######## design 1 ########
==> design_1/m2.png <==
Scale: 4 px per um.
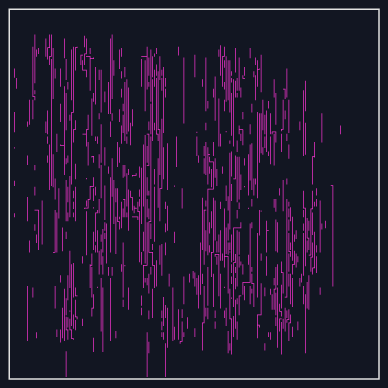

`config.mk`:
```
export PLATFORM = sky130hd
export DESIGN_NAME = ps2_host_tx
export DESIGN_NICKNAME = d
export VERILOG_FILES = /design/src/rtl/ps2_host_tx.sv
export SDC_FILE = /design/constraint.sdc
export NUM_CORES = 1
export LEC_CHECK = 0
export CAP_MARGIN = 20
export CORE_MARGIN = 4
export CORE_UTILIZATION = 50
export CTS_CLUSTER_DIAMETER = 100
export DETAILED_ROUTE_END_ITERATION = 6
export PLACE_DENSITY = 0.68
export SYNTH_ARGS = -nofsm -noshare
export SYNTH_HDL_FRONTEND = slang
export SYNTH_SLANG_ARGS = --single-unit
```
`constraint.sdc`:
```
create_clock -name clk -period 2.9 [get_ports clk]
set_input_delay 0.87 -clock clk [delete_from_list [all_inputs] [get_ports clk]]
set_output_delay 0.87 -clock clk [all_outputs]
set_load 0.01 [all_outputs]
```
`src/rtl/ps2_host_tx.sv`:
```
// ---------------------------------------------------------------------------
// ps2_host_tx
//   Host-to-device PS/2 command transmitter. It inhibits the bus by holding
//   the clock low, issues a request-to-send (data low, clock released), and
//   then shifts out one command byte. Each data bit is presented on the
//   device-generated falling clock edges. The bit order is LSB first, with
//   an odd parity bit and a stop bit. Finally it checks the device
//   acknowledge bit and waits for both lines to return idle.
//
//   Ports
//     clk         system clock, rising edge
//     reset       asynchronous, active-high
//     send        start request, honoured only when idle
//     tx_data     command byte to transmit
//     ps2_clk_in  raw PS/2 clock line level (asynchronous)
//     ps2_dat_in  raw PS/2 data line level (asynchronous)
//     ps2_clk_oe  1 = pull PS2_CLK low, 0 = release
//     ps2_dat_oe  1 = pull PS2_DAT low, 0 = release
//     busy        transfer in progress
//     done        one-cycle pulse: acknowledged, bus idle again
//     error       one-cycle pulse: NACK or device timeout
// ---------------------------------------------------------------------------
module ps2_host_tx #(
  parameter int INHIBIT_CYCLES = 5000,
  parameter int SETUP_CYCLES   = 250,
  parameter int TIMEOUT_CYCLES = 750000,
  parameter int FILTER_LEN     = 8
) (
  input  logic       clk,
  input  logic       reset,
  input  logic       send,
  input  logic [7:0] tx_data,
  input  logic       ps2_clk_in,
  input  logic       ps2_dat_in,
  output logic       ps2_clk_oe,
  output logic       ps2_dat_oe,
  output logic       busy,
  output logic       done,
  output logic       error
);

  localparam int PH_MAX = (INHIBIT_CYCLES > SETUP_CYCLES) ? INHIBIT_CYCLES : SETUP_CYCLES;
  localparam int PH_W   = $clog2(PH_MAX + 1);
  localparam int TO_W   = $clog2(TIMEOUT_CYCLES + 1);
  localparam int FL_W   = $clog2(FILTER_LEN + 1);

  typedef enum logic [2:0] {IDLE, INHIBIT, START, SHIFT, ACK, WAIT_IDLE} state_t;

  // Line synchronizers and clock glitch filter
  logic            r_clk_s1, r_clk_s2, r_dat_s1, r_dat_s2;
  logic            r_clk_flt, r_fall;
  logic [FL_W-1:0] r_flt_cnt;

  always_ff @(posedge clk or posedge reset) begin
    if (reset) begin
      r_clk_s1  <= 1'b1;
      r_clk_s2  <= 1'b1;
      r_dat_s1  <= 1'b1;
      r_dat_s2  <= 1'b1;
      r_clk_flt <= 1'b1;
      r_fall    <= 1'b0;
      r_flt_cnt <= '0;
    end else begin
      r_clk_s1 <= ps2_clk_in;
      r_clk_s2 <= r_clk_s1;
      r_dat_s1 <= ps2_dat_in;
      r_dat_s2 <= r_dat_s1;
      r_fall   <= 1'b0;
      // Any sample that agrees with the filtered level restarts the run.
      if (r_clk_s2 == r_clk_flt) begin
        r_flt_cnt <= '0;
      end else if (r_flt_cnt == FL_W'(FILTER_LEN - 1)) begin
        r_clk_flt <= r_clk_s2;
        r_flt_cnt <= '0;
        r_fall    <= r_clk_flt;   // strobe only when leaving 1
      end else begin
        r_flt_cnt <= r_flt_cnt + FL_W'(1);
      end
    end
  end

  // Transfer FSM
  state_t          r_state, w_state_nx;
  logic [10:0]     r_frame, w_frame_nx;
  logic [3:0]      r_idx, w_idx_nx, w_idx_inc;
  logic [PH_W-1:0] r_ph_cnt, w_ph_nx;
  logic [TO_W-1:0] r_to_cnt, w_to_nx;
  logic            r_clk_oe, r_dat_oe, r_busy, r_done, r_error;
  logic            w_clk_oe_nx, w_dat_oe_nx, w_busy_nx, w_done_nx, w_error_nx;
  logic            w_to_hit;

  always_ff @(posedge clk or posedge reset) begin
    if (reset) begin
      r_state  <= IDLE;
      r_frame  <= '0;
      r_idx    <= '0;
      r_ph_cnt <= '0;
      r_to_cnt <= '0;
      r_clk_oe <= 1'b0;
      r_dat_oe <= 1'b0;
      r_busy   <= 1'b0;
      r_done   <= 1'b0;
      r_error  <= 1'b0;
    end else begin
      r_state  <= w_state_nx;
      r_frame  <= w_frame_nx;
      r_idx    <= w_idx_nx;
      r_ph_cnt <= w_ph_nx;
      r_to_cnt <= w_to_nx;
      r_clk_oe <= w_clk_oe_nx;
      r_dat_oe <= w_dat_oe_nx;
      r_busy   <= w_busy_nx;
      r_done   <= w_done_nx;
      r_error  <= w_error_nx;
    end
  end

  always_comb begin
    w_state_nx  = r_state;
    w_frame_nx  = r_frame;
    w_idx_nx    = r_idx;
    w_ph_nx     = r_ph_cnt;
    w_to_nx     = r_to_cnt;
    w_clk_oe_nx = r_clk_oe;
    w_dat_oe_nx = r_dat_oe;
    w_busy_nx   = r_busy;
    w_done_nx   = 1'b0;
    w_error_nx  = 1'b0;
    w_idx_inc   = r_idx + 4'd1;
    // The timeout counter holds the cycles elapsed since the last device
    // edge (edge cycle included), so the error lands TIMEOUT_CYCLES after it.
    w_to_hit    = (r_to_cnt == TO_W'(TIMEOUT_CYCLES - 1)) && !r_fall;

    case (r_state)
      IDLE: begin
        w_clk_oe_nx = 1'b0;
        w_dat_oe_nx = 1'b0;
        w_busy_nx   = 1'b0;
        if (send) begin
          // {stop, odd parity, data, start}
          w_frame_nx  = {1'b1, ~^tx_data, tx_data, 1'b0};
          w_state_nx  = INHIBIT;
          w_busy_nx   = 1'b1;
          w_clk_oe_nx = 1'b1;
          w_ph_nx     = '0;
        end
      end
      INHIBIT: begin
        if (r_ph_cnt == PH_W'(INHIBIT_CYCLES - 1)) begin
          w_state_nx  = START;
          w_dat_oe_nx = 1'b1;
          w_ph_nx     = '0;
        end else begin
          w_ph_nx = r_ph_cnt + PH_W'(1);
        end
      end
      START: begin
        if (r_ph_cnt == PH_W'(SETUP_CYCLES - 1)) begin
          w_state_nx  = SHIFT;
          w_clk_oe_nx = 1'b0;
          w_idx_nx    = '0;
          w_to_nx     = '0;
          w_ph_nx     = '0;
        end else begin
          w_ph_nx = r_ph_cnt + PH_W'(1);
        end
      end
      SHIFT: begin
        if (r_fall) begin
          // Edge n presents frame bit n; the start bit is already on the line.
          w_idx_nx    = w_idx_inc;
          w_dat_oe_nx = ~r_frame[w_idx_inc];
          w_to_nx     = TO_W'(1);
          if (r_idx == 4'd9) w_state_nx = ACK;
        end else begin
          w_to_nx = r_to_cnt + TO_W'(1);
        end
      end
      ACK: begin
        if (r_fall) begin
          w_to_nx = TO_W'(1);
          if (!r_dat_s2) begin
            w_state_nx = WAIT_IDLE;
          end else begin
            w_state_nx = IDLE;
            w_error_nx = 1'b1;
            w_busy_nx  = 1'b0;
          end
        end else begin
          w_to_nx = r_to_cnt + TO_W'(1);
        end
      end
      WAIT_IDLE: begin
        if (r_clk_flt && r_dat_s2) begin
          w_state_nx = IDLE;
          w_done_nx  = 1'b1;
          w_busy_nx  = 1'b0;
        end else if (r_fall) begin
          w_to_nx = TO_W'(1);
        end else begin
          w_to_nx = r_to_cnt + TO_W'(1);
        end
      end
      default: w_state_nx = IDLE;
    endcase

    // Device went silent: abandon the transfer and free both lines.
    if ((r_state == SHIFT || r_state == ACK || r_state == WAIT_IDLE) &&
        w_to_hit && !w_done_nx && !w_error_nx) begin
      w_state_nx  = IDLE;
      w_error_nx  = 1'b1;
      w_busy_nx   = 1'b0;
      w_clk_oe_nx = 1'b0;
      w_dat_oe_nx = 1'b0;
      w_to_nx     = '0;
    end
  end

  assign ps2_clk_oe = r_clk_oe;
  assign ps2_dat_oe = r_dat_oe;
  assign busy       = r_busy;
  assign done       = r_done;
  assign error      = r_error;

endmodule

```
######## design 2 ########
--- src/rtl/button_uart_reporter_if.sv ---
// Byte handshake between the button reporter and the uart_usb transmitter.
// The reporter presents a byte with a one-cycle load strobe and watches busy.
interface button_uart_reporter_if;
  logic [7:0] tx_data;
  logic       tx_load;
  logic       tx_busy;

  modport master (
    output tx_data,
    output tx_load,
    input  tx_busy
  );

  modport slave (
    input  tx_data,
    input  tx_load,
    output tx_busy
  );
endinterface

--- src/rtl/button_uart_reporter.sv ---
// Button reporter: debounces four raw buttons, turns each accepted press into
// the ASCII message "B<idx>\r\n", queues the bytes in a small FIFO and feeds
// them to the uart transmitter through a load/busy handshake.
module button_uart_reporter #(
  parameter int DEBOUNCE_CYCLES = 500000,
  parameter int FIFO_DEPTH      = 16,
  parameter bit BTN_ACTIVE_LOW  = 1'b1,
  parameter int BUSY_WAIT       = 4
) (
  input  logic                          clk_50,
  input  logic                          reset,
  input  logic [3:0]                    buttons_num,
  button_uart_reporter_if.master        tx,
  output logic [3:0]                    press_pulse,
  output logic [$clog2(FIFO_DEPTH):0]   fifo_count,
  output logic [7:0]                    drop_count
);

  localparam int AW = $clog2(FIFO_DEPTH);
  localparam int CW = (DEBOUNCE_CYCLES > 1) ? $clog2(DEBOUNCE_CYCLES) : 1;
  localparam int BW = (BUSY_WAIT > 1) ? $clog2(BUSY_WAIT) : 1;
  localparam logic [3:0]    IDLE_LEVEL = BTN_ACTIVE_LOW ? 4'hF : 4'h0;
  localparam logic [CW-1:0] DEB_LAST   = CW'(DEBOUNCE_CYCLES - 1);
  localparam logic [BW-1:0] BUSY_LAST  = BW'(BUSY_WAIT - 1);
  localparam logic [AW:0]   DEPTH_V    = (AW + 1)'(FIFO_DEPTH);
  localparam logic [AW:0]   MSG_LEN    = (AW + 1)'(4);

  typedef enum logic [2:0] {
    WR_IDLE = 3'd0,
    WR_W0   = 3'd1,
    WR_W1   = 3'd2,
    WR_W2   = 3'd3,
    WR_W3   = 3'd4
  } wr_state_t;

  typedef enum logic [1:0] {
    DR_IDLE      = 2'd0,
    DR_LOAD      = 2'd1,
    DR_WAIT_BUSY = 2'd2,
    DR_WAIT_DONE = 2'd3
  } dr_state_t;

  // input stage
  logic [3:0]    r_sync1;
  logic [3:0]    r_sync2;
  logic [3:0]    w_level;
  logic [3:0]    r_deb;
  logic [CW-1:0] r_cnt [4];
  logic [3:0]    r_press_pulse;

  // pending / drop accounting
  logic [3:0]    r_pending;
  logic [3:0]    w_clear;
  logic [3:0]    w_drop_bits;
  logic [2:0]    w_drop_n;
  logic [8:0]    w_drop_sum;
  logic [7:0]    w_drop_next;
  logic [7:0]    r_drop;

  // writer
  wr_state_t     r_wr_state;
  wr_state_t     w_wr_next;
  logic [1:0]    w_pick;
  logic [1:0]    r_sel;
  logic          w_wr_en;
  logic [7:0]    w_wr_byte;
  logic [AW:0]   w_free;

  // fifo
  logic [7:0]    r_mem [FIFO_DEPTH];
  logic [AW-1:0] r_wr_ptr;
  logic [AW-1:0] r_rd_ptr;
  logic [AW:0]   r_count;
  logic [7:0]    w_head;
  logic          w_empty;

  // drain
  dr_state_t     r_dr_state;
  dr_state_t     w_dr_next;
  logic [BW-1:0] r_wait_cnt;
  logic          w_rd_en;
  logic          w_load_next;
  logic [7:0]    r_tx_data;
  logic          r_tx_load;

  // Two-flop synchronizer; resets to the released pin level so no false press.
  always_ff @(posedge clk_50 or posedge reset) begin
    if (reset) begin
      r_sync1 <= IDLE_LEVEL;
      r_sync2 <= IDLE_LEVEL;
    end else begin
      r_sync1 <= buttons_num;
      r_sync2 <= r_sync1;
    end
  end

  // 1 means pressed regardless of pin polarity.
  assign w_level = BTN_ACTIVE_LOW ? ~r_sync2 : r_sync2;

  // Per-button stability counter; flips the debounced level and pulses on press.
  always_ff @(posedge clk_50 or posedge reset) begin
    if (reset) begin
      r_deb         <= 4'b0000;
      r_press_pulse <= 4'b0000;
      for (int i = 0; i < 4; i++) begin
        r_cnt[i] <= {CW{1'b0}};
      end
    end else begin
      r_press_pulse <= 4'b0000;
      for (int i = 0; i < 4; i++) begin
        if (w_level[i] == r_deb[i]) begin
          r_cnt[i] <= {CW{1'b0}};
        end else if (r_cnt[i] == DEB_LAST) begin
          r_deb[i]         <= w_level[i];
          r_cnt[i]         <= {CW{1'b0}};
          r_press_pulse[i] <= w_level[i];
        end else begin
          r_cnt[i] <= r_cnt[i] + CW'(1);
        end
      end
    end
  end

  // Presses that land on a still-pending button are lost; count them, saturating.
  always_comb begin
    w_drop_bits = r_press_pulse & r_pending & ~w_clear;
    w_drop_n    = {2'b00, w_drop_bits[0]} + {2'b00, w_drop_bits[1]}
                + {2'b00, w_drop_bits[2]} + {2'b00, w_drop_bits[3]};
    w_drop_sum  = {1'b0, r_drop} + {6'b000000, w_drop_n};
    if (w_drop_sum > 9'd255) begin
      w_drop_next = 8'hFF;
    end else begin
      w_drop_next = w_drop_sum[7:0];
    end
  end

  // Pending flags and drop counter.
  always_ff @(posedge clk_50 or posedge reset) begin
    if (reset) begin
      r_pending <= 4'b0000;
      r_drop    <= 8'h00;
    end else begin
      r_pending <= (r_pending & ~w_clear) | r_press_pulse;
      r_drop    <= w_drop_next;
    end
  end

  // Lowest-index pending button wins.
  always_comb begin
    if (r_pending[0]) begin
      w_pick = 2'd0;
    end else if (r_pending[1]) begin
      w_pick = 2'd1;
    end else if (r_pending[2]) begin
      w_pick = 2'd2;
    end else begin
      w_pick = 2'd3;
    end
  end

  assign w_free = DEPTH_V - r_count;

  // Writer state register.
  always_ff @(posedge clk_50 or posedge reset) begin
    if (reset) begin
      r_wr_state <= WR_IDLE;
    end else begin
      r_wr_state <= w_wr_next;
    end
  end

  // Writer next state: start a message only when all four bytes fit.
  always_comb begin
    w_wr_next = r_wr_state;
    case (r_wr_state)
      WR_IDLE: begin
        if ((r_pending != 4'b0000) && (w_free >= MSG_LEN)) begin
          w_wr_next = WR_W0;
        end else begin
          w_wr_next = WR_IDLE;
        end
      end
      WR_W0:   w_wr_next = WR_W1;
      WR_W1:   w_wr_next = WR_W2;
      WR_W2:   w_wr_next = WR_W3;
      WR_W3:   w_wr_next = WR_IDLE;
      default: w_wr_next = WR_IDLE;
    endcase
  end

  // Writer outputs: byte to push and the pending bit consumed on message start.
  always_comb begin
    w_wr_en   = 1'b0;
    w_wr_byte = 8'h00;
    w_clear   = 4'b0000;
    case (r_wr_state)
      WR_IDLE: begin
        if (w_wr_next == WR_W0) begin
          w_clear = 4'b0001 << w_pick;
        end else begin
          w_clear = 4'b0000;
        end
      end
      WR_W0: begin
        w_wr_en   = 1'b1;
        w_wr_byte = 8'h42;
      end
      WR_W1: begin
        w_wr_en   = 1'b1;
        w_wr_byte = 8'h30 + {6'b000000, r_sel};
      end
      WR_W2: begin
        w_wr_en   = 1'b1;
        w_wr_byte = 8'h0D;
      end
      WR_W3: begin
        w_wr_en   = 1'b1;
        w_wr_byte = 8'h0A;
      end
      default: begin
        w_wr_en   = 1'b0;
        w_wr_byte = 8'h00;
      end
    endcase
  end

  // Remember which button the current message belongs to.
  always_ff @(posedge clk_50 or posedge reset) begin
    if (reset) begin
      r_sel <= 2'd0;
    end else if ((r_wr_state == WR_IDLE) && (w_wr_next == WR_W0)) begin
      r_sel <= w_pick;
    end else begin
      r_sel <= r_sel;
    end
  end

  // FIFO storage; contents are don't-care once pointers reset.
  always_ff @(posedge clk_50) begin
    if (w_wr_en) begin
      r_mem[r_wr_ptr] <= w_wr_byte;
    end
  end

  assign w_head  = r_mem[r_rd_ptr];
  assign w_empty = (r_count == {(AW + 1){1'b0}});

  // FIFO pointers and occupancy; simultaneous push and pop leave count alone.
  always_ff @(posedge clk_50 or posedge reset) begin
    if (reset) begin
      r_wr_ptr <= {AW{1'b0}};
      r_rd_ptr <= {AW{1'b0}};
      r_count  <= {(AW + 1){1'b0}};
    end else begin
      if (w_wr_en) begin
        r_wr_ptr <= r_wr_ptr + AW'(1);
      end
      if (w_rd_en) begin
        r_rd_ptr <= r_rd_ptr + AW'(1);
      end
      case ({w_wr_en, w_rd_en})
        2'b10:   r_count <= r_count + (AW + 1)'(1);
        2'b01:   r_count <= r_count - (AW + 1)'(1);
        default: r_count <= r_count;
      endcase
    end
  end

  // Drain state register.
  always_ff @(posedge clk_50 or posedge reset) begin
    if (reset) begin
      r_dr_state <= DR_IDLE;
    end else begin
      r_dr_state <= w_dr_next;
    end
  end

  // Drain next state: pop, strobe, wait for busy to rise (bounded), wait for idle.
  always_comb begin
    w_dr_next = r_dr_state;
    case (r_dr_state)
      DR_IDLE: begin
        if (!w_empty && !tx.tx_busy) begin
          w_dr_next = DR_LOAD;
        end else begin
          w_dr_next = DR_IDLE;
        end
      end
      DR_LOAD: w_dr_next = DR_WAIT_BUSY;
      DR_WAIT_BUSY: begin
        if (tx.tx_busy || (r_wait_cnt == BUSY_LAST)) begin
          w_dr_next = DR_WAIT_DONE;
        end else begin
          w_dr_next = DR_WAIT_BUSY;
        end
      end
      DR_WAIT_DONE: begin
        if (!tx.tx_busy) begin
          w_dr_next = DR_IDLE;
        end else begin
          w_dr_next = DR_WAIT_DONE;
        end
      end
      default: w_dr_next = DR_IDLE;
    endcase
  end

  // Drain outputs: pop on leaving IDLE, load strobe registered from next state.
  always_comb begin
    w_rd_en     = 1'b0;
    w_load_next = 1'b0;
    case (r_dr_state)
      DR_IDLE: begin
        w_rd_en     = (w_dr_next == DR_LOAD);
        w_load_next = (w_dr_next == DR_LOAD);
      end
      default: begin
        w_rd_en     = 1'b0;
        w_load_next = 1'b0;
      end
    endcase
  end

  // Cycles spent waiting for busy to rise after a load.
  always_ff @(posedge clk_50 or posedge reset) begin
    if (reset) begin
      r_wait_cnt <= {BW{1'b0}};
    end else if (r_dr_state == DR_WAIT_BUSY) begin
      r_wait_cnt <= r_wait_cnt + BW'(1);
    end else begin
      r_wait_cnt <= {BW{1'b0}};
    end
  end

  // Registered transmitter interface; data holds until the next pop.
  always_ff @(posedge clk_50 or posedge reset) begin
    if (reset) begin
      r_tx_data <= 8'h00;
      r_tx_load <= 1'b0;
    end else begin
      r_tx_load <= w_load_next;
      if (w_rd_en) begin
        r_tx_data <= w_head;
      end else begin
        r_tx_data <= r_tx_data;
      end
    end
  end

  assign tx.tx_data  = r_tx_data;
  assign tx.tx_load  = r_tx_load;
  assign press_pulse = r_press_pulse;
  assign fifo_count  = r_count;
  assign drop_count  = r_drop;

endmodule

--- src/flat_wrapper.sv ---
// flat-port wrapper written by rule: the top's interface ports become plain ports
module button_uart_reporter_flat 
#(
  parameter int DEBOUNCE_CYCLES = 500000,
  parameter int FIFO_DEPTH      = 16,
  parameter bit BTN_ACTIVE_LOW  = 1'b1,
  parameter int BUSY_WAIT       = 4
)
  (clk_50, reset, buttons_num, press_pulse, fifo_count, drop_count, tx_tx_data, tx_tx_load, tx_tx_busy);
  button_uart_reporter_if tx_i ();
  input  logic clk_50;
  input  logic reset;
  input  logic [3:0] buttons_num;
  output logic [3:0] press_pulse;
  output logic [$clog2(FIFO_DEPTH):0] fifo_count;
  output logic [7:0] drop_count;
  output wire logic [$bits(tx_i.tx_data)-1:0] tx_tx_data;
  output wire logic [$bits(tx_i.tx_load)-1:0] tx_tx_load;
  input wire logic [$bits(tx_i.tx_busy)-1:0] tx_tx_busy;
  assign tx_tx_data = tx_i.tx_data;
  assign tx_tx_load = tx_i.tx_load;
  assign tx_i.tx_busy = tx_tx_busy;
  button_uart_reporter #(.DEBOUNCE_CYCLES(DEBOUNCE_CYCLES), .FIFO_DEPTH(FIFO_DEPTH), .BTN_ACTIVE_LOW(BTN_ACTIVE_LOW), .BUSY_WAIT(BUSY_WAIT)) u_core (.clk_50(clk_50), .reset(reset), .buttons_num(buttons_num), .tx(tx_i), .press_pulse(press_pulse), .fifo_count(fifo_count), .drop_count(drop_count));
endmodule
--- config.mk ---
export PLATFORM = sky130hd
export DESIGN_NAME = button_uart_reporter_flat
export DESIGN_NICKNAME = d
export VERILOG_FILES = /design/src/rtl/button_uart_reporter_if.sv /design/src/rtl/button_uart_reporter.sv /design/src/flat_wrapper.sv
export SDC_FILE = /design/constraint.sdc
export NUM_CORES = 1
export LEC_CHECK = 0
export ABC_AREA = 1
export CORE_MARGIN = 1
export CORE_UTILIZATION = 50
export DETAILED_ROUTE_END_ITERATION = 8
export PLACE_DENSITY_LB_ADDON = 0.2
export REMOVE_ABC_BUFFERS = 1
export SLEW_MARGIN = 40
export SYNTH_ARGS = -nofsm -noshare
export SYNTH_HDL_FRONTEND = slang
export SYNTH_SLANG_ARGS = --single-unit
--- constraint.sdc ---
create_clock -name clk_50 -period 6 [get_ports clk_50]
set_clock_uncertainty 0.05 [all_clocks]
set_input_delay 0.6 -clock clk_50 [delete_from_list [all_inputs] [get_ports clk_50]]
set_output_delay 0.6 -clock clk_50 [all_outputs]
set_load 0.03 [all_outputs]
==> design_1/ff_map.png <==
Scale: 4 px per um. Other sequential cells in the stronger grey, the rest of the logic in the fainter grey.
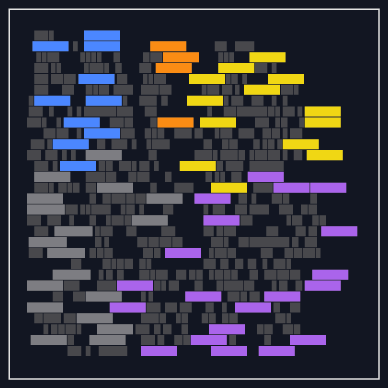
- purple: r_to_cnt (flops 20)
- blue: r_frame (flops 10; where upper left)
- yellow: r_ph_cnt (flops 13)
- orange: r_idx (flops 4; where top centre)

About design_1/m2.png:
- nets with wire on the layer: 331
- longest straight run: 32.0 um
- share of all routed wire: 45%
- wire length on this layer: 3140 um
- main direction: vertical

==> flow_metrics.env, design 1 <==
# implementation run metrics
export IMPL_drt_pre_antenna_iters=4
export IMPL_design_core_area_um2=6832
export IMPL_clk_root_buffer_cell="sky130_fd_sc_hd__clkbuf_8"
export IMPL_regMostFlops="r_to_cnt"
export IMPL_status="complete, no violations"
export IMPL_lay_top_count="sky130_fd_sc_hd__dfrtp_1"
export IMPL_post_cts_setup_buffers=0
export IMPL_core_rowCount=30
export IMPL_viasPerCell=5.588
export IMPL_yosys_chip_area_um2=3531
export IMPL_number_of_cts_inserted_buffers=9
export IMPL_maxCapViolations=0
export IMPL_wp_data_required_ps=3170
export IMPL_crit_path_start_kind="flip-flop"
export IMPL_fin_total_pwr_mw=1.866
export IMPL_die_height_um=92.04
export IMPL_worstMarginPinSlew_ps=675.3
export IMPL_powerComb_mw=0.167
export IMPL_worstSetupPathDepth=6
export IMPL_worst_ep_arrival_time_ps=2620
export IMPL_post_cts_resize_count=0
export IMPL_synth_seq_share_pct=46.24
export IMPL_net_switching_power_mw=0.5058
export IMPL_largest_registers="r_to_cnt (20), r_ph_cnt (13), r_frame (10)"
export IMPL_finalWirelength_mm=6.933
export IMPL_tritoncts="yes"
[design 1: synth_stat cells (all sizes together), types with 2 or more instances]
library cell	count	area, um^2
inv	11	41.29
or4	6	45.04
o21ai	18	90.09
nor4	5	37.53
xor2	4	35.03
a2111oi	5	62.56
and2	4	26.28
nand2b	3	18.77
xnor2	23	201.4
nand2	44	165.2
nor3b	2	15.01
o2bb2ai	2	17.52
a21oi	23	118.9
a22oi	2	20.02
clkbuf	11	42.54
nand3b	2	15.01
ha	6	75.07
and4	6	52.55
o31ai	6	45.04
dfrtp	60	1501
and3b	2	17.52
mux2i	3	30.03
and2b	2	15.01
nand4	10	77.57
nor4b	2	32.53
o31a	2	17.52
dfstp	5	131.4
or3	10	62.56
nand3	15	75.07
a21o	3	23.77
mux2	2	22.52
buf	5	36.28
nor3	8	50.05
and3	3	20.02
nor2b	2	12.51
nor2	35	131.4
[design 1: final cells by class]
class	count	share of cell area (%)
Inverter	11	1.042
Sequential cell	65	41.21
Clock buffer	10	3.221
Clock inverter	6	0.8841
Timing Repair Buffer	23	5.747
Tap cell	96	3.031
Multi-Input combinational cell	275	44.87
==> design_2/m2.png <==
Scale: 2 px per um.
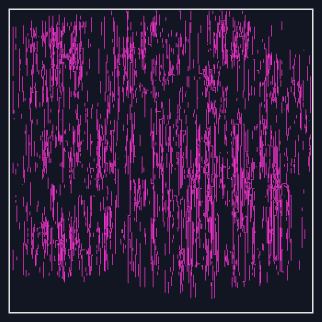
- nets with wire on the layer: 996
- main direction: vertical
- longest straight run: 45.6 um
- wire length on this layer: 10200 um
- share of all routed wire: 46%

==> flow_metrics.env, design 2 <==
# implementation run metrics
export IMPL_slew_limit_headroom_pct=49.67
export IMPL_crit_path_max_cell_delay_ps=420
export IMPL_grt_pass1_vias=7672
export IMPL_seqCellArea_um2=6222
export IMPL_ir_drop_uv=215.5
export IMPL_finalWirelength_mm=22.16
export IMPL_status="complete, no violations"
export IMPL_post_cts_resize_count=0
export IMPL_worst_r2r_path_depth=20
export IMPL_synth_top_flop_cell="sky130_fd_sc_hd__dfrtp_1"
export IMPL_count_of_state_elements_after_synthesis=229
export IMPL_route_layer_met1_wl_mm=10.65
export IMPL_yosys_chip_area_um2=11100
export IMPL_cp_startpoint="u_core.fifo_count[1]"
export IMPL_syn_cell_area_um2=11100
export IMPL_cts_clk_slew_worst_paths_ps=60
export IMPL_fill_cells=1989
==> design 2: layer usage <==
layer / vias up / GRT usage, %
li1: 4100 / -
met1: 3724 / 29.02
met2: 147 / 33.12
met3: 35 / 3.102
met4: 0 / 5.200
met5: - / 0
==> design 2: cells by family (layout without fill, tap and decap cells) <==
group | after synthesis | in the layout | share of synthesized area (%)
buffers and inverters | 224 | 282 | 7.966
AND/OR/NAND/NOR | 703 | 703 | 27.27
XOR/XNOR | 44 | 44 | 3.470
adder cells (fa/ha/maj) | 23 | 23 | 2.794
AND-OR/OR-AND | 50 | 50 | 2.445
other | 1 | 1 | 0.03377
flip-flops | 229 | 229 | 56.02
==> design 2: state kept, by name, indices dropped and copies added, names as in the netlist <==
register            cells
u_core.r_wr_state       3
u_core.drop_count       8
u_core.r_mem           96
u_core.r_dr_state       2
u_core.r_sync1          4
u_core.fifo_count       5
u_core.r_wait_cnt       2
u_core.r_sel            2
u_core.r_pending        4
u_core.r_cnt           76
u_core.tx.tx_load       1
u_core.r_sync2          4
u_core.r_deb            4
u_core.press_pulse      4
u_core.tx.tx_data       6
u_core.r_wr_ptr         4
u_core.r_rd_ptr         4

==> notes/layouts.md <==
Pictures saved along the way, in no particular order.

Clock routing.
image #1
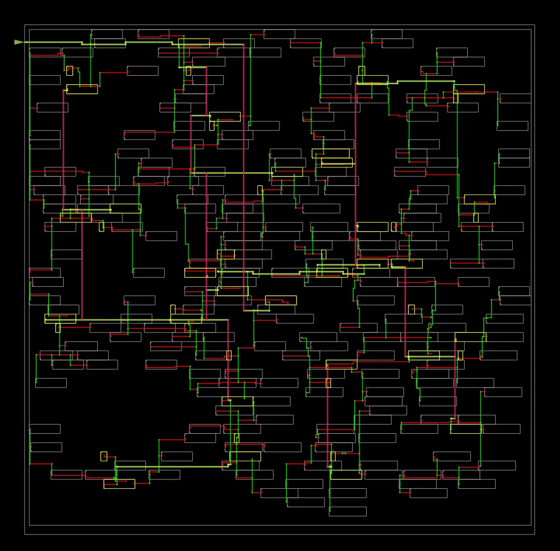
image #2
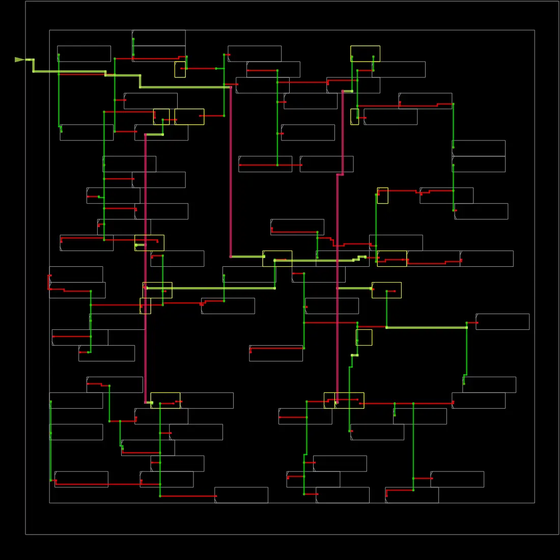
- most sequential cells: image #1
- most clock buffers: image #1
Image #2 comes from design 1.
Image #1 comes from design 2.


######## design 3 ########
==> design_3/clock_nets.png <==
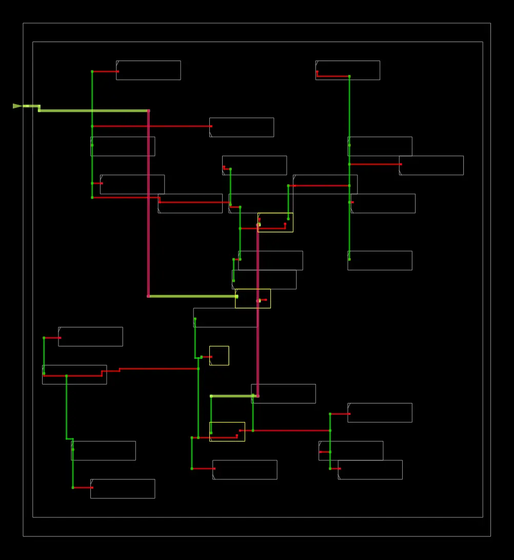

==> src/rtl/pattern_pkg.sv <==
// Shared types and width helpers for the serializer feeding the pattern-detector stage.
package pattern_pkg;

    typedef enum logic [0:0] {
        IDLE  = 1'b0,
        SHIFT = 1'b1
    } st_e;

    localparam logic IDLE_LEVEL_DEF = 1'b0;

    // Counter width for a modulus of n, never narrower than one bit.
    function automatic int unsigned cnt_w(input int unsigned n);
        return (n > 32'd1) ? $clog2(n) : 32'd1;
    endfunction

endpackage

==> src/rtl/bit_rate_divider.sv <==
// Per-bit cycle counter; tick is a lookahead flag meaning "the coming cycle is the last of its bit".
module bit_rate_divider
    import pattern_pkg::*;
#(
    parameter int unsigned BIT_DIV = 1
) (
    input  logic clk,
    input  logic rst,
    input  logic en,
    input  logic clr,
    output logic tick
);

    localparam int unsigned DW = cnt_w(BIT_DIV);
    localparam logic [DW-1:0] DIV_LAST = DW'(BIT_DIV - 32'd1);

    logic [DW-1:0] div_cnt_r;
    logic [DW-1:0] div_cnt_next_s;

    // Next count: explicit reload on clear or at the end of a bit period, hold when disabled
    always_comb begin
        div_cnt_next_s = div_cnt_r;
        if (clr) begin
            div_cnt_next_s = '0;
        end else if (en) begin
            if (div_cnt_r == DIV_LAST) begin
                div_cnt_next_s = '0;
            end else begin
                div_cnt_next_s = div_cnt_r + DW'(1);
            end
        end else begin
            div_cnt_next_s = div_cnt_r;
        end
    end

    assign tick = (div_cnt_next_s == DIV_LAST);

    // Divider count register
    always_ff @(posedge clk or negedge rst) begin
        if (!rst) begin
            div_cnt_r <= '0;
        end else begin
            div_cnt_r <= div_cnt_next_s;
        end
    end

endmodule

==> src/rtl/stream_serializer.sv <==
// Parallel-to-serial feeder with a one-word holding register for gapless back-to-back words.
module stream_serializer
    import pattern_pkg::*;
#(
    parameter int unsigned DATA_W     = 8,
    parameter int unsigned BIT_DIV    = 1,
    parameter bit          LSB_FIRST  = 1'b0,
    parameter logic        IDLE_LEVEL = IDLE_LEVEL_DEF
) (
    input  logic              clk,
    input  logic              rst,
    input  logic [DATA_W-1:0] in_data,
    input  logic              in_valid,
    output logic              in_ready,
    input  logic              abort,
    output logic              stream_out,
    output logic              stream_valid,
    output logic              bit_strobe,
    output logic              word_done
);

    localparam int unsigned BW = cnt_w(DATA_W);
    localparam logic [BW-1:0] BIT_LAST = BW'(DATA_W - 32'd1);

    st_e               state_r, state_next_s;
    logic [DATA_W-1:0] shifter_r, shifter_next_s;
    logic [DATA_W-1:0] hold_r, hold_next_s;
    logic              hold_full_r, hold_full_next_s;
    logic [BW-1:0]     bit_cnt_r, bit_cnt_next_s;
    logic              bit_end_r;
    logic              stream_out_r, stream_valid_r, bit_strobe_r, word_done_r;
    logic              accept_s, load_s, last_end_s, tick_s, div_en_s, div_clr_s;

    function automatic logic head_bit(input logic [DATA_W-1:0] w);
        return LSB_FIRST ? w[0] : w[DATA_W-1];
    endfunction

    function automatic logic [DATA_W-1:0] shift_word(input logic [DATA_W-1:0] w);
        return LSB_FIRST ? {1'b0, w[DATA_W-1:1]} : {w[DATA_W-2:0], 1'b0};
    endfunction

    assign in_ready   = ~hold_full_r;
    assign accept_s   = in_valid & ~hold_full_r;
    assign last_end_s = bit_end_r & (bit_cnt_r == BIT_LAST);

    // Next-state, shifter and hold-register decode; abort overrides accept and the last-bit transfer
    always_comb begin
        state_next_s     = state_r;
        shifter_next_s   = shifter_r;
        hold_next_s      = hold_r;
        hold_full_next_s = hold_full_r;
        bit_cnt_next_s   = bit_cnt_r;
        load_s           = 1'b0;
        if (abort) begin
            state_next_s     = IDLE;
            shifter_next_s   = '0;
            hold_next_s      = '0;
            hold_full_next_s = 1'b0;
            bit_cnt_next_s   = '0;
        end else begin
            case (state_r)
                IDLE: begin
                    if (accept_s) begin
                        shifter_next_s = in_data;
                        bit_cnt_next_s = '0;
                        state_next_s   = SHIFT;
                        load_s         = 1'b1;
                    end else begin
                        state_next_s   = IDLE;
                    end
                end
                SHIFT: begin
                    // A word offered on the last bit with hold empty goes straight to the shifter
                    if (accept_s && !last_end_s) begin
                        hold_next_s      = in_data;
                        hold_full_next_s = 1'b1;
                    end else begin
                        hold_next_s      = hold_r;
                    end
                    if (last_end_s) begin
                        if (hold_full_r) begin
                            shifter_next_s   = hold_r;
                            hold_full_next_s = 1'b0;
                            bit_cnt_next_s   = '0;
                            load_s           = 1'b1;
                        end else if (accept_s) begin
                            shifter_next_s   = in_data;
                            bit_cnt_next_s   = '0;
                            load_s           = 1'b1;
                        end else begin
                            state_next_s     = IDLE;
                            shifter_next_s   = '0;
                            bit_cnt_next_s   = '0;
                        end
                    end else if (bit_end_r) begin
                        shifter_next_s = shift_word(shifter_r);
                        bit_cnt_next_s = bit_cnt_r + BW'(1);
                    end else begin
                        shifter_next_s = shifter_r;
                    end
                end
                default: begin
                    state_next_s = IDLE;
                end
            endcase
        end
    end

    assign div_en_s  = (state_r == SHIFT);
    assign div_clr_s = abort | load_s | (state_next_s == IDLE);

    bit_rate_divider #(
        .BIT_DIV (BIT_DIV)
    ) u_div (
        .clk  (clk),
        .rst  (rst),
        .en   (div_en_s),
        .clr  (div_clr_s),
        .tick (tick_s)
    );

    // State, datapath and registered outputs; strobe and done are decoded one cycle ahead
    always_ff @(posedge clk or negedge rst) begin
        if (!rst) begin
            state_r        <= IDLE;
            shifter_r      <= '0;
            hold_r         <= '0;
            hold_full_r    <= 1'b0;
            bit_cnt_r      <= '0;
            bit_end_r      <= 1'b0;
            stream_out_r   <= IDLE_LEVEL;
            stream_valid_r <= 1'b0;
            bit_strobe_r   <= 1'b0;
            word_done_r    <= 1'b0;
        end else begin
            state_r        <= state_next_s;
            shifter_r      <= shifter_next_s;
            hold_r         <= hold_next_s;
            hold_full_r    <= hold_full_next_s;
            bit_cnt_r      <= bit_cnt_next_s;
            bit_end_r      <= tick_s & (state_next_s == SHIFT);
            stream_out_r   <= (state_next_s == SHIFT) ? head_bit(shifter_next_s) : IDLE_LEVEL;
            stream_valid_r <= (state_next_s == SHIFT);
            bit_strobe_r   <= (state_next_s == SHIFT) & (load_s | bit_end_r);
            word_done_r    <= (state_next_s == SHIFT) & tick_s & (bit_cnt_next_s == BIT_LAST);
        end
    end

    assign stream_out   = stream_out_r;
    assign stream_valid = stream_valid_r;
    assign bit_strobe   = bit_strobe_r;
    assign word_done    = word_done_r;

endmodule

==> config.mk <==
export PLATFORM = sky130hd
export DESIGN_NAME = stream_serializer
export DESIGN_NICKNAME = d
export VERILOG_FILES = /design/src/rtl/pattern_pkg.sv /design/src/rtl/bit_rate_divider.sv /design/src/rtl/stream_serializer.sv
export SDC_FILE = /design/constraint.sdc
export NUM_CORES = 1
export LEC_CHECK = 0
export CAP_MARGIN = 5
export CELL_PAD_IN_SITES_DETAIL_PLACEMENT = 1
export CELL_PAD_IN_SITES_GLOBAL_PLACEMENT = 2
export CORE_ASPECT_RATIO = 1.1
export CORE_MARGIN = 1
export CORE_UTILIZATION = 28
export CTS_CLUSTER_DIAMETER = 50
export DETAILED_ROUTE_END_ITERATION = 10
export PLACE_DENSITY_LB_ADDON = 0.25
export SETUP_SLACK_MARGIN = 0.15
export SLEW_MARGIN = 30
export SYNTH_ARGS = -nofsm -noshare
export SYNTH_HDL_FRONTEND = slang
export SYNTH_SLANG_ARGS = --single-unit
==> constraint.sdc <==
create_clock -name clk -period 2.6 [get_ports clk]
set_input_delay 0.52 -clock clk [delete_from_list [all_inputs] [get_ports clk]]
set_output_delay 0.52 -clock clk [all_outputs]
set_load 0.05 [all_outputs]
######## design 4 ########
$ cat src/rtl/mem_access_unit.sv
// Load/store sequencer between the micro-op stage and a ready/valid data memory.
// Issues one access at a time, stalls upstream while waiting, and aborts after MAX_WAIT cycles.
module mem_access_unit #(
  parameter int unsigned MAX_WAIT = 15
) (
  input  logic        clk,
  input  logic        rst_n,
  input  logic        mem_re,
  input  logic        mem_we,
  input  logic        reg_we,
  input  logic [31:0] alu_result,
  input  logic [31:0] rs2_data,
  input  logic [4:0]  rd_addr,
  output logic        dmem_req,
  output logic        dmem_we,
  output logic [31:0] dmem_addr,
  output logic [31:0] dmem_wdata,
  input  logic        dmem_ready,
  input  logic [31:0] dmem_rdata,
  output logic        wb_en,
  output logic [4:0]  wb_addr,
  output logic [31:0] wb_data,
  output logic        stall,
  output logic        err_misalign,
  output logic        err_illegal,
  output logic        err_timeout
);

  typedef enum logic {
    S_IDLE,
    S_WAIT
  } state_t;

  state_t      r_state, w_state_nxt;
  logic [7:0]  r_cnt, w_cnt_nxt, w_cnt_inc;
  logic [4:0]  r_rd, w_rd_nxt;
  logic        r_req, w_req_nxt;
  logic        r_we, w_we_nxt;
  logic [31:0] r_addr, w_addr_nxt;
  logic [31:0] r_wdata, w_wdata_nxt;
  logic        r_wb_en, w_wb_en_nxt;
  logic [4:0]  r_wb_addr, w_wb_addr_nxt;
  logic [31:0] r_wb_data, w_wb_data_nxt;
  logic        r_err_mis, w_err_mis_nxt;
  logic        r_err_ill, w_err_ill_nxt;
  logic        r_err_to, w_err_to_nxt;

  assign w_cnt_inc = r_cnt + 8'd1;

  always_ff @(posedge clk or negedge rst_n) begin
    if (!rst_n) begin
      r_state <= S_IDLE;
    end else begin
      r_state <= w_state_nxt;
    end
  end

  always_comb begin
    w_state_nxt   = r_state;
    w_cnt_nxt     = r_cnt;
    w_rd_nxt      = r_rd;
    w_req_nxt     = r_req;
    w_we_nxt      = r_we;
    w_addr_nxt    = r_addr;
    w_wdata_nxt   = r_wdata;
    w_wb_en_nxt   = 1'b0;
    w_wb_addr_nxt = r_wb_addr;
    w_wb_data_nxt = r_wb_data;
    w_err_mis_nxt = 1'b0;
    w_err_ill_nxt = 1'b0;
    w_err_to_nxt  = 1'b0;
    case (r_state)
      S_IDLE: begin
        if (mem_re && mem_we) begin
          w_err_ill_nxt = 1'b1;
        end else if (mem_re || mem_we) begin
          if (alu_result[1:0] != 2'b00) begin
            w_err_mis_nxt = 1'b1;
          end else begin
            w_state_nxt = S_WAIT;
            w_cnt_nxt   = '0;
            w_req_nxt   = 1'b1;
            w_we_nxt    = mem_we;
            w_addr_nxt  = alu_result;
            if (mem_we) w_wdata_nxt = rs2_data;
            else        w_rd_nxt    = rd_addr;
          end
        end else if (reg_we && (rd_addr != 5'd0)) begin
          w_wb_en_nxt   = 1'b1;
          w_wb_addr_nxt = rd_addr;
          w_wb_data_nxt = alu_result;
        end
      end
      S_WAIT: begin
        if (dmem_ready) begin
          w_state_nxt = S_IDLE;
          w_req_nxt   = 1'b0;
          if (!r_we && (r_rd != 5'd0)) begin
            w_wb_en_nxt   = 1'b1;
            w_wb_addr_nxt = r_rd;
            w_wb_data_nxt = dmem_rdata;
          end
        end else begin
          // Compare the post-increment value so the abort lands on the MAX_WAIT-th WAIT cycle.
          w_cnt_nxt = w_cnt_inc;
          if (w_cnt_inc == 8'(MAX_WAIT)) begin
            w_state_nxt  = S_IDLE;
            w_req_nxt    = 1'b0;
            w_err_to_nxt = 1'b1;
          end
        end
      end
      default: w_state_nxt = S_IDLE;
    endcase
  end

  always_ff @(posedge clk or negedge rst_n) begin
    if (!rst_n) begin
      r_cnt     <= '0;
      r_rd      <= '0;
      r_req     <= 1'b0;
      r_we      <= 1'b0;
      r_addr    <= '0;
      r_wdata   <= '0;
      r_wb_en   <= 1'b0;
      r_wb_addr <= '0;
      r_wb_data <= '0;
      r_err_mis <= 1'b0;
      r_err_ill <= 1'b0;
      r_err_to  <= 1'b0;
    end else begin
      r_cnt     <= w_cnt_nxt;
      r_rd      <= w_rd_nxt;
      r_req     <= w_req_nxt;
      r_we      <= w_we_nxt;
      r_addr    <= w_addr_nxt;
      r_wdata   <= w_wdata_nxt;
      r_wb_en   <= w_wb_en_nxt;
      r_wb_addr <= w_wb_addr_nxt;
      r_wb_data <= w_wb_data_nxt;
      r_err_mis <= w_err_mis_nxt;
      r_err_ill <= w_err_ill_nxt;
      r_err_to  <= w_err_to_nxt;
    end
  end

  assign stall        = (r_state == S_WAIT);
  assign dmem_req     = r_req;
  assign dmem_we      = r_we;
  assign dmem_addr    = r_addr;
  assign dmem_wdata   = r_wdata;
  assign wb_en        = r_wb_en;
  assign wb_addr      = r_wb_addr;
  assign wb_data      = r_wb_data;
  assign err_misalign = r_err_mis;
  assign err_illegal  = r_err_ill;
  assign err_timeout  = r_err_to;

endmodule

$ cat config.mk
export PLATFORM = sky130hd
export DESIGN_NAME = mem_access_unit
export DESIGN_NICKNAME = d
export VERILOG_FILES = /design/src/rtl/mem_access_unit.sv
export SDC_FILE = /design/constraint.sdc
export NUM_CORES = 1
export LEC_CHECK = 0
export CORE_UTILIZATION = 30
export DETAILED_ROUTE_END_ITERATION = 7
export SYNTH_ARGS = -nofsm -noshare
export SYNTH_HDL_FRONTEND = slang
export SYNTH_SLANG_ARGS = --single-unit
export TNS_END_PERCENT = 100
$ cat constraint.sdc
create_clock -name clk -period 4.6 [get_ports clk]
set_clock_uncertainty 0.05 [all_clocks]
set_input_delay 0.69 -clock clk [delete_from_list [all_inputs] [get_ports clk]]
set_output_delay 0.69 -clock clk [all_outputs]
set_load 0.05 [all_outputs]
######## design 5 ########
--- src/rtl/button_event_port.sv ---
// button_event_port: four debounced pushbuttons exposed as one memory-mapped press-event register.
// Latency: btn_raw edge -> level/pending is 2+DEBOUNCE_CYCLES clocks; event_pending lags pending by 1 clock.
// Backpressure: none; reads/writes complete in one cycle, repeated presses are flagged in overrun.
//
// Ports:
//   clock, reset (async active-low)   system clock / reset
//   btn_raw[3:0]                      raw buttons {U,L,D,R}
//   address_dmem, rd_en, wren, data   processor data-bus access
//   q_port, hit                       combinational read data and address decode
//   event_pending                     registered OR of pending[3:0]
// Register read: {20'b0, overrun[3:0], level[3:0], pending[3:0]}; load clears all, store is write-1-to-clear.
// Optional feature: define BTN_AUTOREPEAT_EN to emit a repeat press every REPEAT_CYCLES while held.
module button_event_port #(
    parameter int          DEBOUNCE_CYCLES = 400000,
    parameter logic [31:0] PORT_ADDR       = 32'd4098,
    parameter int          REPEAT_CYCLES   = 20000000
) (
    input  logic        clock,
    input  logic        reset,
    input  logic [3:0]  btn_raw,
    input  logic [31:0] address_dmem,
    input  logic        rd_en,
    input  logic        wren,
    input  logic [31:0] data,
    output logic [31:0] q_port,
    output logic        hit,
    output logic        event_pending
);
    localparam int              DB_W    = $clog2(DEBOUNCE_CYCLES) + 1;
    localparam logic [DB_W-1:0] DB_LAST = DB_W'(DEBOUNCE_CYCLES - 1);
    localparam logic [DB_W-1:0] DB_ONE  = DB_W'(1);

    logic [3:0] r_sync1;
    logic [3:0] r_sync2;
    logic [3:0] r_level;
    logic [3:0] r_pending;
    logic [3:0] r_overrun;
    logic       r_event_pending;

    logic [3:0] w_accept;     // debounced level flips this cycle
    logic [3:0] w_repeat;     // auto-repeat press this cycle
    logic [3:0] w_press;
    logic [3:0] w_clr;
    logic [3:0] w_pend_kept;  // pending after this cycle's clears
    logic       w_unused_data;

    // Only bits [3:0] of store data act as clear mask.
    assign w_unused_data = ^data[31:4];

    always_ff @(posedge clock or negedge reset) begin
        if (!reset) begin
            r_sync1 <= '0;
            r_sync2 <= '0;
        end else begin
            r_sync1 <= btn_raw;
            r_sync2 <= r_sync1;
        end
    end

`ifdef BTN_AUTOREPEAT_EN
    localparam int              RP_W    = $clog2(REPEAT_CYCLES) + 1;
    localparam logic [RP_W-1:0] RP_LAST = RP_W'(REPEAT_CYCLES - 1);
    localparam logic [RP_W-1:0] RP_ONE  = RP_W'(1);
`else
    logic w_unused_cfg;
    assign w_unused_cfg = (REPEAT_CYCLES != 0);
`endif

    for (genvar gi = 0; gi < 4; gi++) begin : g_btn
        logic [DB_W-1:0] r_db_cnt;

        // The counter has already seen DEBOUNCE_CYCLES-1 differing samples; this is the last one.
        assign w_accept[gi] = (r_sync2[gi] != r_level[gi]) && (r_db_cnt == DB_LAST);

        always_ff @(posedge clock or negedge reset) begin
            if (!reset) begin
                r_db_cnt <= '0;
            end else if ((r_sync2[gi] == r_level[gi]) || w_accept[gi]) begin
                r_db_cnt <= '0;
            end else begin
                r_db_cnt <= r_db_cnt + DB_ONE;
            end
        end

`ifdef BTN_AUTOREPEAT_EN
        logic [RP_W-1:0] r_rep_cnt;

        // Held at zero while released, so the first repeat lands REPEAT_CYCLES after the press.
        assign w_repeat[gi] = r_level[gi] && (r_rep_cnt == RP_LAST);

        always_ff @(posedge clock or negedge reset) begin
            if (!reset) begin
                r_rep_cnt <= '0;
            end else if (!r_level[gi] || w_repeat[gi]) begin
                r_rep_cnt <= '0;
            end else begin
                r_rep_cnt <= r_rep_cnt + RP_ONE;
            end
        end
`else
        assign w_repeat[gi] = 1'b0;
`endif
    end

    assign hit    = (address_dmem == PORT_ADDR);
    assign q_port = hit ? {20'b0, r_overrun, r_level, r_pending} : 32'b0;

    assign w_clr       = {4{rd_en & hit}} | ({4{wren & hit}} & data[3:0]);
    assign w_pend_kept = r_pending & ~w_clr;
    // Only a rising accept is a press; release generates nothing.
    assign w_press     = (w_accept & r_sync2) | w_repeat;

    always_ff @(posedge clock or negedge reset) begin
        if (!reset) begin
            r_level         <= '0;
            r_pending       <= '0;
            r_overrun       <= '0;
            r_event_pending <= 1'b0;
        end else begin
            r_level         <= r_level ^ w_accept;
            // Clears apply before a same-cycle press, so a press right after a clear is not an overrun.
            r_pending       <= w_pend_kept | w_press;
            r_overrun       <= (r_overrun & ~w_clr) | (w_press & w_pend_kept);
            r_event_pending <= |r_pending;
        end
    end

    assign event_pending = r_event_pending;
endmodule

--- config.mk ---
export PLATFORM = sky130hd
export DESIGN_NAME = button_event_port
export DESIGN_NICKNAME = d
export VERILOG_FILES = /design/src/rtl/button_event_port.sv
export SDC_FILE = /design/constraint.sdc
export NUM_CORES = 1
export LEC_CHECK = 0
export CORE_MARGIN = 2
export CORE_UTILIZATION = 40
export CTS_BUF_LIST = sky130_fd_sc_hd__clkbuf_8 sky130_fd_sc_hd__clkbuf_16
export CTS_CLUSTER_SIZE = 14
export DETAILED_ROUTE_END_ITERATION = 10
export GPL_ROUTABILITY_DRIVEN = 0
export SYNTH_ARGS = -nofsm -noshare
export SYNTH_HDL_FRONTEND = slang
export SYNTH_SLANG_ARGS = --single-unit
--- constraint.sdc ---
create_clock -name clock -period 3.15 [get_ports clock]
set_input_delay 0.945 -clock clock [delete_from_list [all_inputs] [get_ports clock]]
set_output_delay 0.945 -clock clock [all_outputs]
set_load 0.01 [all_outputs]
######## design 6 ########
<file path="src/rtl/wb_arbiter.sv">
// wb_arbiter: merges pipeline MEM/WB results and long-latency unit completions
// onto the single regfile write port. Pipeline writes always win; long-latency
// results wait in a small FIFO, drain into idle slots, and are squashed by
// younger pipeline writes to the same register. A head that waits too long
// raises pipe_stall so it can eventually drain.
module wb_arbiter #(
  parameter int DEPTH        = 2,
  parameter int STARVE_LIMIT = 4
) (
  input  logic        clk,
  input  logic        rst_n,
  input  logic        pipe_valid,
  input  logic        pipe_wen,
  input  logic [4:0]  pipe_rd,
  input  logic [31:0] pipe_data,
  input  logic        ll_valid,
  input  logic [4:0]  ll_rd,
  input  logic [31:0] ll_data,
  output logic        ll_ready,
  output logic        pipe_stall,
  output logic [31:0] busy_mask,
  output logic        rf_load,
  output logic        rf_use_rd,
  output logic [4:0]  rf_dest,
  output logic [31:0] rf_in
);

  localparam int AW = $clog2(DEPTH);
  localparam int SW = $clog2(STARVE_LIMIT + 1);
  localparam logic [AW:0]   DEPTH_C = DEPTH[AW:0];
  localparam logic [SW-1:0] LIMIT_C = STARVE_LIMIT[SW-1:0];

  // FIFO storage; a slot's live bit is cleared when it pops, so unoccupied
  // slots never contribute to busy_mask.
  logic          fifo_live [DEPTH];
  logic [4:0]    fifo_rd   [DEPTH];
  logic [31:0]   fifo_data [DEPTH];
  logic [AW-1:0] wr_ptr;
  logic [AW-1:0] rd_ptr;
  logic [AW:0]   count;
  logic [SW-1:0] starve_cnt;

  logic          pipe_write;
  logic          fifo_nonempty;
  logic          head_live;
  logic          push;
  logic          push_live;
  logic          pop;
  logic          fifo_write;
  logic          held;
  logic [SW-1:0] starve_nxt;
  logic          stall_nxt;

  assign ll_ready  = (count != DEPTH_C);
  assign rf_use_rd = rf_load;

  // Per-cycle arbitration decisions from current FIFO state and inputs.
  always_comb begin
    pipe_write    = pipe_valid && pipe_wen && (pipe_rd != 5'd0);
    fifo_nonempty = (count != '0);
    head_live     = fifo_nonempty && fifo_live[rd_ptr];
    push          = ll_valid && ll_ready;
    // The incoming entry is older than the pipeline instruction, so a
    // same-cycle pipeline write to the same register kills it on entry.
    push_live     = (ll_rd != 5'd0) && !(pipe_write && (pipe_rd == ll_rd));
    fifo_write    = head_live && !pipe_write;
    held          = head_live && pipe_write;
    pop           = fifo_nonempty && (!fifo_live[rd_ptr] || !pipe_write);

    starve_nxt = '0;
    if (held) begin
      if (starve_cnt == LIMIT_C) starve_nxt = starve_cnt;
      else                       starve_nxt = starve_cnt + 1'b1;
    end
    // Stall holds until the head stops being held (written, squashed and
    // popped, or gone), so it cannot get stuck on a dead head.
    stall_nxt = held && (pipe_stall || (starve_nxt == LIMIT_C));
  end

  // FIFO entries, pointers and occupancy, including squash of matching entries.
  always_ff @(posedge clk or negedge rst_n) begin
    if (!rst_n) begin
      for (int i = 0; i < DEPTH; i++) begin
        fifo_live[i] <= 1'b0;
        fifo_rd[i]   <= 5'd0;
        fifo_data[i] <= 32'd0;
      end
      wr_ptr <= '0;
      rd_ptr <= '0;
      count  <= '0;
    end else begin
      for (int i = 0; i < DEPTH; i++) begin
        if (pop && (rd_ptr == AW'(i))) fifo_live[i] <= 1'b0;
        if (pipe_write && (fifo_rd[i] == pipe_rd)) fifo_live[i] <= 1'b0;
        if (push && (wr_ptr == AW'(i))) begin
          fifo_live[i] <= push_live;
          fifo_rd[i]   <= ll_rd;
          fifo_data[i] <= ll_data;
        end
      end
      if (push) wr_ptr <= wr_ptr + 1'b1;
      if (pop)  rd_ptr <= rd_ptr + 1'b1;
      case ({push, pop})
        2'b10:   count <= count + 1'b1;
        2'b01:   count <= count - 1'b1;
        default: count <= count;
      endcase
    end
  end

  // Starvation counter and the stall request it drives.
  always_ff @(posedge clk or negedge rst_n) begin
    if (!rst_n) begin
      starve_cnt <= '0;
      pipe_stall <= 1'b0;
    end else begin
      starve_cnt <= starve_nxt;
      pipe_stall <= stall_nxt;
    end
  end

  // Registered regfile write port; dest/data hold when nothing is written.
  always_ff @(posedge clk or negedge rst_n) begin
    if (!rst_n) begin
      rf_load <= 1'b0;
      rf_dest <= 5'd0;
      rf_in   <= 32'd0;
    end else begin
      rf_load <= pipe_write || fifo_write;
      if (pipe_write) begin
        rf_dest <= pipe_rd;
        rf_in   <= pipe_data;
      end else if (fifo_write) begin
        rf_dest <= fifo_rd[rd_ptr];
        rf_in   <= fifo_data[rd_ptr];
      end
    end
  end

  // Registers targeted by live queued results; x0 is never reported busy.
  always_comb begin
    busy_mask = 32'd0;
    for (int i = 0; i < DEPTH; i++) begin
      if (fifo_live[i]) busy_mask[fifo_rd[i]] = 1'b1;
    end
    busy_mask[0] = 1'b0;
  end

endmodule

</file>
<file path="config.mk">
export PLATFORM = sky130hd
export DESIGN_NAME = wb_arbiter
export DESIGN_NICKNAME = d
export VERILOG_FILES = /design/src/rtl/wb_arbiter.sv
export SDC_FILE = /design/constraint.sdc
export NUM_CORES = 1
export LEC_CHECK = 0
export ABC_AREA = 1
export CAP_MARGIN = 30
export CORE_ASPECT_RATIO = 1.25
export CORE_UTILIZATION = 27
export DETAILED_ROUTE_END_ITERATION = 12
export PLACE_DENSITY = 0.48
export REMOVE_ABC_BUFFERS = 1
export SLEW_MARGIN = 20
export SYNTH_ARGS = -nofsm -noshare
export SYNTH_HDL_FRONTEND = slang
export SYNTH_SLANG_ARGS = --single-unit
</file>
<file path="constraint.sdc">
create_clock -name clk -period 3.05 [get_ports clk]
set_input_delay 0.305 -clock clk [delete_from_list [all_inputs] [get_ports clk]]
set_output_delay 0.305 -clock clk [all_outputs]
set_load 0.02 [all_outputs]
</file>
######## design 7 ########
<file path="config.mk">
export PLATFORM = sky130hd
export DESIGN_NAME = run_sequencer
export DESIGN_NICKNAME = d
export VERILOG_FILES = /design/src/rtl/run_sequencer.sv
export SDC_FILE = /design/constraint.sdc
export NUM_CORES = 1
export LEC_CHECK = 0
export ABC_AREA = 1
export ABC_CLOCK_PERIOD_IN_PS = 3000
export CAP_MARGIN = 10
export CORE_MARGIN = 1
export CORE_UTILIZATION = 44
export DETAILED_ROUTE_END_ITERATION = 7
export PLACE_DENSITY = 0.86
export SLEW_MARGIN = 20
export SYNTH_ARGS = -nofsm -noshare
export SYNTH_HDL_FRONTEND = slang
export SYNTH_SLANG_ARGS = --single-unit
</file>
<file path="constraint.sdc">
create_clock -name clk -period 3 [get_ports clk]
set_input_delay 0.6 -clock clk [delete_from_list [all_inputs] [get_ports clk]]
set_output_delay 0.6 -clock clk [all_outputs]
set_load 0.02 [all_outputs]
</file>
<file path="src/rtl/run_sequencer.sv">
// Run controller for the Pebble core: sequences core reset/run, counts run
// cycles, detects halt or timeout, and arbitrates data memory between core and host.
module run_sequencer #(
  parameter int          RST_CYCLES = 2,
  parameter logic [15:0] MAX_CYCLES = 16'hFFFF
) (
  input  logic        clk,
  input  logic        reset,
  input  logic        start,
  input  logic        core_done,
  input  logic        core_dm_we,
  input  logic [7:0]  core_dm_addr,
  input  logic [7:0]  core_dm_wdata,
  input  logic [7:0]  dm_rdata,
  input  logic        host_req,
  input  logic        host_we,
  input  logic [7:0]  host_addr,
  input  logic [7:0]  host_wdata,
  output logic        core_reset,
  output logic        core_run,
  output logic        dm_we,
  output logic [7:0]  dm_addr,
  output logic [7:0]  dm_wdata,
  output logic        host_gnt,
  output logic [7:0]  host_rdata,
  output logic        done,
  output logic        timeout,
  output logic [15:0] cycle_count
);

  typedef enum logic [1:0] {IDLE, RST, RUN, HALT} state_t;

  localparam int CW = (RST_CYCLES > 1) ? $clog2(RST_CYCLES) : 1;

  state_t        state;
  logic [CW-1:0] rst_cnt;
  logic          host_phase;
  logic          grant;

  assign host_phase = (state == IDLE) || (state == HALT);
  // A start in the same cycle takes priority, so the host access (and its write) is deferred.
  assign grant      = host_phase & host_req & ~host_gnt & ~start;

  assign core_reset = (state == IDLE) || (state == RST);
  assign core_run   = (state == RUN);

  assign dm_addr  = core_run ? core_dm_addr  : host_addr;
  assign dm_wdata = core_run ? core_dm_wdata : host_wdata;
  assign dm_we    = core_run ? core_dm_we    : (grant & host_we);

  // NOTE: every register here is updated with non-blocking assignments so all
  // next-state terms see the pre-edge values, regardless of statement order.
  always_ff @(posedge clk or posedge reset) begin
    if (reset) begin
      state       <= IDLE;
      rst_cnt     <= '0;
      done        <= 1'b0;
      timeout     <= 1'b0;
      cycle_count <= '0;
      host_gnt    <= 1'b0;
      host_rdata  <= '0;
    end else begin
      host_gnt <= grant;
      if (grant) host_rdata <= dm_rdata;

      case (state)
        IDLE, HALT: begin
          if (start) begin
            state       <= RST;
            rst_cnt     <= CW'(RST_CYCLES - 1);
            done        <= 1'b0;
            timeout     <= 1'b0;
            cycle_count <= '0;
          end
        end
        RST: begin
          if (rst_cnt == '0) state <= RUN;
          else               rst_cnt <= rst_cnt - CW'(1);
        end
        RUN: begin
          if (cycle_count != 16'hFFFF) cycle_count <= cycle_count + 16'd1;
          // A normal halt outranks a timeout landing on the same cycle.
          if (core_done) begin
            state <= HALT;
            done  <= 1'b1;
          end else if (cycle_count == MAX_CYCLES - 16'd1) begin
            state   <= HALT;
            timeout <= 1'b1;
          end
        end
        default: state <= IDLE;
      endcase
    end
  end

endmodule
</file>

==> screenshots <==
Met2 routing.
panel A
Scale: 2 px per um.
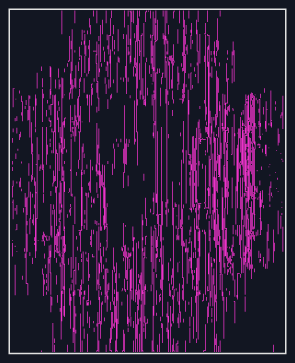
panel B
Scale: 4 px per um.
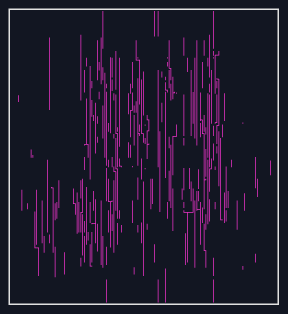
panel C
Scale: 3 px per um.
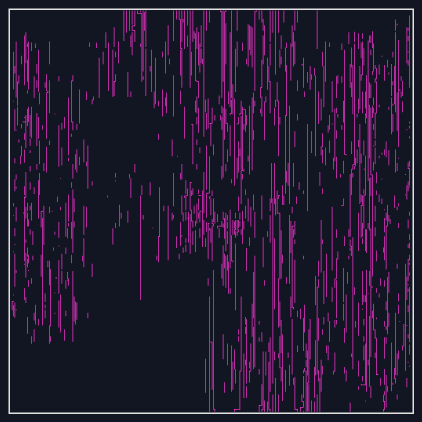
panel D
Scale: 6 px per um.
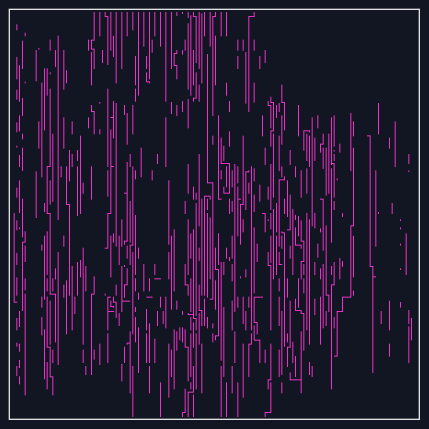
panel E
Scale: 3 px per um.
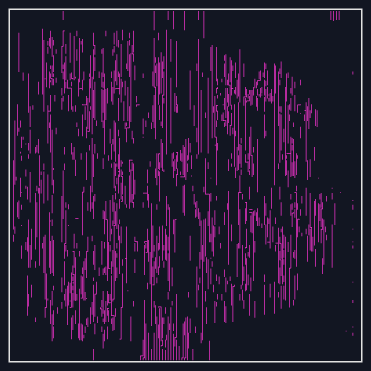
- largest die: panel A
Panel A is design 6.
Panel C is design 4.
Panel D is design 7.
Panel E is design 5.
Panel B is design 3.

Key to panel E:
- nets with wire on the layer: 559
- main direction: vertical
- wire length on this layer: 5130 um
- share of all routed wire: 48%

==> design_5/floorplan.png <==
Scale: 3 px per um. Pins as bars on the die edge.
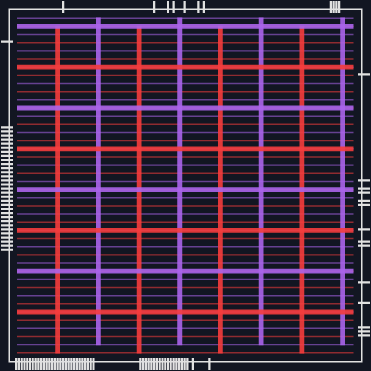
- purple: VDD
- red: VSS
- met1 rails: 42
- signal pins: 106
- met4 straps: 8
- rows: 41

==> flow_metrics.env, design 5 <==
# implementation run metrics
export IMPL_status="complete, no violations"
export IMPL_num_antenna_cells=0
export IMPL_power_frac_seq_pct=51.2
export IMPL_worst_r2r_path_depth=5
export IMPL_design_core_area_um2=12520
export IMPL_p_comb_share_pct=5.4
export IMPL_grt_usage_pct=17.79
export IMPL_syn2layout_area_growth_pct=20.95
export IMPL_crit_path_buf_inv_count=3
export IMPL_synth_largest_type_area_fraction_pct=49.50
export IMPL_final_nonclk_buf_share_pct=9.177
export IMPL_synth_top_flop_cell="sky130_fd_sc_hd__dfrtp_1"
export IMPL_worstSetupPathDepth=7
export IMPL_powerComb_mw=0.140
export IMPL_clock_power_share_pct=43.4
export IMPL_floorplan_initialDensity_pct=40.79
export IMPL_clk_root_buffer_cell="sky130_fd_sc_hd__clkbuf_16"
export IMPL_top_usage_layer="met2"
export IMPL_setup_crit_end_kind="output port"
export IMPL_drt_pre_antenna_iters=4
export IMPL_synth_edff_count=0
export IMPL_number_of_cts_inserted_buffers=9
export IMPL_synthTopCellsByCount="sky130_fd_sc_hd__dfrtp_1 (101), sky130_fd_sc_hd__nor2_1 (63), sky130_fd_sc_hd__xnor2_1 (38), sky130_fd_sc_hd__nand3_1 (35), sky130_fd_sc_hd__nor4_1 (28)"
export IMPL_inverters_excl_clock=16
export IMPL_fill_cells=1217
export IMPL_clock_latency_late_pin_ps=350
export IMPL_topRoutingLayerUsed="met4"
export IMPL_die_area_um2=13690
-- design 5: kinds of logic (layout without fill, tap and decap cells) --
| group | after synthesis | in the layout |
|---|---|---|
| flops | 101 | 101 |
| fa+ha+maj | 4 | 4 |
| mux | 3 | 3 |
| simple gates | 255 | 255 |
| compound gates | 56 | 56 |
| xor+xnor | 56 | 56 |
| buf+inv | 45 | 97 |
| other cells | 1 | 20 |
-- design 5: final timing paths --
path | endpoint | slack, ps | start
hold / removal | r_sync2[1] | 350 | r_sync1[1]
setup reg to reg | g_btn[0].r_db_cnt[3] | 770 | g_btn[0].r_db_cnt[0]
hold reg to reg | r_sync2[1] | 350 | r_sync1[1]
min in group asynchronous | g_btn[2].r_db_cnt[19] | 510 | reset
max in group asynchronous | g_btn[3].r_db_cnt[10] | 1930 | reset
setup / recovery | q_port[3] | 40 | address_dmem[5]
-- design 5: sequential cells by signal, indices dropped and copies added (netlist names), named ones only --
name and flops:
g_btn.r_db_cnt 80, r_overrun 4, r_pending 4, r_sync1 4
r_sync2 4, event_pending 1
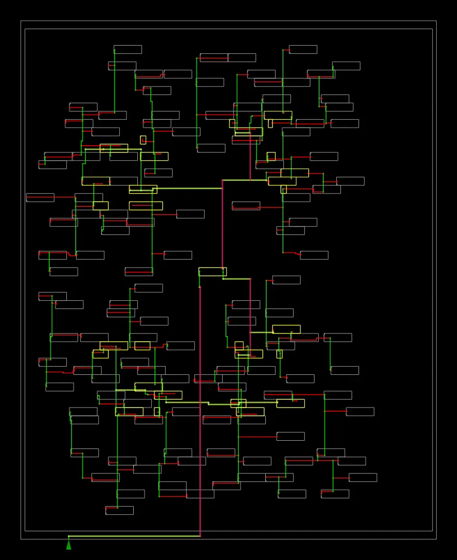
(design_6/clock_nets.png)
number of CTS-inserted buffers: 17
clock tree buffer count of the final layout: 22
CTS Sinks: 122
setup skew after layout: 8.551 ps
number of flip-flops and latches: 122

==> design_6/floorplan.png <==
Scale: 2 px per um. Pins as bars on the die edge.
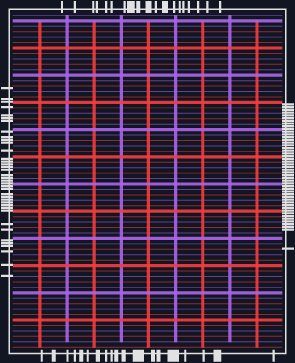
- purple: VDD
- red: VSS
- met5 straps: 12
- met4 straps: 9
- rows: 61
- met1 rails: 62
- signal pins: 152

==> flow_metrics.env, design 6 <==
# implementation run metrics
export IMPL_yosys_area_share_aoi_pct=9.657
export IMPL_synthCells=812
export IMPL_timing_critical_path_slowest_stage_cell="sky130_fd_sc_hd__clkdlybuf4s50_1"
export IMPL_numPortBuffers=150
export IMPL_crit_path_max_fanout=7
export IMPL_final_area_um2=8438
export IMPL_tritoncts="yes"
export IMPL_post_route_min_period_ps=2706
export IMPL_clock_latency_late_pin_ps=410
export IMPL_synth_top_flop_cell="sky130_fd_sc_hd__dfrtp_1"
export IMPL_power_frac_seq_pct=34.6
export IMPL_floorplan_initialDensity_pct=27.70
export IMPL_largest_area_cell="sky130_fd_sc_hd__dfrtp_1"
export IMPL_count_of_state_elements_after_synthesis=122
export IMPL_cts_clk_slew_worst_paths_ps=50
export IMPL_status="complete, no violations"
export IMPL_design_core_area_um2=22360
export IMPL_cts_hold_fix_buffers=1
export IMPL_synth_cellmix_xorXnorShare_pct=1.838
export IMPL_wl_per_cell_um=15.15
export IMPL_grt_first_pass_wirelength_mm=29.96
export IMPL_place_ws_ps=788.7
export IMPL_die_height_um=171.3
export IMPL_finalWirelength_mm=18.82
export IMPL_net_switching_power_mw=3.340
export IMPL_setup_viol=0
export IMPL_synthAdderAreaFrac_pct=0.6061
export IMPL_worst_r2r_path_depth=9
export IMPL_synth_seq_share_pct=49.29
==> design 6: layer usage <==
layer,up-vias,part of all wire [%],track usage [%]
met5,-,0,0
met4,0,0.81,4.921
met3,10,4.5,3.537
met2,146,50,29.21
met1,2722,44,20.75
li1,2851,-,-
==> design 6: through the flow <==
step / total power [mW] / cells
5_1_grt: 8.886 / 1242
2_1_floorplan: 4.858 / 765
3_3_place_gp: 6.376 / 1211
4_1_cts: 8.352 / 1242
6_report: 8.228 / 1242
3_5_place_dp: 6.406 / 1211
==> design 6: path summary, 6_finish.rpt <==
kind	from	to
max	fifo_rd[9]	busy_mask[31]
min	rst_n	rf_in[2]
min in group clk	pipe_data[31]	rf_in[31]
min reg2reg	fifo_data[37]	fifo_data[37]
max reg2reg	rd_ptr	count[1]
max in group asynchronous	rst_n	rf_dest[3]
==> design 6: cell type report <==
cell class / count / area [um^2]
clock buffers: 22 / 484.2
multi-input cells: 576 / 2599
repair buffers: 164 / 1623
inverters: 67 / 255.2
flip-flops and latches: 122 / 3053
clock inverters: 8 / 70.07
fillers: 2367 / 13920
well taps: 283 / 354.1
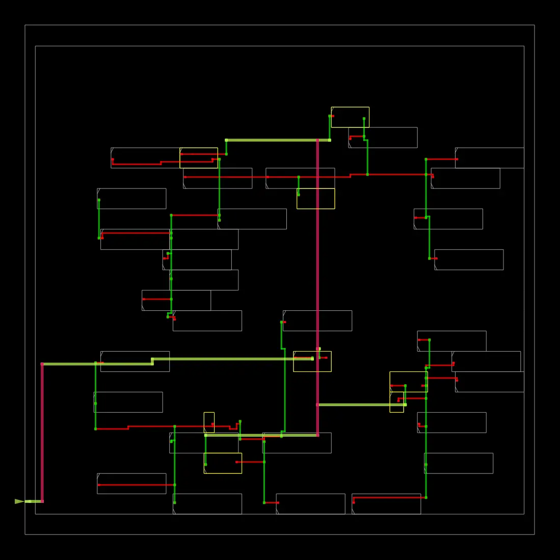
(design_7/clock_nets.png)
number of flip-flops and latches: 30
clock tree buffer count of the final layout: 7

==> flow_metrics.env, design 7 <==
# implementation run metrics
export IMPL_status="complete, no violations"
export IMPL_floorplan_nets=332
export IMPL_cts_hold_fix_buffers=0
export IMPL_power_internal_mw=1.200
export IMPL_wp_data_required_ps=2400
export IMPL_global_route_usage_met2_pct=39.58
export IMPL_post_route_min_period_ps=2721
export IMPL_dr_wl_met2_mm=2.457
export IMPL_seq_power_mw=0.560
export IMPL_grt_overflow=0
export IMPL_largest_registers="cycle_count (16), host_rdata (8), state (2)"
export IMPL_unrepaired_setup_endpoints_after_global_routing="no"
export IMPL_synth_async_reset_ratio_pct=100.0
export IMPL_synth_edff_count=0
export IMPL_top_usage_layer="met2"
export IMPL_timing_hold_ws_ps=472.4
export IMPL_fin_total_pwr_mw=2.139
export IMPL_p_comb_share_pct=58.1
export IMPL_core_rowCount=23
==> design 7: cell usage after synthesis (4+ instances only) <==
| cell | instances |
|---|---|
| sky130_fd_sc_hd__nand3_1 | 12 |
| sky130_fd_sc_hd__o21bai_1 | 4 |
| sky130_fd_sc_hd__inv_1 | 18 |
| sky130_fd_sc_hd__ha_1 | 5 |
| sky130_fd_sc_hd__or2_2 | 4 |
| sky130_fd_sc_hd__o21ai_1 | 9 |
| sky130_fd_sc_hd__o21ai_0 | 6 |
| sky130_fd_sc_hd__nand4_1 | 6 |
| sky130_fd_sc_hd__nor2_1 | 19 |
| sky130_fd_sc_hd__dfrtp_1 | 30 |
| sky130_fd_sc_hd__xor2_1 | 4 |
| sky130_fd_sc_hd__nand2_1 | 134 |
==> design 7: worst min-delay path: cells and delay by family, from the launching register on <==
kind | cells | cell delay [ps]
flip-flops | 1 | 340
AND/OR/NAND/NOR | 2 | 90
==> design 7: cell type report <==
cell class	count	area [um^2]
timing repair buffer	96	953.4
tap	50	62.56
clock buffer	7	86.33
multi-input combinational	221	1049
sequential	30	750.7
inverter	21	83.83
clock inverter	1	5.005
fill	322	1096
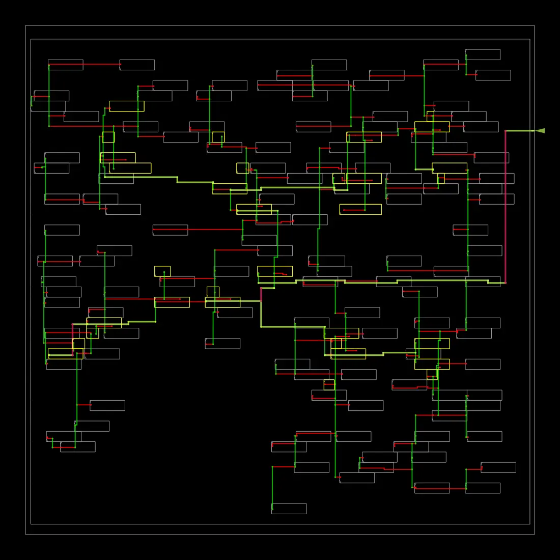
(design_4/clock_nets.png)
number of flip-flops and latches: 121
CTS Sinks: 121
number of CTS-inserted buffers: 17
clock network latency to the later pin of the worst-skew pair: 410 ps
power attributed to the clock group: 1.32 mW

==> design_4/util_map.png <==
Scale: 3 px per um. 13 x 13 tiles, from black (low) to pale yellow (high), 0 to 100% covered.
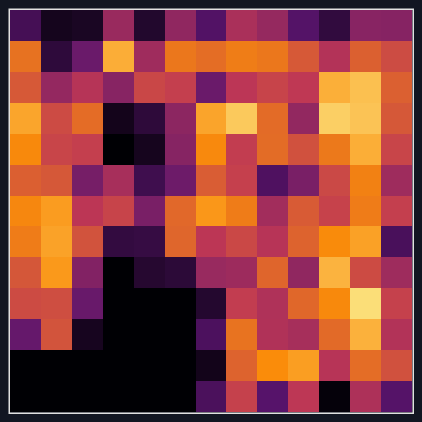
- emptiest ninth of the die: lower left
- nearly empty tiles: 12%
- fullest tile: 93%
- mean over tiles: 44%
- tiles over 75% full: 11%

==> flow_metrics.env, design 4 <==
# implementation run metrics
export IMPL_status="complete, no violations"
export IMPL_design_core_area_um2=16820
export IMPL_crit_path_max_fanout=34
export IMPL_post_cts_resize_count=0
export IMPL_cts_hold_fix_buffers=0
export IMPL_synth_area_per_cell_um2=15.19
export IMPL_synth_top_cell_by_count="sky130_fd_sc_hd__dfrtp_1"
export IMPL_endpoint="stall"
export IMPL_clk_root_buffer_cell="sky130_fd_sc_hd__clkbuf_16"
export IMPL_fill_cells=1464
export IMPL_viasPerCell=4.607
export IMPL_worst_ep_arrival_time_ps=2530
export IMPL_wp_data_required_ps=3860
export IMPL_multiInputCombCellCount=205
export IMPL_synth_largest_type_area_fraction_pct=57.78
export IMPL_synthCells=345
export IMPL_worst_r2r_endpoint="wb_data[11]"
design 4: cell families (layout without fill, tap and decap cells):
| family | count (synthesis) | after routing | synth area share [%] |
|---|---|---|---|
| AOI/OAI and AO/OA | 19 | 19 | 2.411 |
| xor gates and xnor gates | 6 | 6 | 1.003 |
| adders and majority gates | 2 | 2 | 0.4775 |
| buffers and inverters | 19 | 253 | 2.268 |
| DFF | 121 | 121 | 57.78 |
| muxes | 141 | 141 | 32.16 |
| and+or+nand+nor | 37 | 37 | 3.892 |
design 4: stage by stage:
step	setup WS, ps	power (mW)	hold WS, ps	util (%)
detailed placement	1425	3.903	422.2	45.28
floorplan	2381	3.045	344.4	-
global route	1191	5.427	318.4	48.79
global placement	1495	3.878	419.5	45.28
finish	1326	5.192	276.2	48.79
CTS	1277	5.259	291.4	48.79
design 4: where the power goes:
group          leakage [nW]  internal (mW)  total [mW]  switching [mW]
clock                 0.283          0.808        1.32           0.514
combinational          1.69          0.892        2.29            1.40
sequential             1.47           1.38        1.58           0.194
design 4: metal layers:
metal	vias up	share of wire (%)
met1	1797	45
met5	-	0
li1	1691	-
met4	0	0.57
met2	183	44
met3	10	10
==> design_3/ff_map.png <==
Scale: 4 px per um. Other sequential cells in the stronger grey, the rest of the logic in the fainter grey.
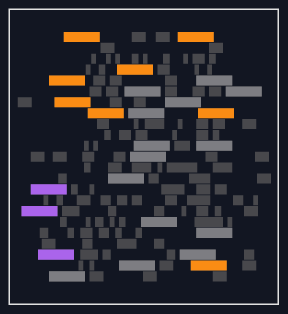
- orange: shifter_r (flops 8)
- purple: bit_cnt_r (flops 3)
- not coloured: 14

## Picture notes: design_3/clock_nets.png
CTS Sinks: 25
number of CTS-inserted buffers: 3
clock network latency to the later pin of the worst-skew pair: 280 ps
clock tree buffer count of the final layout: 3
setup skew after layout: 5.380 ps

==> flow_metrics.env, design 3 <==
# implementation run metrics
export IMPL_min_delay_path_depth=1
export IMPL_p_leak_nw=0.6485
export IMPL_count_of_state_elements_after_synthesis=25
export IMPL_post_cts_resize_count=0
export IMPL_crit_path_start_kind="flip-flop"
export IMPL_cp_startpoint="hold_full_r"
export IMPL_lay_top_count="sky130_fd_sc_hd__dfrtp_1"
export IMPL_synth_warn=0
export IMPL_timing_hold_ws_ps=501.9
export IMPL_cts_htree_levels=1
export IMPL_final_hold_violation_count=0
export IMPL_utilization_pct=35.77
export IMPL_place_ws_ps=508.6
export IMPL_instance_area_at_placement_um2=1518
export IMPL_status="complete, no violations"
export IMPL_yosysCellCount=118
export IMPL_fill_cells=502
export IMPL_warning_count=26
export IMPL_synthTopCellsByCount="sky130_fd_sc_hd__dfrtp_1 (25), sky130_fd_sc_hd__nor2_1 (17), sky130_fd_sc_hd__a21oi_1 (11), sky130_fd_sc_hd__a22o_1 (9)"
export IMPL_syn_cell_area_um2=1297
export IMPL_synthAdderAreaFrac_pct=1.929
export IMPL_grt_overflow=0
export IMPL_ys_sh_simple_pct=15.53
export IMPL_setup_viol=0
export IMPL_finalWirelength_mm=3.277
export IMPL_core_rowCount=25
export IMPL_die_height_um=73.40
export IMPL_layout_nets=151
export IMPL_grt_usage_pct=14.96
export IMPL_cts_buffer_depth=2
-- design 3: worst max-delay path: stages, from the launching register on --
cell and delay, ps:
sky130_fd_sc_hd__dfrtp_1 390, sky130_fd_sc_hd__inv_1 50, sky130_fd_sc_hd__clkdlybuf4s50_1 790
-- design 3: state kept, by name (all words and copies together) (netlist names) --
register,cells
word_done,1
stream_out,1
bit_strobe,1
bit_cnt_r,3
hold_r,8
hold_full_r,1
shifter_r,8
bit_end_r,1
stream_valid,1
-- design 3: area by class of cell --
type / count / area [um^2] / share of cell area [%]
Clock buffer: 3 / 41.29 / 2.636
Multi-Input combinational cell: 83 / 611.8 / 39.06
Inverter: 2 / 7.507 / 0.4792
Sequential cell: 25 / 625.6 / 39.94
Tap cell: 54 / 67.56 / 4.313
Clock inverter: 1 / 7.507 / 0.4792
Timing Repair Buffer: 22 / 205.2 / 13.10
-- design 3: routing by layer --
metal / wire length (um) / share of wire [%]
met1: 1551 / 47
met2: 1549 / 47
met3: 124 / 3.8
met4: 51 / 1.6
met5: 0 / 0
-- design 3: power by group --
part,total [mW],switching [mW],internal (mW)
combinational,0.145,0.0875,0.0578
sequential,0.424,0.0150,0.409
clock,0.242,0.134,0.109
total,0.811,0.236,0.575

######## design 8 ########
===== src/rtl/fft8_loader.sv =====
// Ping-pong loader: collects 8-sample frames from a valid/ready stream into two
// register banks and presents the oldest complete frame in parallel on A0..A7.
module fft8_loader #(
    parameter int DATA_W = 32
) (
    input  logic              clk,
    input  logic              rst_n,
    input  logic              in_valid,
    output logic              in_ready,
    input  logic [DATA_W-1:0] in_data,
    input  logic              in_last,
    output logic [DATA_W-1:0] A0,
    output logic [DATA_W-1:0] A1,
    output logic [DATA_W-1:0] A2,
    output logic [DATA_W-1:0] A3,
    output logic [DATA_W-1:0] A4,
    output logic [DATA_W-1:0] A5,
    output logic [DATA_W-1:0] A6,
    output logic [DATA_W-1:0] A7,
    output logic              frame_valid,
    input  logic              frame_ack,
    output logic              err_pulse,
    output logic [7:0]        err_cnt
);

    // Handshake: a sample transfers on a rising edge where in_valid && in_ready;
    // in_ready depends on registered state only, never on in_valid.
    logic [DATA_W-1:0] bank [2][8];
    logic [1:0]        full;
    logic [1:0]        full_nxt;
    logic              wr_bank;
    logic              rd_bank;
    logic [2:0]        wr_idx;

    logic accept;
    logic frame_done;
    logic frame_rel;
    logic err_nxt;

    assign in_ready    = !full[wr_bank];
    assign frame_valid = full[rd_bank];
    assign accept      = in_valid && in_ready;
    assign frame_done  = accept && (wr_idx == 3'd7);
    assign frame_rel   = frame_valid && frame_ack;
    // Error when in_last disagrees with the frame position: short or misaligned frame.
    assign err_nxt     = accept && (in_last != (wr_idx == 3'd7));

    // Release and completion never target the same bank: a full bank is not writable.
    always_comb begin
        full_nxt = full;
        if (frame_rel) full_nxt[rd_bank] = 1'b0;
        if (frame_done) full_nxt[wr_bank] = 1'b1;
    end

    always_ff @(posedge clk or negedge rst_n) begin
        if (!rst_n) begin
            for (int b = 0; b < 2; b++) begin
                for (int i = 0; i < 8; i++) begin
                    bank[b][i] <= '0;
                end
            end
        end else if (accept) begin
            bank[wr_bank][wr_idx] <= in_data;
        end
    end

    always_ff @(posedge clk or negedge rst_n) begin
        if (!rst_n) begin
            full      <= 2'b00;
            wr_bank   <= 1'b0;
            rd_bank   <= 1'b0;
            wr_idx    <= 3'd0;
            err_pulse <= 1'b0;
            err_cnt   <= 8'd0;
        end else begin
            full <= full_nxt;
            if (frame_done) begin
                wr_bank <= ~wr_bank;
                wr_idx  <= 3'd0;
            end else if (accept && in_last) begin
                wr_idx <= 3'd0;
            end else if (accept) begin
                wr_idx <= wr_idx + 3'd1;
            end
            if (frame_rel) rd_bank <= ~rd_bank;
            err_pulse <= err_nxt;
            if (err_nxt && (err_cnt != 8'hFF)) err_cnt <= err_cnt + 8'd1;
        end
    end

    assign A0 = bank[rd_bank][0];
    assign A1 = bank[rd_bank][1];
    assign A2 = bank[rd_bank][2];
    assign A3 = bank[rd_bank][3];
    assign A4 = bank[rd_bank][4];
    assign A5 = bank[rd_bank][5];
    assign A6 = bank[rd_bank][6];
    assign A7 = bank[rd_bank][7];

endmodule


===== config.mk =====
export PLATFORM = sky130hd
export DESIGN_NAME = fft8_loader
export DESIGN_NICKNAME = d
export VERILOG_FILES = /design/src/rtl/fft8_loader.sv
export SDC_FILE = /design/constraint.sdc
export NUM_CORES = 1
export LEC_CHECK = 0
export CORE_MARGIN = 4
export CORE_UTILIZATION = 60
export CTS_CLUSTER_DIAMETER = 150
export DETAILED_ROUTE_END_ITERATION = 12
export HOLD_SLACK_MARGIN = 0.15
export PLACE_DENSITY_LB_ADDON = 0.08
export SYNTH_ARGS = -nofsm -noshare
export SYNTH_HDL_FRONTEND = slang
export SYNTH_SLANG_ARGS = --single-unit

===== constraint.sdc =====
create_clock -name clk -period 6.1 [get_ports clk]
set_input_delay 1.22 -clock clk [delete_from_list [all_inputs] [get_ports clk]]
set_output_delay 1.22 -clock clk [all_outputs]
set_load 0.02 [all_outputs]

######## design 9 ########
**src/rtl/game_tick_scheduler_if.sv**
```systemverilog
// game_tick_scheduler_if: phase handshake between the tick scheduler and the game-state modules
//   game_tick    scheduler -> game  1-cycle pulse at the start of an update sequence
//   phase_start  scheduler -> game  one-hot 1-cycle pulse on entry to phase k
//   busy         scheduler -> game  high while any phase is active
//   phase_done   game -> scheduler  bit k completes phase k
interface game_tick_scheduler_if;
    logic       game_tick;
    logic [3:0] phase_start;
    logic       busy;
    logic [3:0] phase_done;
    modport master (output game_tick, phase_start, busy, input phase_done);
    modport slave (input game_tick, phase_start, busy, output phase_done);
endinterface

```
**src/rtl/game_tick_scheduler.sv**
```systemverilog
// game_tick_scheduler: one game-update trigger per frame (or per debounced KEY press) sequenced into four phase enables
//   clk, rst                  system clock, synchronous active-high reset
//   SW                        0 = run on frame events, 1 = single-step on KEY
//   KEY                       active-low step button, asynchronous
//   current_pixel_x/y         VGA pixel position
//   tick_if                   game_tick / phase_start / busy out, phase_done in
//   frame_count               completed sequences, wrapping
//   overrun_count             triggers dropped while busy, saturating
//   timeout_flag              sticky, set when a phase advanced on timeout
module game_tick_scheduler #(
    parameter int H_LAST = 639,
    parameter int V_LAST = 479,
    parameter int DEBOUNCE_CYCLES = 500000,
    parameter int TIMEOUT_CYCLES = 65535
) (
    input  logic                         clk,
    input  logic                         rst,
    input  logic                         SW,
    input  logic                         KEY,
    input  logic [9:0]                   current_pixel_x,
    input  logic [9:0]                   current_pixel_y,
    game_tick_scheduler_if.master        tick_if,
    output logic [15:0]                  frame_count,
    output logic [7:0]                   overrun_count,
    output logic                         timeout_flag
);
    localparam int DW = $clog2(DEBOUNCE_CYCLES + 1);
    localparam int TW = $clog2(TIMEOUT_CYCLES + 1);
    typedef enum logic [2:0] {IDLE, PH0, PH1, PH2, PH3} state_t;
    state_t state, state_n;
    logic key_s1, key_s2, key_stable, key_stable_d;
    logic sw_s1, sw_s2, mode_q;
    logic fpos_q, fpos_d;
    logic [DW-1:0] deb_cnt;
    logic [TW-1:0] ph_cnt;
    logic frame_evt, step_evt, trigger, tout, done_cur, adv;
    logic [3:0] start_n;
    assign frame_evt = fpos_q & ~fpos_d;
    assign step_evt = key_stable_d & ~key_stable;
    assign trigger = mode_q ? step_evt : frame_evt;
    assign tout = ph_cnt == TW'(TIMEOUT_CYCLES - 1);
    // Input conditioning: synchronizers, debounce, frame-position edge detect
    always_ff @(posedge clk) begin
        if (rst) begin
            key_s1 <= 1'b1;
            key_s2 <= 1'b1;
            key_stable <= 1'b1;
            key_stable_d <= 1'b1;
            sw_s1 <= 1'b0;
            sw_s2 <= 1'b0;
            mode_q <= 1'b0;
            fpos_q <= 1'b0;
            fpos_d <= 1'b0;
            deb_cnt <= '0;
        end else begin
            key_s1 <= KEY;
            key_s2 <= key_s1;
            key_stable_d <= key_stable;
            sw_s1 <= SW;
            sw_s2 <= sw_s1;
            fpos_q <= current_pixel_x == 10'(H_LAST) && current_pixel_y == 10'(V_LAST);
            fpos_d <= fpos_q;
            // Mode only follows SW between sequences so a running sequence keeps its source
            if (state == IDLE) mode_q <= sw_s2;
            // Counter runs only while the synced key disagrees with the accepted level; any bounce back restarts it
            if (key_s2 == key_stable) deb_cnt <= '0;
            else if (deb_cnt == DW'(DEBOUNCE_CYCLES - 1)) begin
                key_stable <= key_s2;
                deb_cnt <= '0;
            end else deb_cnt <= deb_cnt + 1'b1;
        end
    end
    always_comb begin
        state_n = state;
        start_n = 4'b0000;
        case (state)
            PH0: done_cur = tick_if.phase_done[0];
            PH1: done_cur = tick_if.phase_done[1];
            PH2: done_cur = tick_if.phase_done[2];
            PH3: done_cur = tick_if.phase_done[3];
            default: done_cur = 1'b0;
        endcase
        // A timeout advances the phase exactly like a done
        adv = state != IDLE && (done_cur || tout);
        case (state)
            IDLE: if (trigger) begin
                state_n = PH0;
                start_n = 4'b0001;
            end
            PH0: if (adv) begin
                state_n = PH1;
                start_n = 4'b0010;
            end
            PH1: if (adv) begin
                state_n = PH2;
                start_n = 4'b0100;
            end
            PH2: if (adv) begin
                state_n = PH3;
                start_n = 4'b1000;
            end
            PH3: if (adv) state_n = IDLE;
            default: state_n = IDLE;
        endcase
    end
    always_ff @(posedge clk) begin
        if (rst) begin
            state <= IDLE;
            ph_cnt <= '0;
            tick_if.game_tick <= 1'b0;
            tick_if.phase_start <= 4'b0000;
            tick_if.busy <= 1'b0;
            frame_count <= '0;
            overrun_count <= '0;
            timeout_flag <= 1'b0;
        end else begin
            state <= state_n;
            ph_cnt <= state_n != state ? '0 : ph_cnt + 1'b1;
            tick_if.game_tick <= state == IDLE && trigger;
            tick_if.phase_start <= start_n;
            tick_if.busy <= state_n != IDLE;
            if (state == PH3 && adv) frame_count <= frame_count + 1'b1;
            // Includes a trigger landing on the PH3 -> IDLE cycle
            if (trigger && state != IDLE && overrun_count != 8'hFF) overrun_count <= overrun_count + 1'b1;
            if (adv && !done_cur) timeout_flag <= 1'b1;
        end
    end
endmodule

```
**src/flat_wrapper.sv**
```systemverilog
// flat-port wrapper written by rule: the top's interface ports become plain ports
module game_tick_scheduler_flat 
#(
    parameter int H_LAST = 639,
    parameter int V_LAST = 479,
    parameter int DEBOUNCE_CYCLES = 500000,
    parameter int TIMEOUT_CYCLES = 65535
)
  (clk, rst, SW, KEY, current_pixel_x, current_pixel_y, frame_count, overrun_count, timeout_flag, tick_if_game_tick, tick_if_phase_start, tick_if_busy, tick_if_phase_done);
  game_tick_scheduler_if tick_if_i ();
  input  logic clk;
  input  logic rst;
  input  logic SW;
  input  logic KEY;
  input  logic [9:0] current_pixel_x;
  input  logic [9:0] current_pixel_y;
  output logic [15:0] frame_count;
  output logic [7:0] overrun_count;
  output logic timeout_flag;
  output wire logic [$bits(tick_if_i.game_tick)-1:0] tick_if_game_tick;
  output wire logic [$bits(tick_if_i.phase_start)-1:0] tick_if_phase_start;
  output wire logic [$bits(tick_if_i.busy)-1:0] tick_if_busy;
  input wire logic [$bits(tick_if_i.phase_done)-1:0] tick_if_phase_done;
  assign tick_if_game_tick = tick_if_i.game_tick;
  assign tick_if_phase_start = tick_if_i.phase_start;
  assign tick_if_busy = tick_if_i.busy;
  assign tick_if_i.phase_done = tick_if_phase_done;
  game_tick_scheduler #(.H_LAST(H_LAST), .V_LAST(V_LAST), .DEBOUNCE_CYCLES(DEBOUNCE_CYCLES), .TIMEOUT_CYCLES(TIMEOUT_CYCLES)) u_core (.clk(clk), .rst(rst), .SW(SW), .KEY(KEY), .current_pixel_x(current_pixel_x), .current_pixel_y(current_pixel_y), .tick_if(tick_if_i), .frame_count(frame_count), .overrun_count(overrun_count), .timeout_flag(timeout_flag));
endmodule
```
**config.mk**
```make
export PLATFORM = sky130hd
export DESIGN_NAME = game_tick_scheduler_flat
export DESIGN_NICKNAME = d
export VERILOG_FILES = /design/src/rtl/game_tick_scheduler_if.sv /design/src/rtl/game_tick_scheduler.sv /design/src/flat_wrapper.sv
export SDC_FILE = /design/constraint.sdc
export NUM_CORES = 1
export LEC_CHECK = 0
export CAP_MARGIN = 20
export CORE_MARGIN = 8
export CORE_UTILIZATION = 48
export DETAILED_ROUTE_END_ITERATION = 6
export GPL_TIMING_DRIVEN = 0
export PLACE_DENSITY = 0.8
export SYNTH_ARGS = -nofsm -noshare
export SYNTH_HDL_FRONTEND = slang
export SYNTH_SLANG_ARGS = --single-unit
```
**constraint.sdc**
```tcl
create_clock -name clk -period 1.9 [get_ports clk]
set_input_delay 0.285 -clock clk [delete_from_list [all_inputs] [get_ports clk]]
set_output_delay 0.285 -clock clk [all_outputs]
set_load 0.1 [all_outputs]
```

## Gallery

Floorplan with the power grid.
picture 1
Scale: 2 px per um. Pins as bars on the die edge.
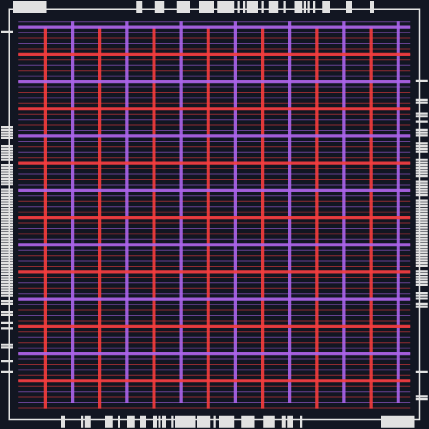
picture 2
Scale: 4 px per um. Pins as bars on the die edge.
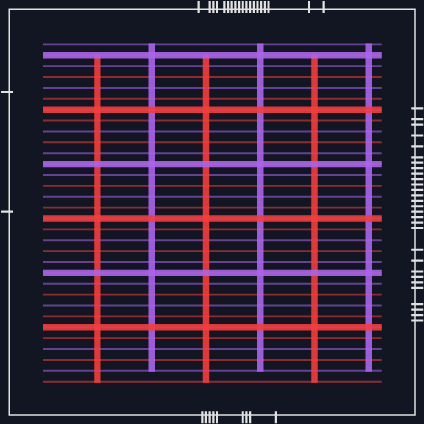
Picture 1 comes from design 8.
Picture 2 comes from design 9.

Key to picture 2:
- red: VSS
- purple: VDD
- met4 straps: 6
- met1 rails: 32
- signal pins: 59
- met5 straps: 6
- rows: 31

==> design_9/clock_nets.png <==
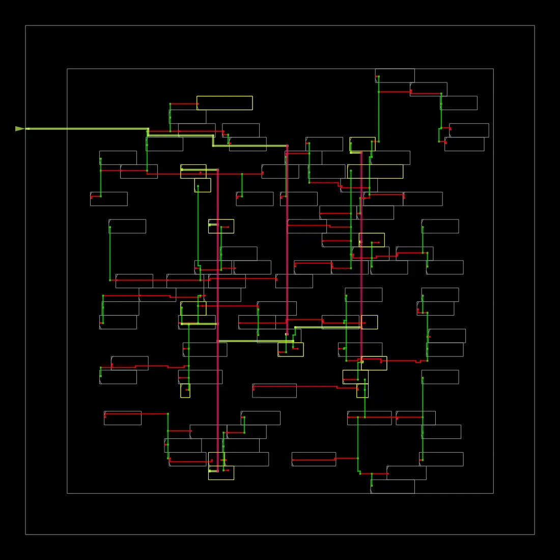
clock network latency to the later pin of the worst-skew pair: 350 ps
power attributed to the clock group: 1.37 mW
clock tree buffer count of the final layout: 9
CTS Sinks: 78
setup skew after layout: 8.611 ps

==> flow_metrics.env, design 9 <==
# implementation run metrics
export IMPL_synth_edff_count=0
export IMPL_grt_overflow=0
export IMPL_final_signal_buffer_count=88
export IMPL_drt_pre_antenna_iters=4
export IMPL_post_cts_resize_count=55
export IMPL_path_delay_family="simple AND/OR/NAND/NOR gates"
export IMPL_global_route_usage_met2_pct=25.35
export IMPL_setup_crit_end_kind="flip-flop"
export IMPL_synth_area_per_cell_um2=8.932
export IMPL_hold_path_endpoint="u_core.key_s2"
export IMPL_min_delay_path_depth=1
export IMPL_lay_top_count="sky130_fd_sc_hd__nor2_1"
export IMPL_slew_viol_final=0
export IMPL_number_of_cts_inserted_buffers=9
export IMPL_status="complete, no violations"
export IMPL_timing_critical_path_slowest_stage_cell="sky130_fd_sc_hd__or3b_1"
export IMPL_crit_path_buf_inv_count=2
export IMPL_cts_htree_levels=3
export IMPL_groute_layer_met1_usage_pct=17.93
export IMPL_floorplan_initialDensity_pct=48.69
export IMPL_count_of_state_elements_after_synthesis=78
design 9: through the flow:
step	util (%)	instance area (um^2)	worst slack, ps	total power, mW
after floorplan	-	3513	-29.80	1.722
after global placement	58.96	4208	-246.8	1.787
after detailed placement	58.96	4208	-324.4	1.792
after CTS	62.85	4486	-45.87	3.156
after global routing	65.83	4698	-63.08	3.241
final	65.83	4698	1.578	3.139
design 9: worst max-delay path by stage:
stage          slack (ps)                      to
4_1_cts               -50  u_core.frame_count[15]
5_1_grt               -60  u_core.frame_count[15]
3_5_place_dp         -320       u_core.ph_cnt[11]
2_1_floorplan         -30  u_core.frame_count[15]
3_3_place_gp         -250        u_core.ph_cnt[8]
6_report                2  u_core.frame_count[15]
design 9: cells by family after synthesis:
kind of cell             Yosys count  share of synthesized area, %
buffers and inverters             21                         3.025
AND-OR/OR-AND                     26                         6.122
multiplexers                       4                         1.188
AND/OR/NAND/NOR                  204                         30.07
flip-flops                        78                         44.94
XOR/XNOR                          51                         12.86
adder cells (fa/ha/maj)            5                         1.801
design 9: power by group:
| part | internal [mW] | switching, mW |
|---|---|---|
| Clock | 0.744 | 0.623 |
| Sequential | 1.63 | 0.0110 |
| Combinational | 0.0760 | 0.0516 |
==> design_8/ff_map.png <==
Scale: 2 px per um. Other sequential cells in the stronger grey, the rest of the logic in the fainter grey.
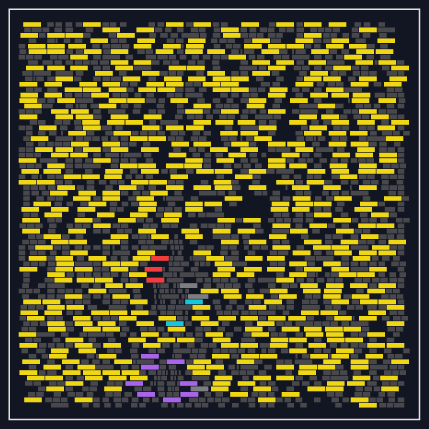
- yellow: bank (flops 512; where all over the die)
- purple: err_cnt (flops 8)
- red: wr_idx (flops 3)
- cyan: full (flops 2)

==> flow_metrics.env, design 8 <==
# implementation run metrics
export IMPL_clock_power_share_pct=23.7
export IMPL_worst_r2r_path_depth=3
export IMPL_synth_top_cell_by_count="sky130_fd_sc_hd__mux2_2"
export IMPL_maxCapViolations=0
export IMPL_setup_total_negative_slack_ps=0
export IMPL_cts_htree_levels=2
export IMPL_post_cts_setup_buffers=0
export IMPL_viasPerCell=5.724
export IMPL_synth_top_flop_cell="sky130_fd_sc_hd__dfrtp_1"
export IMPL_p_comb_share_pct=39.6
export IMPL_wp_data_required_ps=4880
export IMPL_finalWirelength_mm=54.90
export IMPL_worstMarginPinSlew_ps=1136
export IMPL_power_attributed_to_the_clock_group_mw=3.17
export IMPL_yosysCellCount=1493
export IMPL_fill_cells=2454
export IMPL_numClockSinks=528
export IMPL_worst_r2r_endpoint="bank[87]"
export IMPL_synth_async_reset_ratio_pct=100.0
export IMPL_post_route_min_period_ps=4506
export IMPL_seq_cell_share_pct=46.93
export IMPL_fin_total_pwr_mw=13.35
export IMPL_power_per_cell_area_nw_per_um2=474.2
export IMPL_worstReg2RegStart="wr_bank"
export IMPL_ys_sh_simple_pct=1.481
export IMPL_warning_count=34
export IMPL_status="complete, no violations"
export IMPL_slew_limit_headroom_pct=24.01
==> design 8: flip-flops by register name (all words and copies together), names as in the netlist <==
| name | count |
|---|---|
| err_pulse | 1 |
| err_cnt | 8 |
| rd_bank | 1 |
| wr_bank | 1 |
| bank | 512 |
| full | 2 |
| wr_idx | 3 |
==> design 8: metal layers <==
metal | up-vias | wire (um) | track usage, %
li1 | 5842 | - | -
met1 | 6999 | 23440 | 35.36
met5 | - | 0 | 0
met3 | 67 | 3068 | 6.680
met4 | 0 | 1179 | 6.365
met2 | 274 | 27220 | 44.13
==> design 8: critical path, stage by stage, from the launching register on <==
cell and delay [ps]:
sky130_fd_sc_hd__dfrtp_4 1060, sky130_fd_sc_hd__buf_4 570, sky130_fd_sc_hd__mux2_2 390, sky130_fd_sc_hd__clkdlybuf4s50_1 600
==> design 8: per-stage QoR <==
stage	worst slack (ps)	instance area (um^2)
floorplan	3380	23150
global placement	2092	26460
detailed placement	2024	26460
CTS	1600	28160
global route	1508	28160
finish	1594	28160

######## design 10 ########
==> design_10/ff_map.png <==
Scale: 4 px per um. Other sequential cells in the stronger grey, the rest of the logic in the fainter grey.
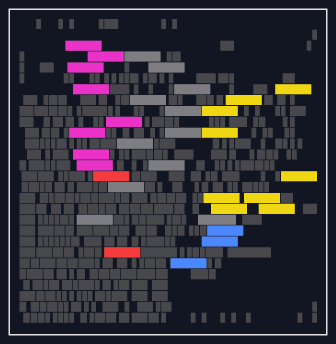

[config.mk]
export PLATFORM = sky130hd
export DESIGN_NAME = mmio_uart_tx
export DESIGN_NICKNAME = d
export VERILOG_FILES = /design/src/rtl/uart_tx_pkg.sv /design/src/rtl/uart_baud_counter.sv /design/src/rtl/mmio_uart_tx.sv
export SDC_FILE = /design/constraint.sdc
export NUM_CORES = 1
export LEC_CHECK = 0
export ABC_AREA = 1
export CORE_AREA = 2 2 77 79
export CTS_CLUSTER_DIAMETER = 150
export DETAILED_ROUTE_END_ITERATION = 12
export DIE_AREA = 0 0 79 81
export PLACE_DENSITY = 0.79
export SYNTH_ARGS = -nofsm -noshare
export SYNTH_HDL_FRONTEND = slang
export SYNTH_HIERARCHICAL = 1
export SYNTH_SLANG_ARGS = --single-unit
[constraint.sdc]
create_clock -name clk -period 2.13 [get_ports clk]
set_input_delay 0.639 -clock clk [delete_from_list [all_inputs] [get_ports clk]]
set_output_delay 0.639 -clock clk [all_outputs]
set_load 0.01 [all_outputs]
[src/rtl/uart_tx_pkg.sv]
// rtl/uart_tx_pkg.sv - shared FSM encoding, register map and STATUS bit indices for mmio_uart_tx
package uart_tx_pkg;

    typedef enum logic [1:0] {
        ST_IDLE  = 2'd0,
        ST_START = 2'd1,
        ST_DATA  = 2'd2,
        ST_STOP  = 2'd3
    } tx_state_e;

    // Register offsets relative to BASE_ADDR
    localparam logic [31:0] TXDATA_OFF = 32'h0000_0000;
    localparam logic [31:0] STATUS_OFF = 32'h0000_0004;

    // STATUS register bit positions
    localparam int STATUS_BUSY_BIT    = 0;
    localparam int STATUS_OVERRUN_BIT = 1;
    localparam int STATUS_FULL_BIT    = 2;

    // Depth of the pending queue when the FIFO build option is enabled
    localparam int FIFO_DEPTH = 4;

endpackage

[src/rtl/uart_baud_counter.sv]
// rtl/uart_baud_counter.sv - bit-period counter 0..CLKS_PER_BIT-1 with terminal-count tick
// Ports:
//   clk      - system clock, rising edge
//   reset    - asynchronous active-high reset, counter returns to 0
//   clear_i  - synchronous clear to 0 (takes priority over enable_i)
//   enable_i - count while high
//   tick_o   - high during the last cycle of a bit period (count == CLKS_PER_BIT-1)
module uart_baud_counter #(
    parameter int CLKS_PER_BIT = 434
) (
    input  logic clk,
    input  logic reset,
    input  logic clear_i,
    input  logic enable_i,
    output logic tick_o
);

    localparam int              CNT_W = (CLKS_PER_BIT > 1) ? $clog2(CLKS_PER_BIT) : 1;
    localparam logic [CNT_W-1:0] LAST = CNT_W'(CLKS_PER_BIT - 1);

    logic [CNT_W-1:0] cnt_q;
    logic [CNT_W-1:0] cnt_d;

    assign tick_o = enable_i && (cnt_q == LAST);

    always_comb begin
        cnt_d = cnt_q;
        if (clear_i) begin
            cnt_d = '0;
        end else if (enable_i) begin
            // Wrap on the tick so back-to-back bit periods need no extra clear
            cnt_d = tick_o ? '0 : cnt_q + CNT_W'(1);
        end
    end

    always_ff @(posedge clk or posedge reset) begin
        if (reset) begin
            cnt_q <= '0;
        end else begin
            cnt_q <= cnt_d;
        end
    end

endmodule

[src/rtl/mmio_uart_tx.sv]
// rtl/mmio_uart_tx.sv - memory-mapped 8N1 UART transmitter with TXDATA/STATUS registers
// Build option: define UART_TX_FIFO_EN for a 4-entry pending FIFO; otherwise a single
// holding register is used.
// Ports:
//   clk            - system clock, rising edge
//   reset          - asynchronous active-high reset
//   write_enable_i - processor store strobe
//   Address_i      - processor byte address, fully decoded
//   Write_Data     - store data; [7:0] to TXDATA, [1] clears overrun at STATUS
//   Read_Data_o    - combinational load data, STATUS = {29'b0, full, overrun, busy}
//   tx_o           - registered serial line, idle high
//   busy_o         - frame shifting or byte pending
module mmio_uart_tx
    import uart_tx_pkg::*;
#(
    parameter logic [31:0] BASE_ADDR    = 32'h1001_0000,
    parameter int          CLKS_PER_BIT = 434
) (
    input  logic        clk,
    input  logic        reset,
    input  logic        write_enable_i,
    input  logic [31:0] Address_i,
    input  logic [31:0] Write_Data,
    output logic [31:0] Read_Data_o,
    output logic        tx_o,
    output logic        busy_o
);

    localparam logic [31:0] TXDATA_ADDR = BASE_ADDR + TXDATA_OFF;
    localparam logic [31:0] STATUS_ADDR = BASE_ADDR + STATUS_OFF;

    tx_state_e   state_q, state_d;
    logic [7:0]  shift_q, shift_d;
    logic [2:0]  bit_idx_q, bit_idx_d;
    logic        tx_q, tx_d;
    logic        ovr_q, ovr_d;

    logic        wr_txdata;
    logic        wr_status;
    logic        q_empty;
    logic        q_full;
    logic [7:0]  q_head;
    logic        pop;
    logic        push;
    logic        baud_tick;

    logic        unused_wdata;
    assign unused_wdata = ^Write_Data[31:8];

    assign wr_txdata = write_enable_i && (Address_i == TXDATA_ADDR);
    assign wr_status = write_enable_i && (Address_i == STATUS_ADDR);

    // A full queue still takes a write on the edge that frees a slot by popping
    assign push = wr_txdata && (!q_full || pop);

    //------------------------------------------------------------------
    // Pending queue
    //------------------------------------------------------------------
`ifdef UART_TX_FIFO_EN
    logic [7:0] fifo_q [FIFO_DEPTH];
    logic [7:0] fifo_d [FIFO_DEPTH];
    logic [1:0] rd_ptr_q, rd_ptr_d;
    logic [1:0] wr_ptr_q, wr_ptr_d;
    logic [2:0] count_q, count_d;

    assign q_empty = (count_q == 3'd0);
    assign q_full  = (count_q == 3'(FIFO_DEPTH));
    assign q_head  = fifo_q[rd_ptr_q];

    always_comb begin
        fifo_d   = fifo_q;
        rd_ptr_d = rd_ptr_q;
        wr_ptr_d = wr_ptr_q;
        count_d  = count_q;
        if (push) begin
            // When full and popping, wr_ptr equals rd_ptr; the head is read
            // combinationally this cycle so overwriting the slot is safe.
            fifo_d[wr_ptr_q] = Write_Data[7:0];
            wr_ptr_d         = wr_ptr_q + 2'd1;
        end
        if (pop) begin
            rd_ptr_d = rd_ptr_q + 2'd1;
        end
        case ({push, pop})
            2'b10:   count_d = count_q + 3'd1;
            2'b01:   count_d = count_q - 3'd1;
            default: count_d = count_q;
        endcase
    end

    always_ff @(posedge clk or posedge reset) begin
        if (reset) begin
            for (int i = 0; i < FIFO_DEPTH; i++) begin
                fifo_q[i] <= '0;
            end
            rd_ptr_q <= '0;
            wr_ptr_q <= '0;
            count_q  <= '0;
        end else begin
            fifo_q   <= fifo_d;
            rd_ptr_q <= rd_ptr_d;
            wr_ptr_q <= wr_ptr_d;
            count_q  <= count_d;
        end
    end
`else
    logic [7:0] hold_q, hold_d;
    logic       hold_valid_q, hold_valid_d;

    assign q_empty = !hold_valid_q;
    assign q_full  = hold_valid_q;
    assign q_head  = hold_q;

    always_comb begin
        hold_d       = hold_q;
        hold_valid_d = hold_valid_q;
        if (pop) begin
            hold_valid_d = 1'b0;
        end
        // Push after pop so a same-edge refill leaves the register valid
        if (push) begin
            hold_d       = Write_Data[7:0];
            hold_valid_d = 1'b1;
        end
    end

    always_ff @(posedge clk or posedge reset) begin
        if (reset) begin
            hold_q       <= '0;
            hold_valid_q <= 1'b0;
        end else begin
            hold_q       <= hold_d;
            hold_valid_q <= hold_valid_d;
        end
    end
`endif

    //------------------------------------------------------------------
    // Bit timing
    //------------------------------------------------------------------
    uart_baud_counter #(
        .CLKS_PER_BIT(CLKS_PER_BIT)
    ) u_baud (
        .clk      (clk),
        .reset    (reset),
        .clear_i  (state_q == ST_IDLE),
        .enable_i (state_q != ST_IDLE),
        .tick_o   (baud_tick)
    );

    //------------------------------------------------------------------
    // Transmit FSM
    //------------------------------------------------------------------
    always_comb begin
        state_d   = state_q;
        shift_d   = shift_q;
        bit_idx_d = bit_idx_q;
        tx_d      = tx_q;
        pop       = 1'b0;
        case (state_q)
            ST_IDLE: begin
                if (!q_empty) begin
                    pop       = 1'b1;
                    shift_d   = q_head;
                    bit_idx_d = '0;
                    tx_d      = 1'b0;
                    state_d   = ST_START;
                end
            end
            ST_START: begin
                if (baud_tick) begin
                    tx_d      = shift_q[0];
                    shift_d   = {1'b0, shift_q[7:1]};
                    bit_idx_d = '0;
                    state_d   = ST_DATA;
                end
            end
            ST_DATA: begin
                if (baud_tick) begin
                    if (bit_idx_q == 3'd7) begin
                        tx_d    = 1'b1;
                        state_d = ST_STOP;
                    end else begin
                        tx_d      = shift_q[0];
                        shift_d   = {1'b0, shift_q[7:1]};
                        bit_idx_d = bit_idx_q + 3'd1;
                    end
                end
            end
            ST_STOP: begin
                if (baud_tick) begin
                    if (!q_empty) begin
                        // Chain straight into the next start bit, no idle cycle
                        pop       = 1'b1;
                        shift_d   = q_head;
                        bit_idx_d = '0;
                        tx_d      = 1'b0;
                        state_d   = ST_START;
                    end else begin
                        state_d = ST_IDLE;
                    end
                end
            end
            default: begin
                tx_d    = 1'b1;
                state_d = ST_IDLE;
            end
        endcase
    end

    always_comb begin
        ovr_d = ovr_q;
        if (wr_txdata && q_full && !pop) begin
            ovr_d = 1'b1;
        end else if (wr_status && Write_Data[STATUS_OVERRUN_BIT]) begin
            ovr_d = 1'b0;
        end
    end

    always_ff @(posedge clk or posedge reset) begin
        if (reset) begin
            state_q   <= ST_IDLE;
            shift_q   <= '0;
            bit_idx_q <= '0;
            tx_q      <= 1'b1;
            ovr_q     <= 1'b0;
        end else begin
            state_q   <= state_d;
            shift_q   <= shift_d;
            bit_idx_q <= bit_idx_d;
            tx_q      <= tx_d;
            ovr_q     <= ovr_d;
        end
    end

    //------------------------------------------------------------------
    // Outputs and register read
    //------------------------------------------------------------------
    assign tx_o   = tx_q;
    assign busy_o = (state_q != ST_IDLE) || !q_empty;

    always_comb begin
        Read_Data_o = '0;
        if (Address_i == STATUS_ADDR) begin
            Read_Data_o[STATUS_BUSY_BIT]    = busy_o;
            Read_Data_o[STATUS_OVERRUN_BIT] = ovr_q;
            Read_Data_o[STATUS_FULL_BIT]    = q_full;
        end
    end

endmodule

######## design 11 ########
File: config.mk
export PLATFORM = sky130hd
export DESIGN_NAME = matrix_mac_engine
export DESIGN_NICKNAME = d
export VERILOG_FILES = /design/src/rtl/matrix_mac_engine.sv
export SDC_FILE = /design/constraint.sdc
export NUM_CORES = 2
export LEC_CHECK = 0
export CAP_MARGIN = 20
export CORE_MARGIN = 3
export CORE_UTILIZATION = 40
export CTS_BUF_LIST = sky130_fd_sc_hd__clkbuf_4 sky130_fd_sc_hd__clkbuf_8 sky130_fd_sc_hd__clkbuf_16
export DETAILED_ROUTE_END_ITERATION = 8
export PLACE_DENSITY = 0.65
export SETUP_SLACK_MARGIN = 0.15
export SLEW_MARGIN = 20
export SYNTH_ARGS = -nofsm -noshare
export SYNTH_HDL_FRONTEND = slang
export SYNTH_SLANG_ARGS = --single-unit
File: constraint.sdc
create_clock -name clk -period 10.25 [get_ports clk]
set_input_delay 3.075 -clock clk [delete_from_list [all_inputs] [get_ports clk]]
set_output_delay 3.075 -clock clk [all_outputs]
set_load 0.05 [all_outputs]
File: src/rtl/matrix_mac_engine.sv
// matrix_mac_engine: single-MAC square matrix multiplier (C = A*B or C += A*B)
// with internal A/B/C buffers behind a word-addressed bus-slave register map.
module matrix_mac_engine #(
    parameter int DW = 16,
    parameter int N  = 4
) (
    input  logic        clk,
    input  logic        reset,
    input  logic        S_sel,
    input  logic        S_wr,
    input  logic [7:0]  S_address,
    input  logic [31:0] S_din,
    output logic [31:0] S_dout,
    output logic        m_interrupt,
    output logic        busy
);
    localparam int         NN   = N * N;
    localparam int         AW   = (NN > 1) ? $clog2(NN) : 1;
    localparam logic [6:0] NN7  = 7'(NN);
    localparam logic [3:0] NMAX = 4'(N);

    localparam logic [1:0] S_IDLE = 2'd0;
    localparam logic [1:0] S_MAC  = 2'd1;
    localparam logic [1:0] S_WB   = 2'd2;
    localparam logic [1:0] S_DONE = 2'd3;

    logic [1:0]    state;
    logic [DW-1:0] a_mem [NN];
    logic [DW-1:0] b_mem [NN];
    logic [31:0]   c_mem [NN];

    logic          ctrl_signed, ctrl_accum, ctrl_ie;
    logic          done, err;
    logic [3:0]    dim;
    logic          run_signed, run_accum;
    logic [3:0]    run_n;
    logic [3:0]    i, j, k;
    logic [31:0]   acc;

    // decoded bus strobes and address fields
    logic          wr, rd;
    logic          wr_ctrl, wr_status, wr_dim, wr_a, wr_b;
    logic [5:0]    off;
    logic          in_range;
    logic [AW-1:0] off_idx;
    logic [31:0]   rd_data;

    // datapath
    logic [AW-1:0] a_idx, b_idx, c_idx, nxt_idx;
    logic [DW-1:0] a_op, b_op;
    logic [31:0]   a_ext, b_ext, product;
    logic          last_col, last_row;
    logic [3:0]    nxt_i, nxt_j;
    logic          dim_ok;
    logic          unused_din;

    assign unused_din = ^S_din;

    // address decode, read mux and MAC operand selection
    always_comb begin
        wr        = S_sel & S_wr;
        rd        = S_sel & ~S_wr;
        off       = S_address[5:0];
        in_range  = ({1'b0, off} < NN7);
        off_idx   = off[AW-1:0];
        wr_ctrl   = wr && (S_address == 8'h00);
        wr_status = wr && (S_address == 8'h01);
        wr_dim    = wr && (S_address == 8'h02);
        wr_a      = wr && (S_address[7:6] == 2'b01) && in_range;
        wr_b      = wr && (S_address[7:6] == 2'b10) && in_range;
        dim_ok    = (dim != 4'd0) && (dim <= NMAX);

        rd_data = '0;
        case (S_address[7:6])
            2'b00: begin
                case (S_address[5:0])
                    6'h00:   rd_data = {27'd0, ctrl_ie, ctrl_accum, ctrl_signed, 2'b00};
                    6'h01:   rd_data = {29'd0, err, done, busy};
                    6'h02:   rd_data = {28'd0, dim};
                    default: rd_data = '0;
                endcase
            end
            2'b01: if (in_range) rd_data = ctrl_signed ?
                       {{(32-DW){a_mem[off_idx][DW-1]}}, a_mem[off_idx]} :
                       {{(32-DW){1'b0}}, a_mem[off_idx]};
            2'b10: if (in_range) rd_data = ctrl_signed ?
                       {{(32-DW){b_mem[off_idx][DW-1]}}, b_mem[off_idx]} :
                       {{(32-DW){1'b0}}, b_mem[off_idx]};
            default: if (in_range) rd_data = c_mem[off_idx];
        endcase

        a_idx    = AW'(int'(i) * N + int'(k));
        b_idx    = AW'(int'(k) * N + int'(j));
        c_idx    = AW'(int'(i) * N + int'(j));
        last_col = (j == run_n - 4'd1);
        last_row = (i == run_n - 4'd1);
        nxt_i    = last_col ? i + 4'd1 : i;
        nxt_j    = last_col ? 4'd0 : j + 4'd1;
        nxt_idx  = AW'(int'(nxt_i) * N + int'(nxt_j));

        a_op  = a_mem[a_idx];
        b_op  = b_mem[b_idx];
        a_ext = run_signed ? {{(32-DW){a_op[DW-1]}}, a_op} : {{(32-DW){1'b0}}, a_op};
        b_ext = run_signed ? {{(32-DW){b_op[DW-1]}}, b_op} : {{(32-DW){1'b0}}, b_op};
        // low 32 bits of the extended-operand product equal the 2*DW product extended to 32
        product = a_ext * b_ext;

        busy = (state != S_IDLE);
    end

    // control registers, buffers and the MAC sequencer
    always_ff @(posedge clk) begin
        if (reset) begin
            state       <= S_IDLE;
            ctrl_signed <= 1'b0;
            ctrl_accum  <= 1'b0;
            ctrl_ie     <= 1'b0;
            done        <= 1'b0;
            err         <= 1'b0;
            dim         <= '0;
            run_signed  <= 1'b0;
            run_accum   <= 1'b0;
            run_n       <= '0;
            i           <= '0;
            j           <= '0;
            k           <= '0;
            acc         <= '0;
            for (int unsigned x = 0; x < NN; x++) begin
                a_mem[x] <= '0;
                b_mem[x] <= '0;
                c_mem[x] <= '0;
            end
        end else begin
            if (wr_status) begin
                if (S_din[1]) done <= 1'b0;
                if (S_din[2]) err  <= 1'b0;
            end
            if (wr_ctrl) begin
                ctrl_signed <= S_din[2];
                ctrl_accum  <= S_din[3];
                ctrl_ie     <= S_din[4];
            end
            if (!busy) begin
                if (wr_dim) dim <= S_din[3:0];
                if (wr_a)   a_mem[off_idx] <= S_din[DW-1:0];
                if (wr_b)   b_mem[off_idx] <= S_din[DW-1:0];
            end

            if (wr_ctrl && S_din[1]) begin
                // clear/abort: overrides any start in the same write
                state <= S_IDLE;
                acc   <= '0;
                done  <= 1'b0;
                err   <= 1'b0;
                for (int unsigned x = 0; x < NN; x++) c_mem[x] <= '0;
            end else begin
                case (state)
                    S_IDLE: begin
                        if (wr_ctrl && S_din[0]) begin
                            if (dim_ok) begin
                                state      <= S_MAC;
                                run_signed <= S_din[2];
                                run_accum  <= S_din[3];
                                run_n      <= dim;
                                i          <= '0;
                                j          <= '0;
                                k          <= '0;
                                acc        <= S_din[3] ? c_mem[0] : '0;
                            end else begin
                                err <= 1'b1;
                            end
                        end
                    end
                    S_MAC: begin
                        acc <= acc + product;
                        if (k == run_n - 4'd1) begin
                            k     <= '0;
                            state <= S_WB;
                        end else begin
                            k <= k + 4'd1;
                        end
                    end
                    S_WB: begin
                        c_mem[c_idx] <= acc;
                        if (last_col && last_row) begin
                            state <= S_DONE;
                        end else begin
                            i     <= nxt_i;
                            j     <= nxt_j;
                            acc   <= run_accum ? c_mem[nxt_idx] : '0;
                            state <= S_MAC;
                        end
                    end
                    default: begin
                        done  <= 1'b1;
                        state <= S_IDLE;
                    end
                endcase
            end
        end
    end

    // registered read data: updated only on a read access
    always_ff @(posedge clk) begin
        if (reset)   S_dout <= '0;
        else if (rd) S_dout <= rd_data;
    end

    // level interrupt from the stored done flag and IE
    always_ff @(posedge clk) begin
        if (reset) m_interrupt <= 1'b0;
        else       m_interrupt <= done & ctrl_ie;
    end
endmodule

==> design_11/floorplan.png <==
Pins as bars on the die edge.
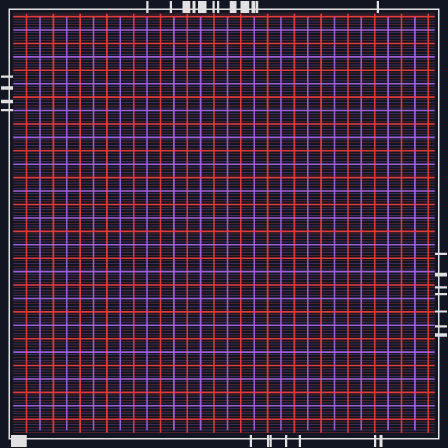
- red: VSS
- purple: VDD
- rows: 156
- met5 straps: 31
- met4 straps: 31

==> design_11/m2.png <==
Scale: 1 px per um.
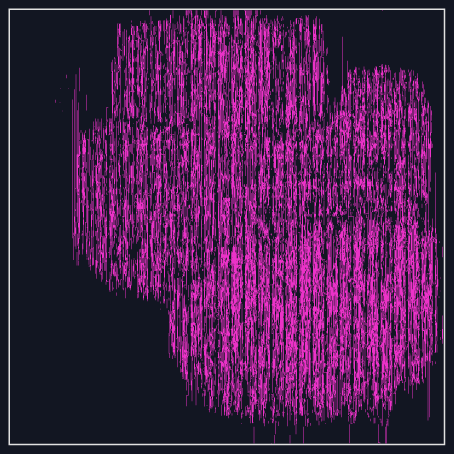
- share of all routed wire: 46%
- nets with wire on the layer: 5115
- main direction: vertical
- wire length on this layer: 107 mm
- longest straight run: 139 um

==> flow_metrics.env, design 11 <==
# implementation run metrics
export IMPL_clk_root_buffer_cell="sky130_fd_sc_hd__clkbuf_16"
export IMPL_multiInputCombCellCount=3567
export IMPL_clock_skew_final_ps=69.80
export IMPL_setup_viol=0
export IMPL_endpoint="acc[22]"
export IMPL_global_route_usage_met2_pct=38.40
export IMPL_final_area_um2=80510
export IMPL_regMostFlops="c_mem"
export IMPL_status="complete, no violations"
export IMPL_cts_hold_fix_buffers=0
export IMPL_p_leak_nw=31.66
export IMPL_floorplan_initialDensity_pct=40.36
export IMPL_syn2layout_area_growth_pct=10.01
export IMPL_floorplan_nets=6230
export IMPL_top_usage_layer="met2"
export IMPL_seqCellArea_um2=32650
-- design 11: cells in the final DEF, fill, tap and decap left out, types with 56 or more instances in the layout --
cell type and instances:
sky130_fd_sc_hd__or2_2 77, sky130_fd_sc_hd__mux2_2 56, sky130_fd_sc_hd__inv_1 484, sky130_fd_sc_hd__xnor2_1 64, sky130_fd_sc_hd__nand2_1 227, sky130_fd_sc_hd__clkbuf_16 117, sky130_fd_sc_hd__and3_1 388, sky130_fd_sc_hd__o21ai_0 69
sky130_fd_sc_hd__a21oi_1 96, sky130_fd_sc_hd__buf_4 190, sky130_fd_sc_hd__mux2i_1 57, sky130_fd_sc_hd__ha_1 142, sky130_fd_sc_hd__nor2_1 343, sky130_fd_sc_hd__fa_1 381, sky130_fd_sc_hd__and2_1 593, sky130_fd_sc_hd__a22oi_1 57
sky130_fd_sc_hd__edfxtp_1 1024, sky130_fd_sc_hd__mux4_2 522, sky130_fd_sc_hd__dfxtp_1 90
==> design_10/m2.png <==
Scale: 4 px per um.
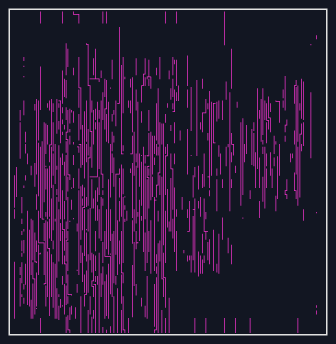
- longest straight run: 30.3 um
- nets with wire on the layer: 393
- wire length on this layer: 3380 um
- share of all routed wire: 55%
- main direction: vertical

Notes on design_10/ff_map.png above:
- magenta: hold_q (flops 8)
- red: state_q (flops 2)
- blue: bit_idx_q (flops 3)
- yellow: u_baud/cnt_q (flops 9; where middle right)
- not coloured: 11

==> flow_metrics.env, design 10 <==
# implementation run metrics
export IMPL_power_switching_fraction_pct=24.11
export IMPL_seq_cell_share_pct=24.69
export IMPL_syn_cell_area_um2=2302
export IMPL_p_comb_share_pct=15.5
export IMPL_violations="negative setup slack"
export IMPL_slew_viol_final=0
export IMPL_critical_path_most_common_cell="sky130_fd_sc_hd__nor2_2"
export IMPL_synthTopCellsByCount="sky130_fd_sc_hd__nand2_1 (82), sky130_fd_sc_hd__nor2_1 (55), sky130_fd_sc_hd__dfrtp_1 (32), sky130_fd_sc_hd__buf_4 (31), sky130_fd_sc_hd__inv_1 (29)"
export IMPL_status="complete, but fails checks"
export IMPL_synth_top_flop_cell="sky130_fd_sc_hd__dfrtp_1"
export IMPL_post_cts_setup_buffers=41
export IMPL_setup_ws_ps=-160.1
export IMPL_dr_wl_met2_mm=3.384
export IMPL_crit_path_max_cell_delay_ps=170
export IMPL_groute_layer_met1_usage_pct=20.08
export IMPL_synth_cellmix_xorXnorShare_pct=0.3804
export IMPL_path_delay_family="simple AND/OR/NAND/NOR gates"
export IMPL_inverters_excl_clock=32
export IMPL_synth_top_cell_by_count="sky130_fd_sc_hd__nand2_1"
export IMPL_top_usage_layer="met2"
export IMPL_setup_viol=4
export IMPL_via_count=2296
export IMPL_ys_sh_simple_pct=35.54
export IMPL_setup_crit_end_kind="output port"
export IMPL_synth_area_per_cell_um2=7.262
export IMPL_reg2reg_slack_ps=190
export IMPL_cts_clk_slew_worst_paths_ps=80
export IMPL_final_signal_buffer_count=104
design 10: cell usage in the layout (no fill, tap or decap), types with 12 or more instances in the layout:
cell type                         synthesis  layout
sky130_fd_sc_hd__inv_1                   29      26
sky130_fd_sc_hd__buf_4                   31      53
sky130_fd_sc_hd__conb_1                   1      29
sky130_fd_sc_hd__nand2_1                 82      77
sky130_fd_sc_hd__clkdlybuf4s50_1          0      12
sky130_fd_sc_hd__nor2_2                   9      15
sky130_fd_sc_hd__nor2_1                  55      40
sky130_fd_sc_hd__nor2_4                   4      13
sky130_fd_sc_hd__buf_6                    2      25
sky130_fd_sc_hd__dfrtp_1                 32      32
design 10: power groups by stage:
stage	combinational, mW	sequential, mW	clock [mW]
CTS	0.188	0.626	0.609
global route	0.243	0.626	0.633
finish	0.226	0.626	0.600
floorplan	0.0922	0.638	0
detailed placement	0.150	0.638	0
global placement	0.148	0.638	0
design 10: registers in the layout, summed over array words and instances (netlist names):
signal / cells
hold_q: 8
state_q: 2
shift_q: 8
ovr_q: 1
bit_idx_q: 3
u_baud/cnt_q: 9
hold_valid_q: 1
tx_o: 1

==> screenshots <==
Cell density map.
(a)
Scale: 4 px per um. 8 x 8 tiles, from black (low) to pale yellow (high), 0 to 100% covered.
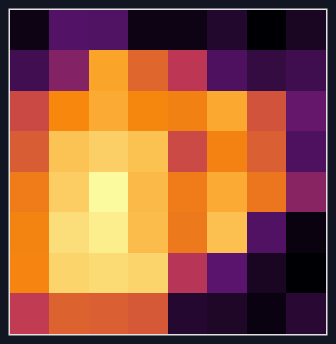
(b)
22 x 22 tiles, from black (low) to pale yellow (high), 0 to 100% covered.
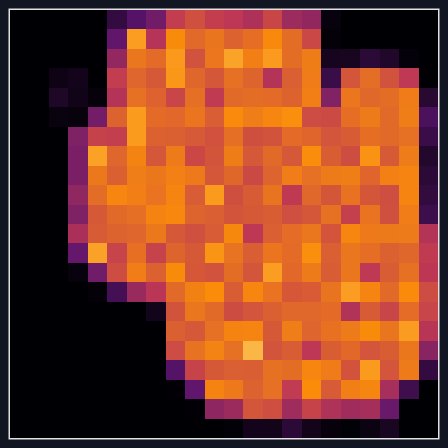
- design 10 = (a)
- design 11 = (b)
Of these, largest die: (b)

Key to (b):
- nearly empty tiles: 28%
- emptiest ninth of the die: lower left
- tiles over 75% full: 4.5%



==> notes/layouts.md <==
Pictures saved along the way, in no particular order.

Clock routing.
Plate I
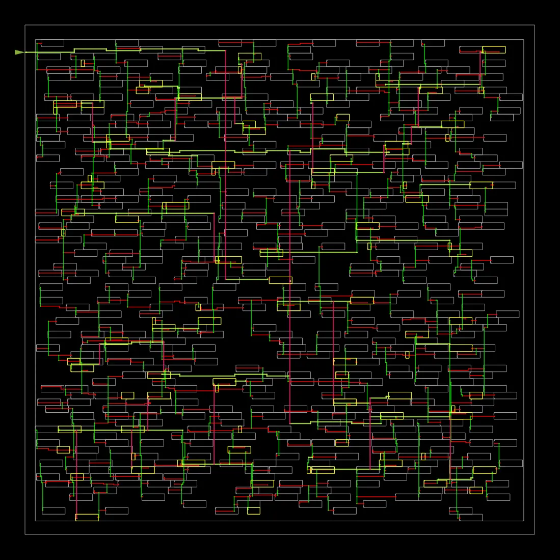
Plate II
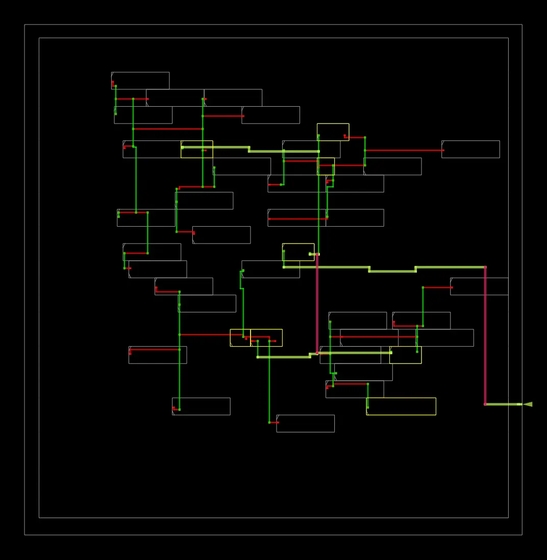
Plate III
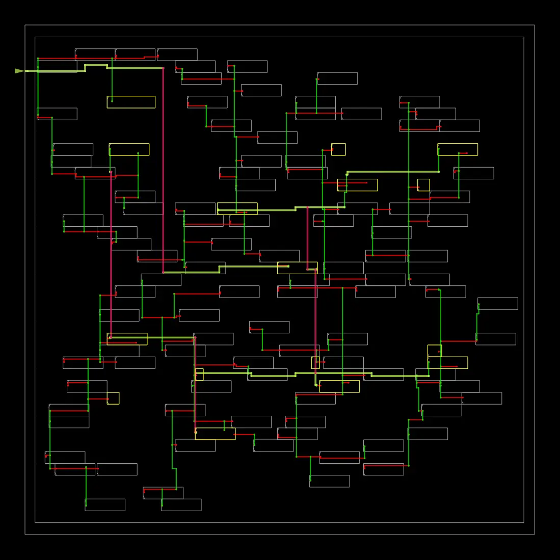
Plate IV
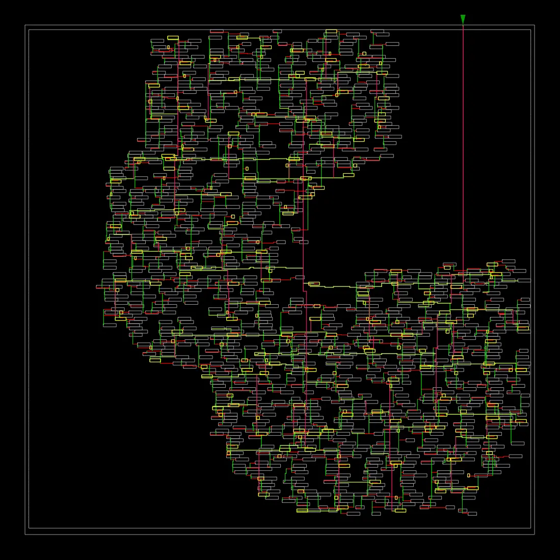
Plate II comes from design 10.
Plate IV comes from design 11.
Plate I comes from design 8.
Plate III comes from design 5.
- most sequential cells: Plate IV
- most clock buffers: Plate IV


==> notes/layouts.md <==
Pictures saved along the way, in no particular order.

Cell density map.
shot_01.png
Scale: 4 px per um. 10 x 10 tiles, from black (low) to pale yellow (high), 0 to 100% covered.
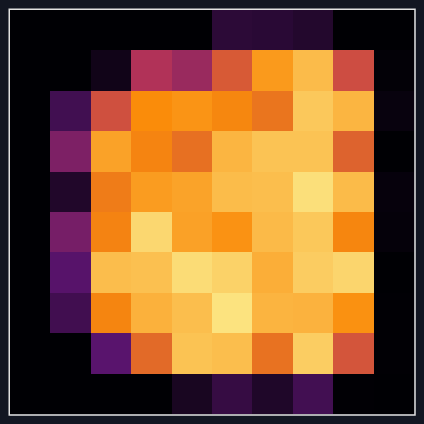
shot_02.png
Scale: 6 px per um. 7 x 7 tiles, from black (low) to pale yellow (high), 0 to 100% covered.
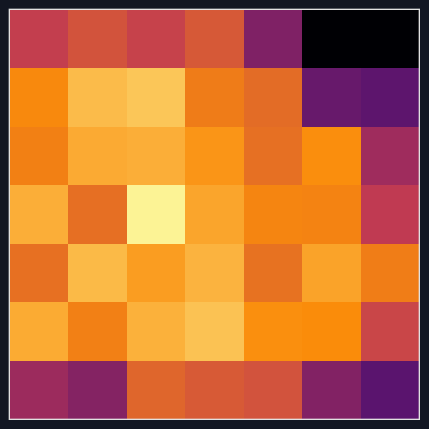
shot_03.png
Scale: 2 px per um. 15 x 15 tiles, from black (low) to pale yellow (high), 0 to 100% covered.
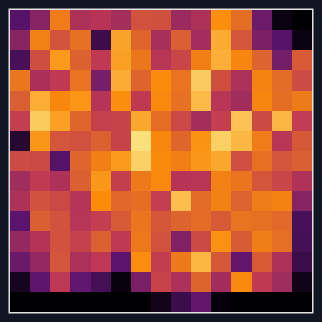
shot_04.png
Scale: 4 px per um. 9 x 9 tiles, from black (low) to pale yellow (high), 0 to 100% covered.
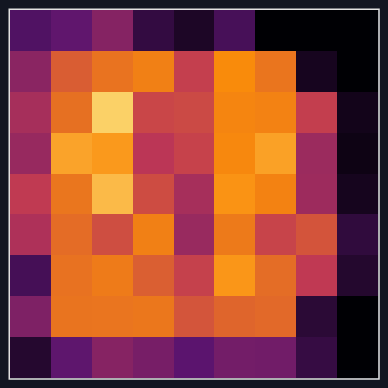
shot_05.png
Scale: 2 px per um. 20 x 20 tiles, from black (low) to pale yellow (high), 0 to 100% covered.
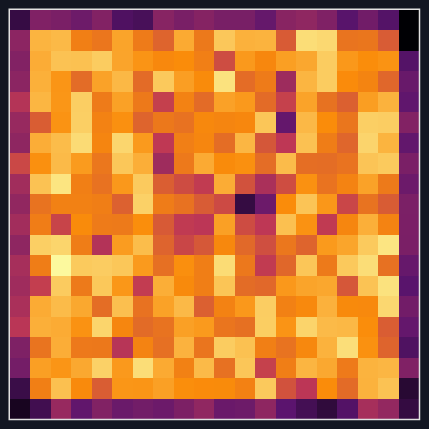
shot_06.png
Scale: 3 px per um. 12 x 12 tiles, from black (low) to pale yellow (high), 0 to 100% covered.
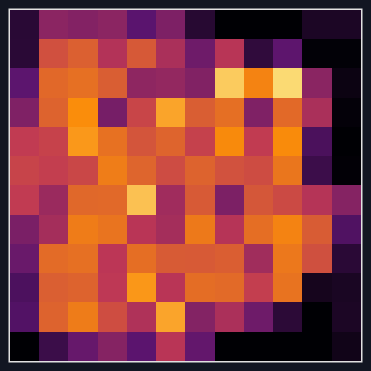
shot_06.png is design 5.
shot_04.png is design 1.
shot_01.png is design 9.
shot_03.png is design 2.
shot_05.png is design 8.
shot_02.png is design 7.

Power and IR drop assume default switching activity.
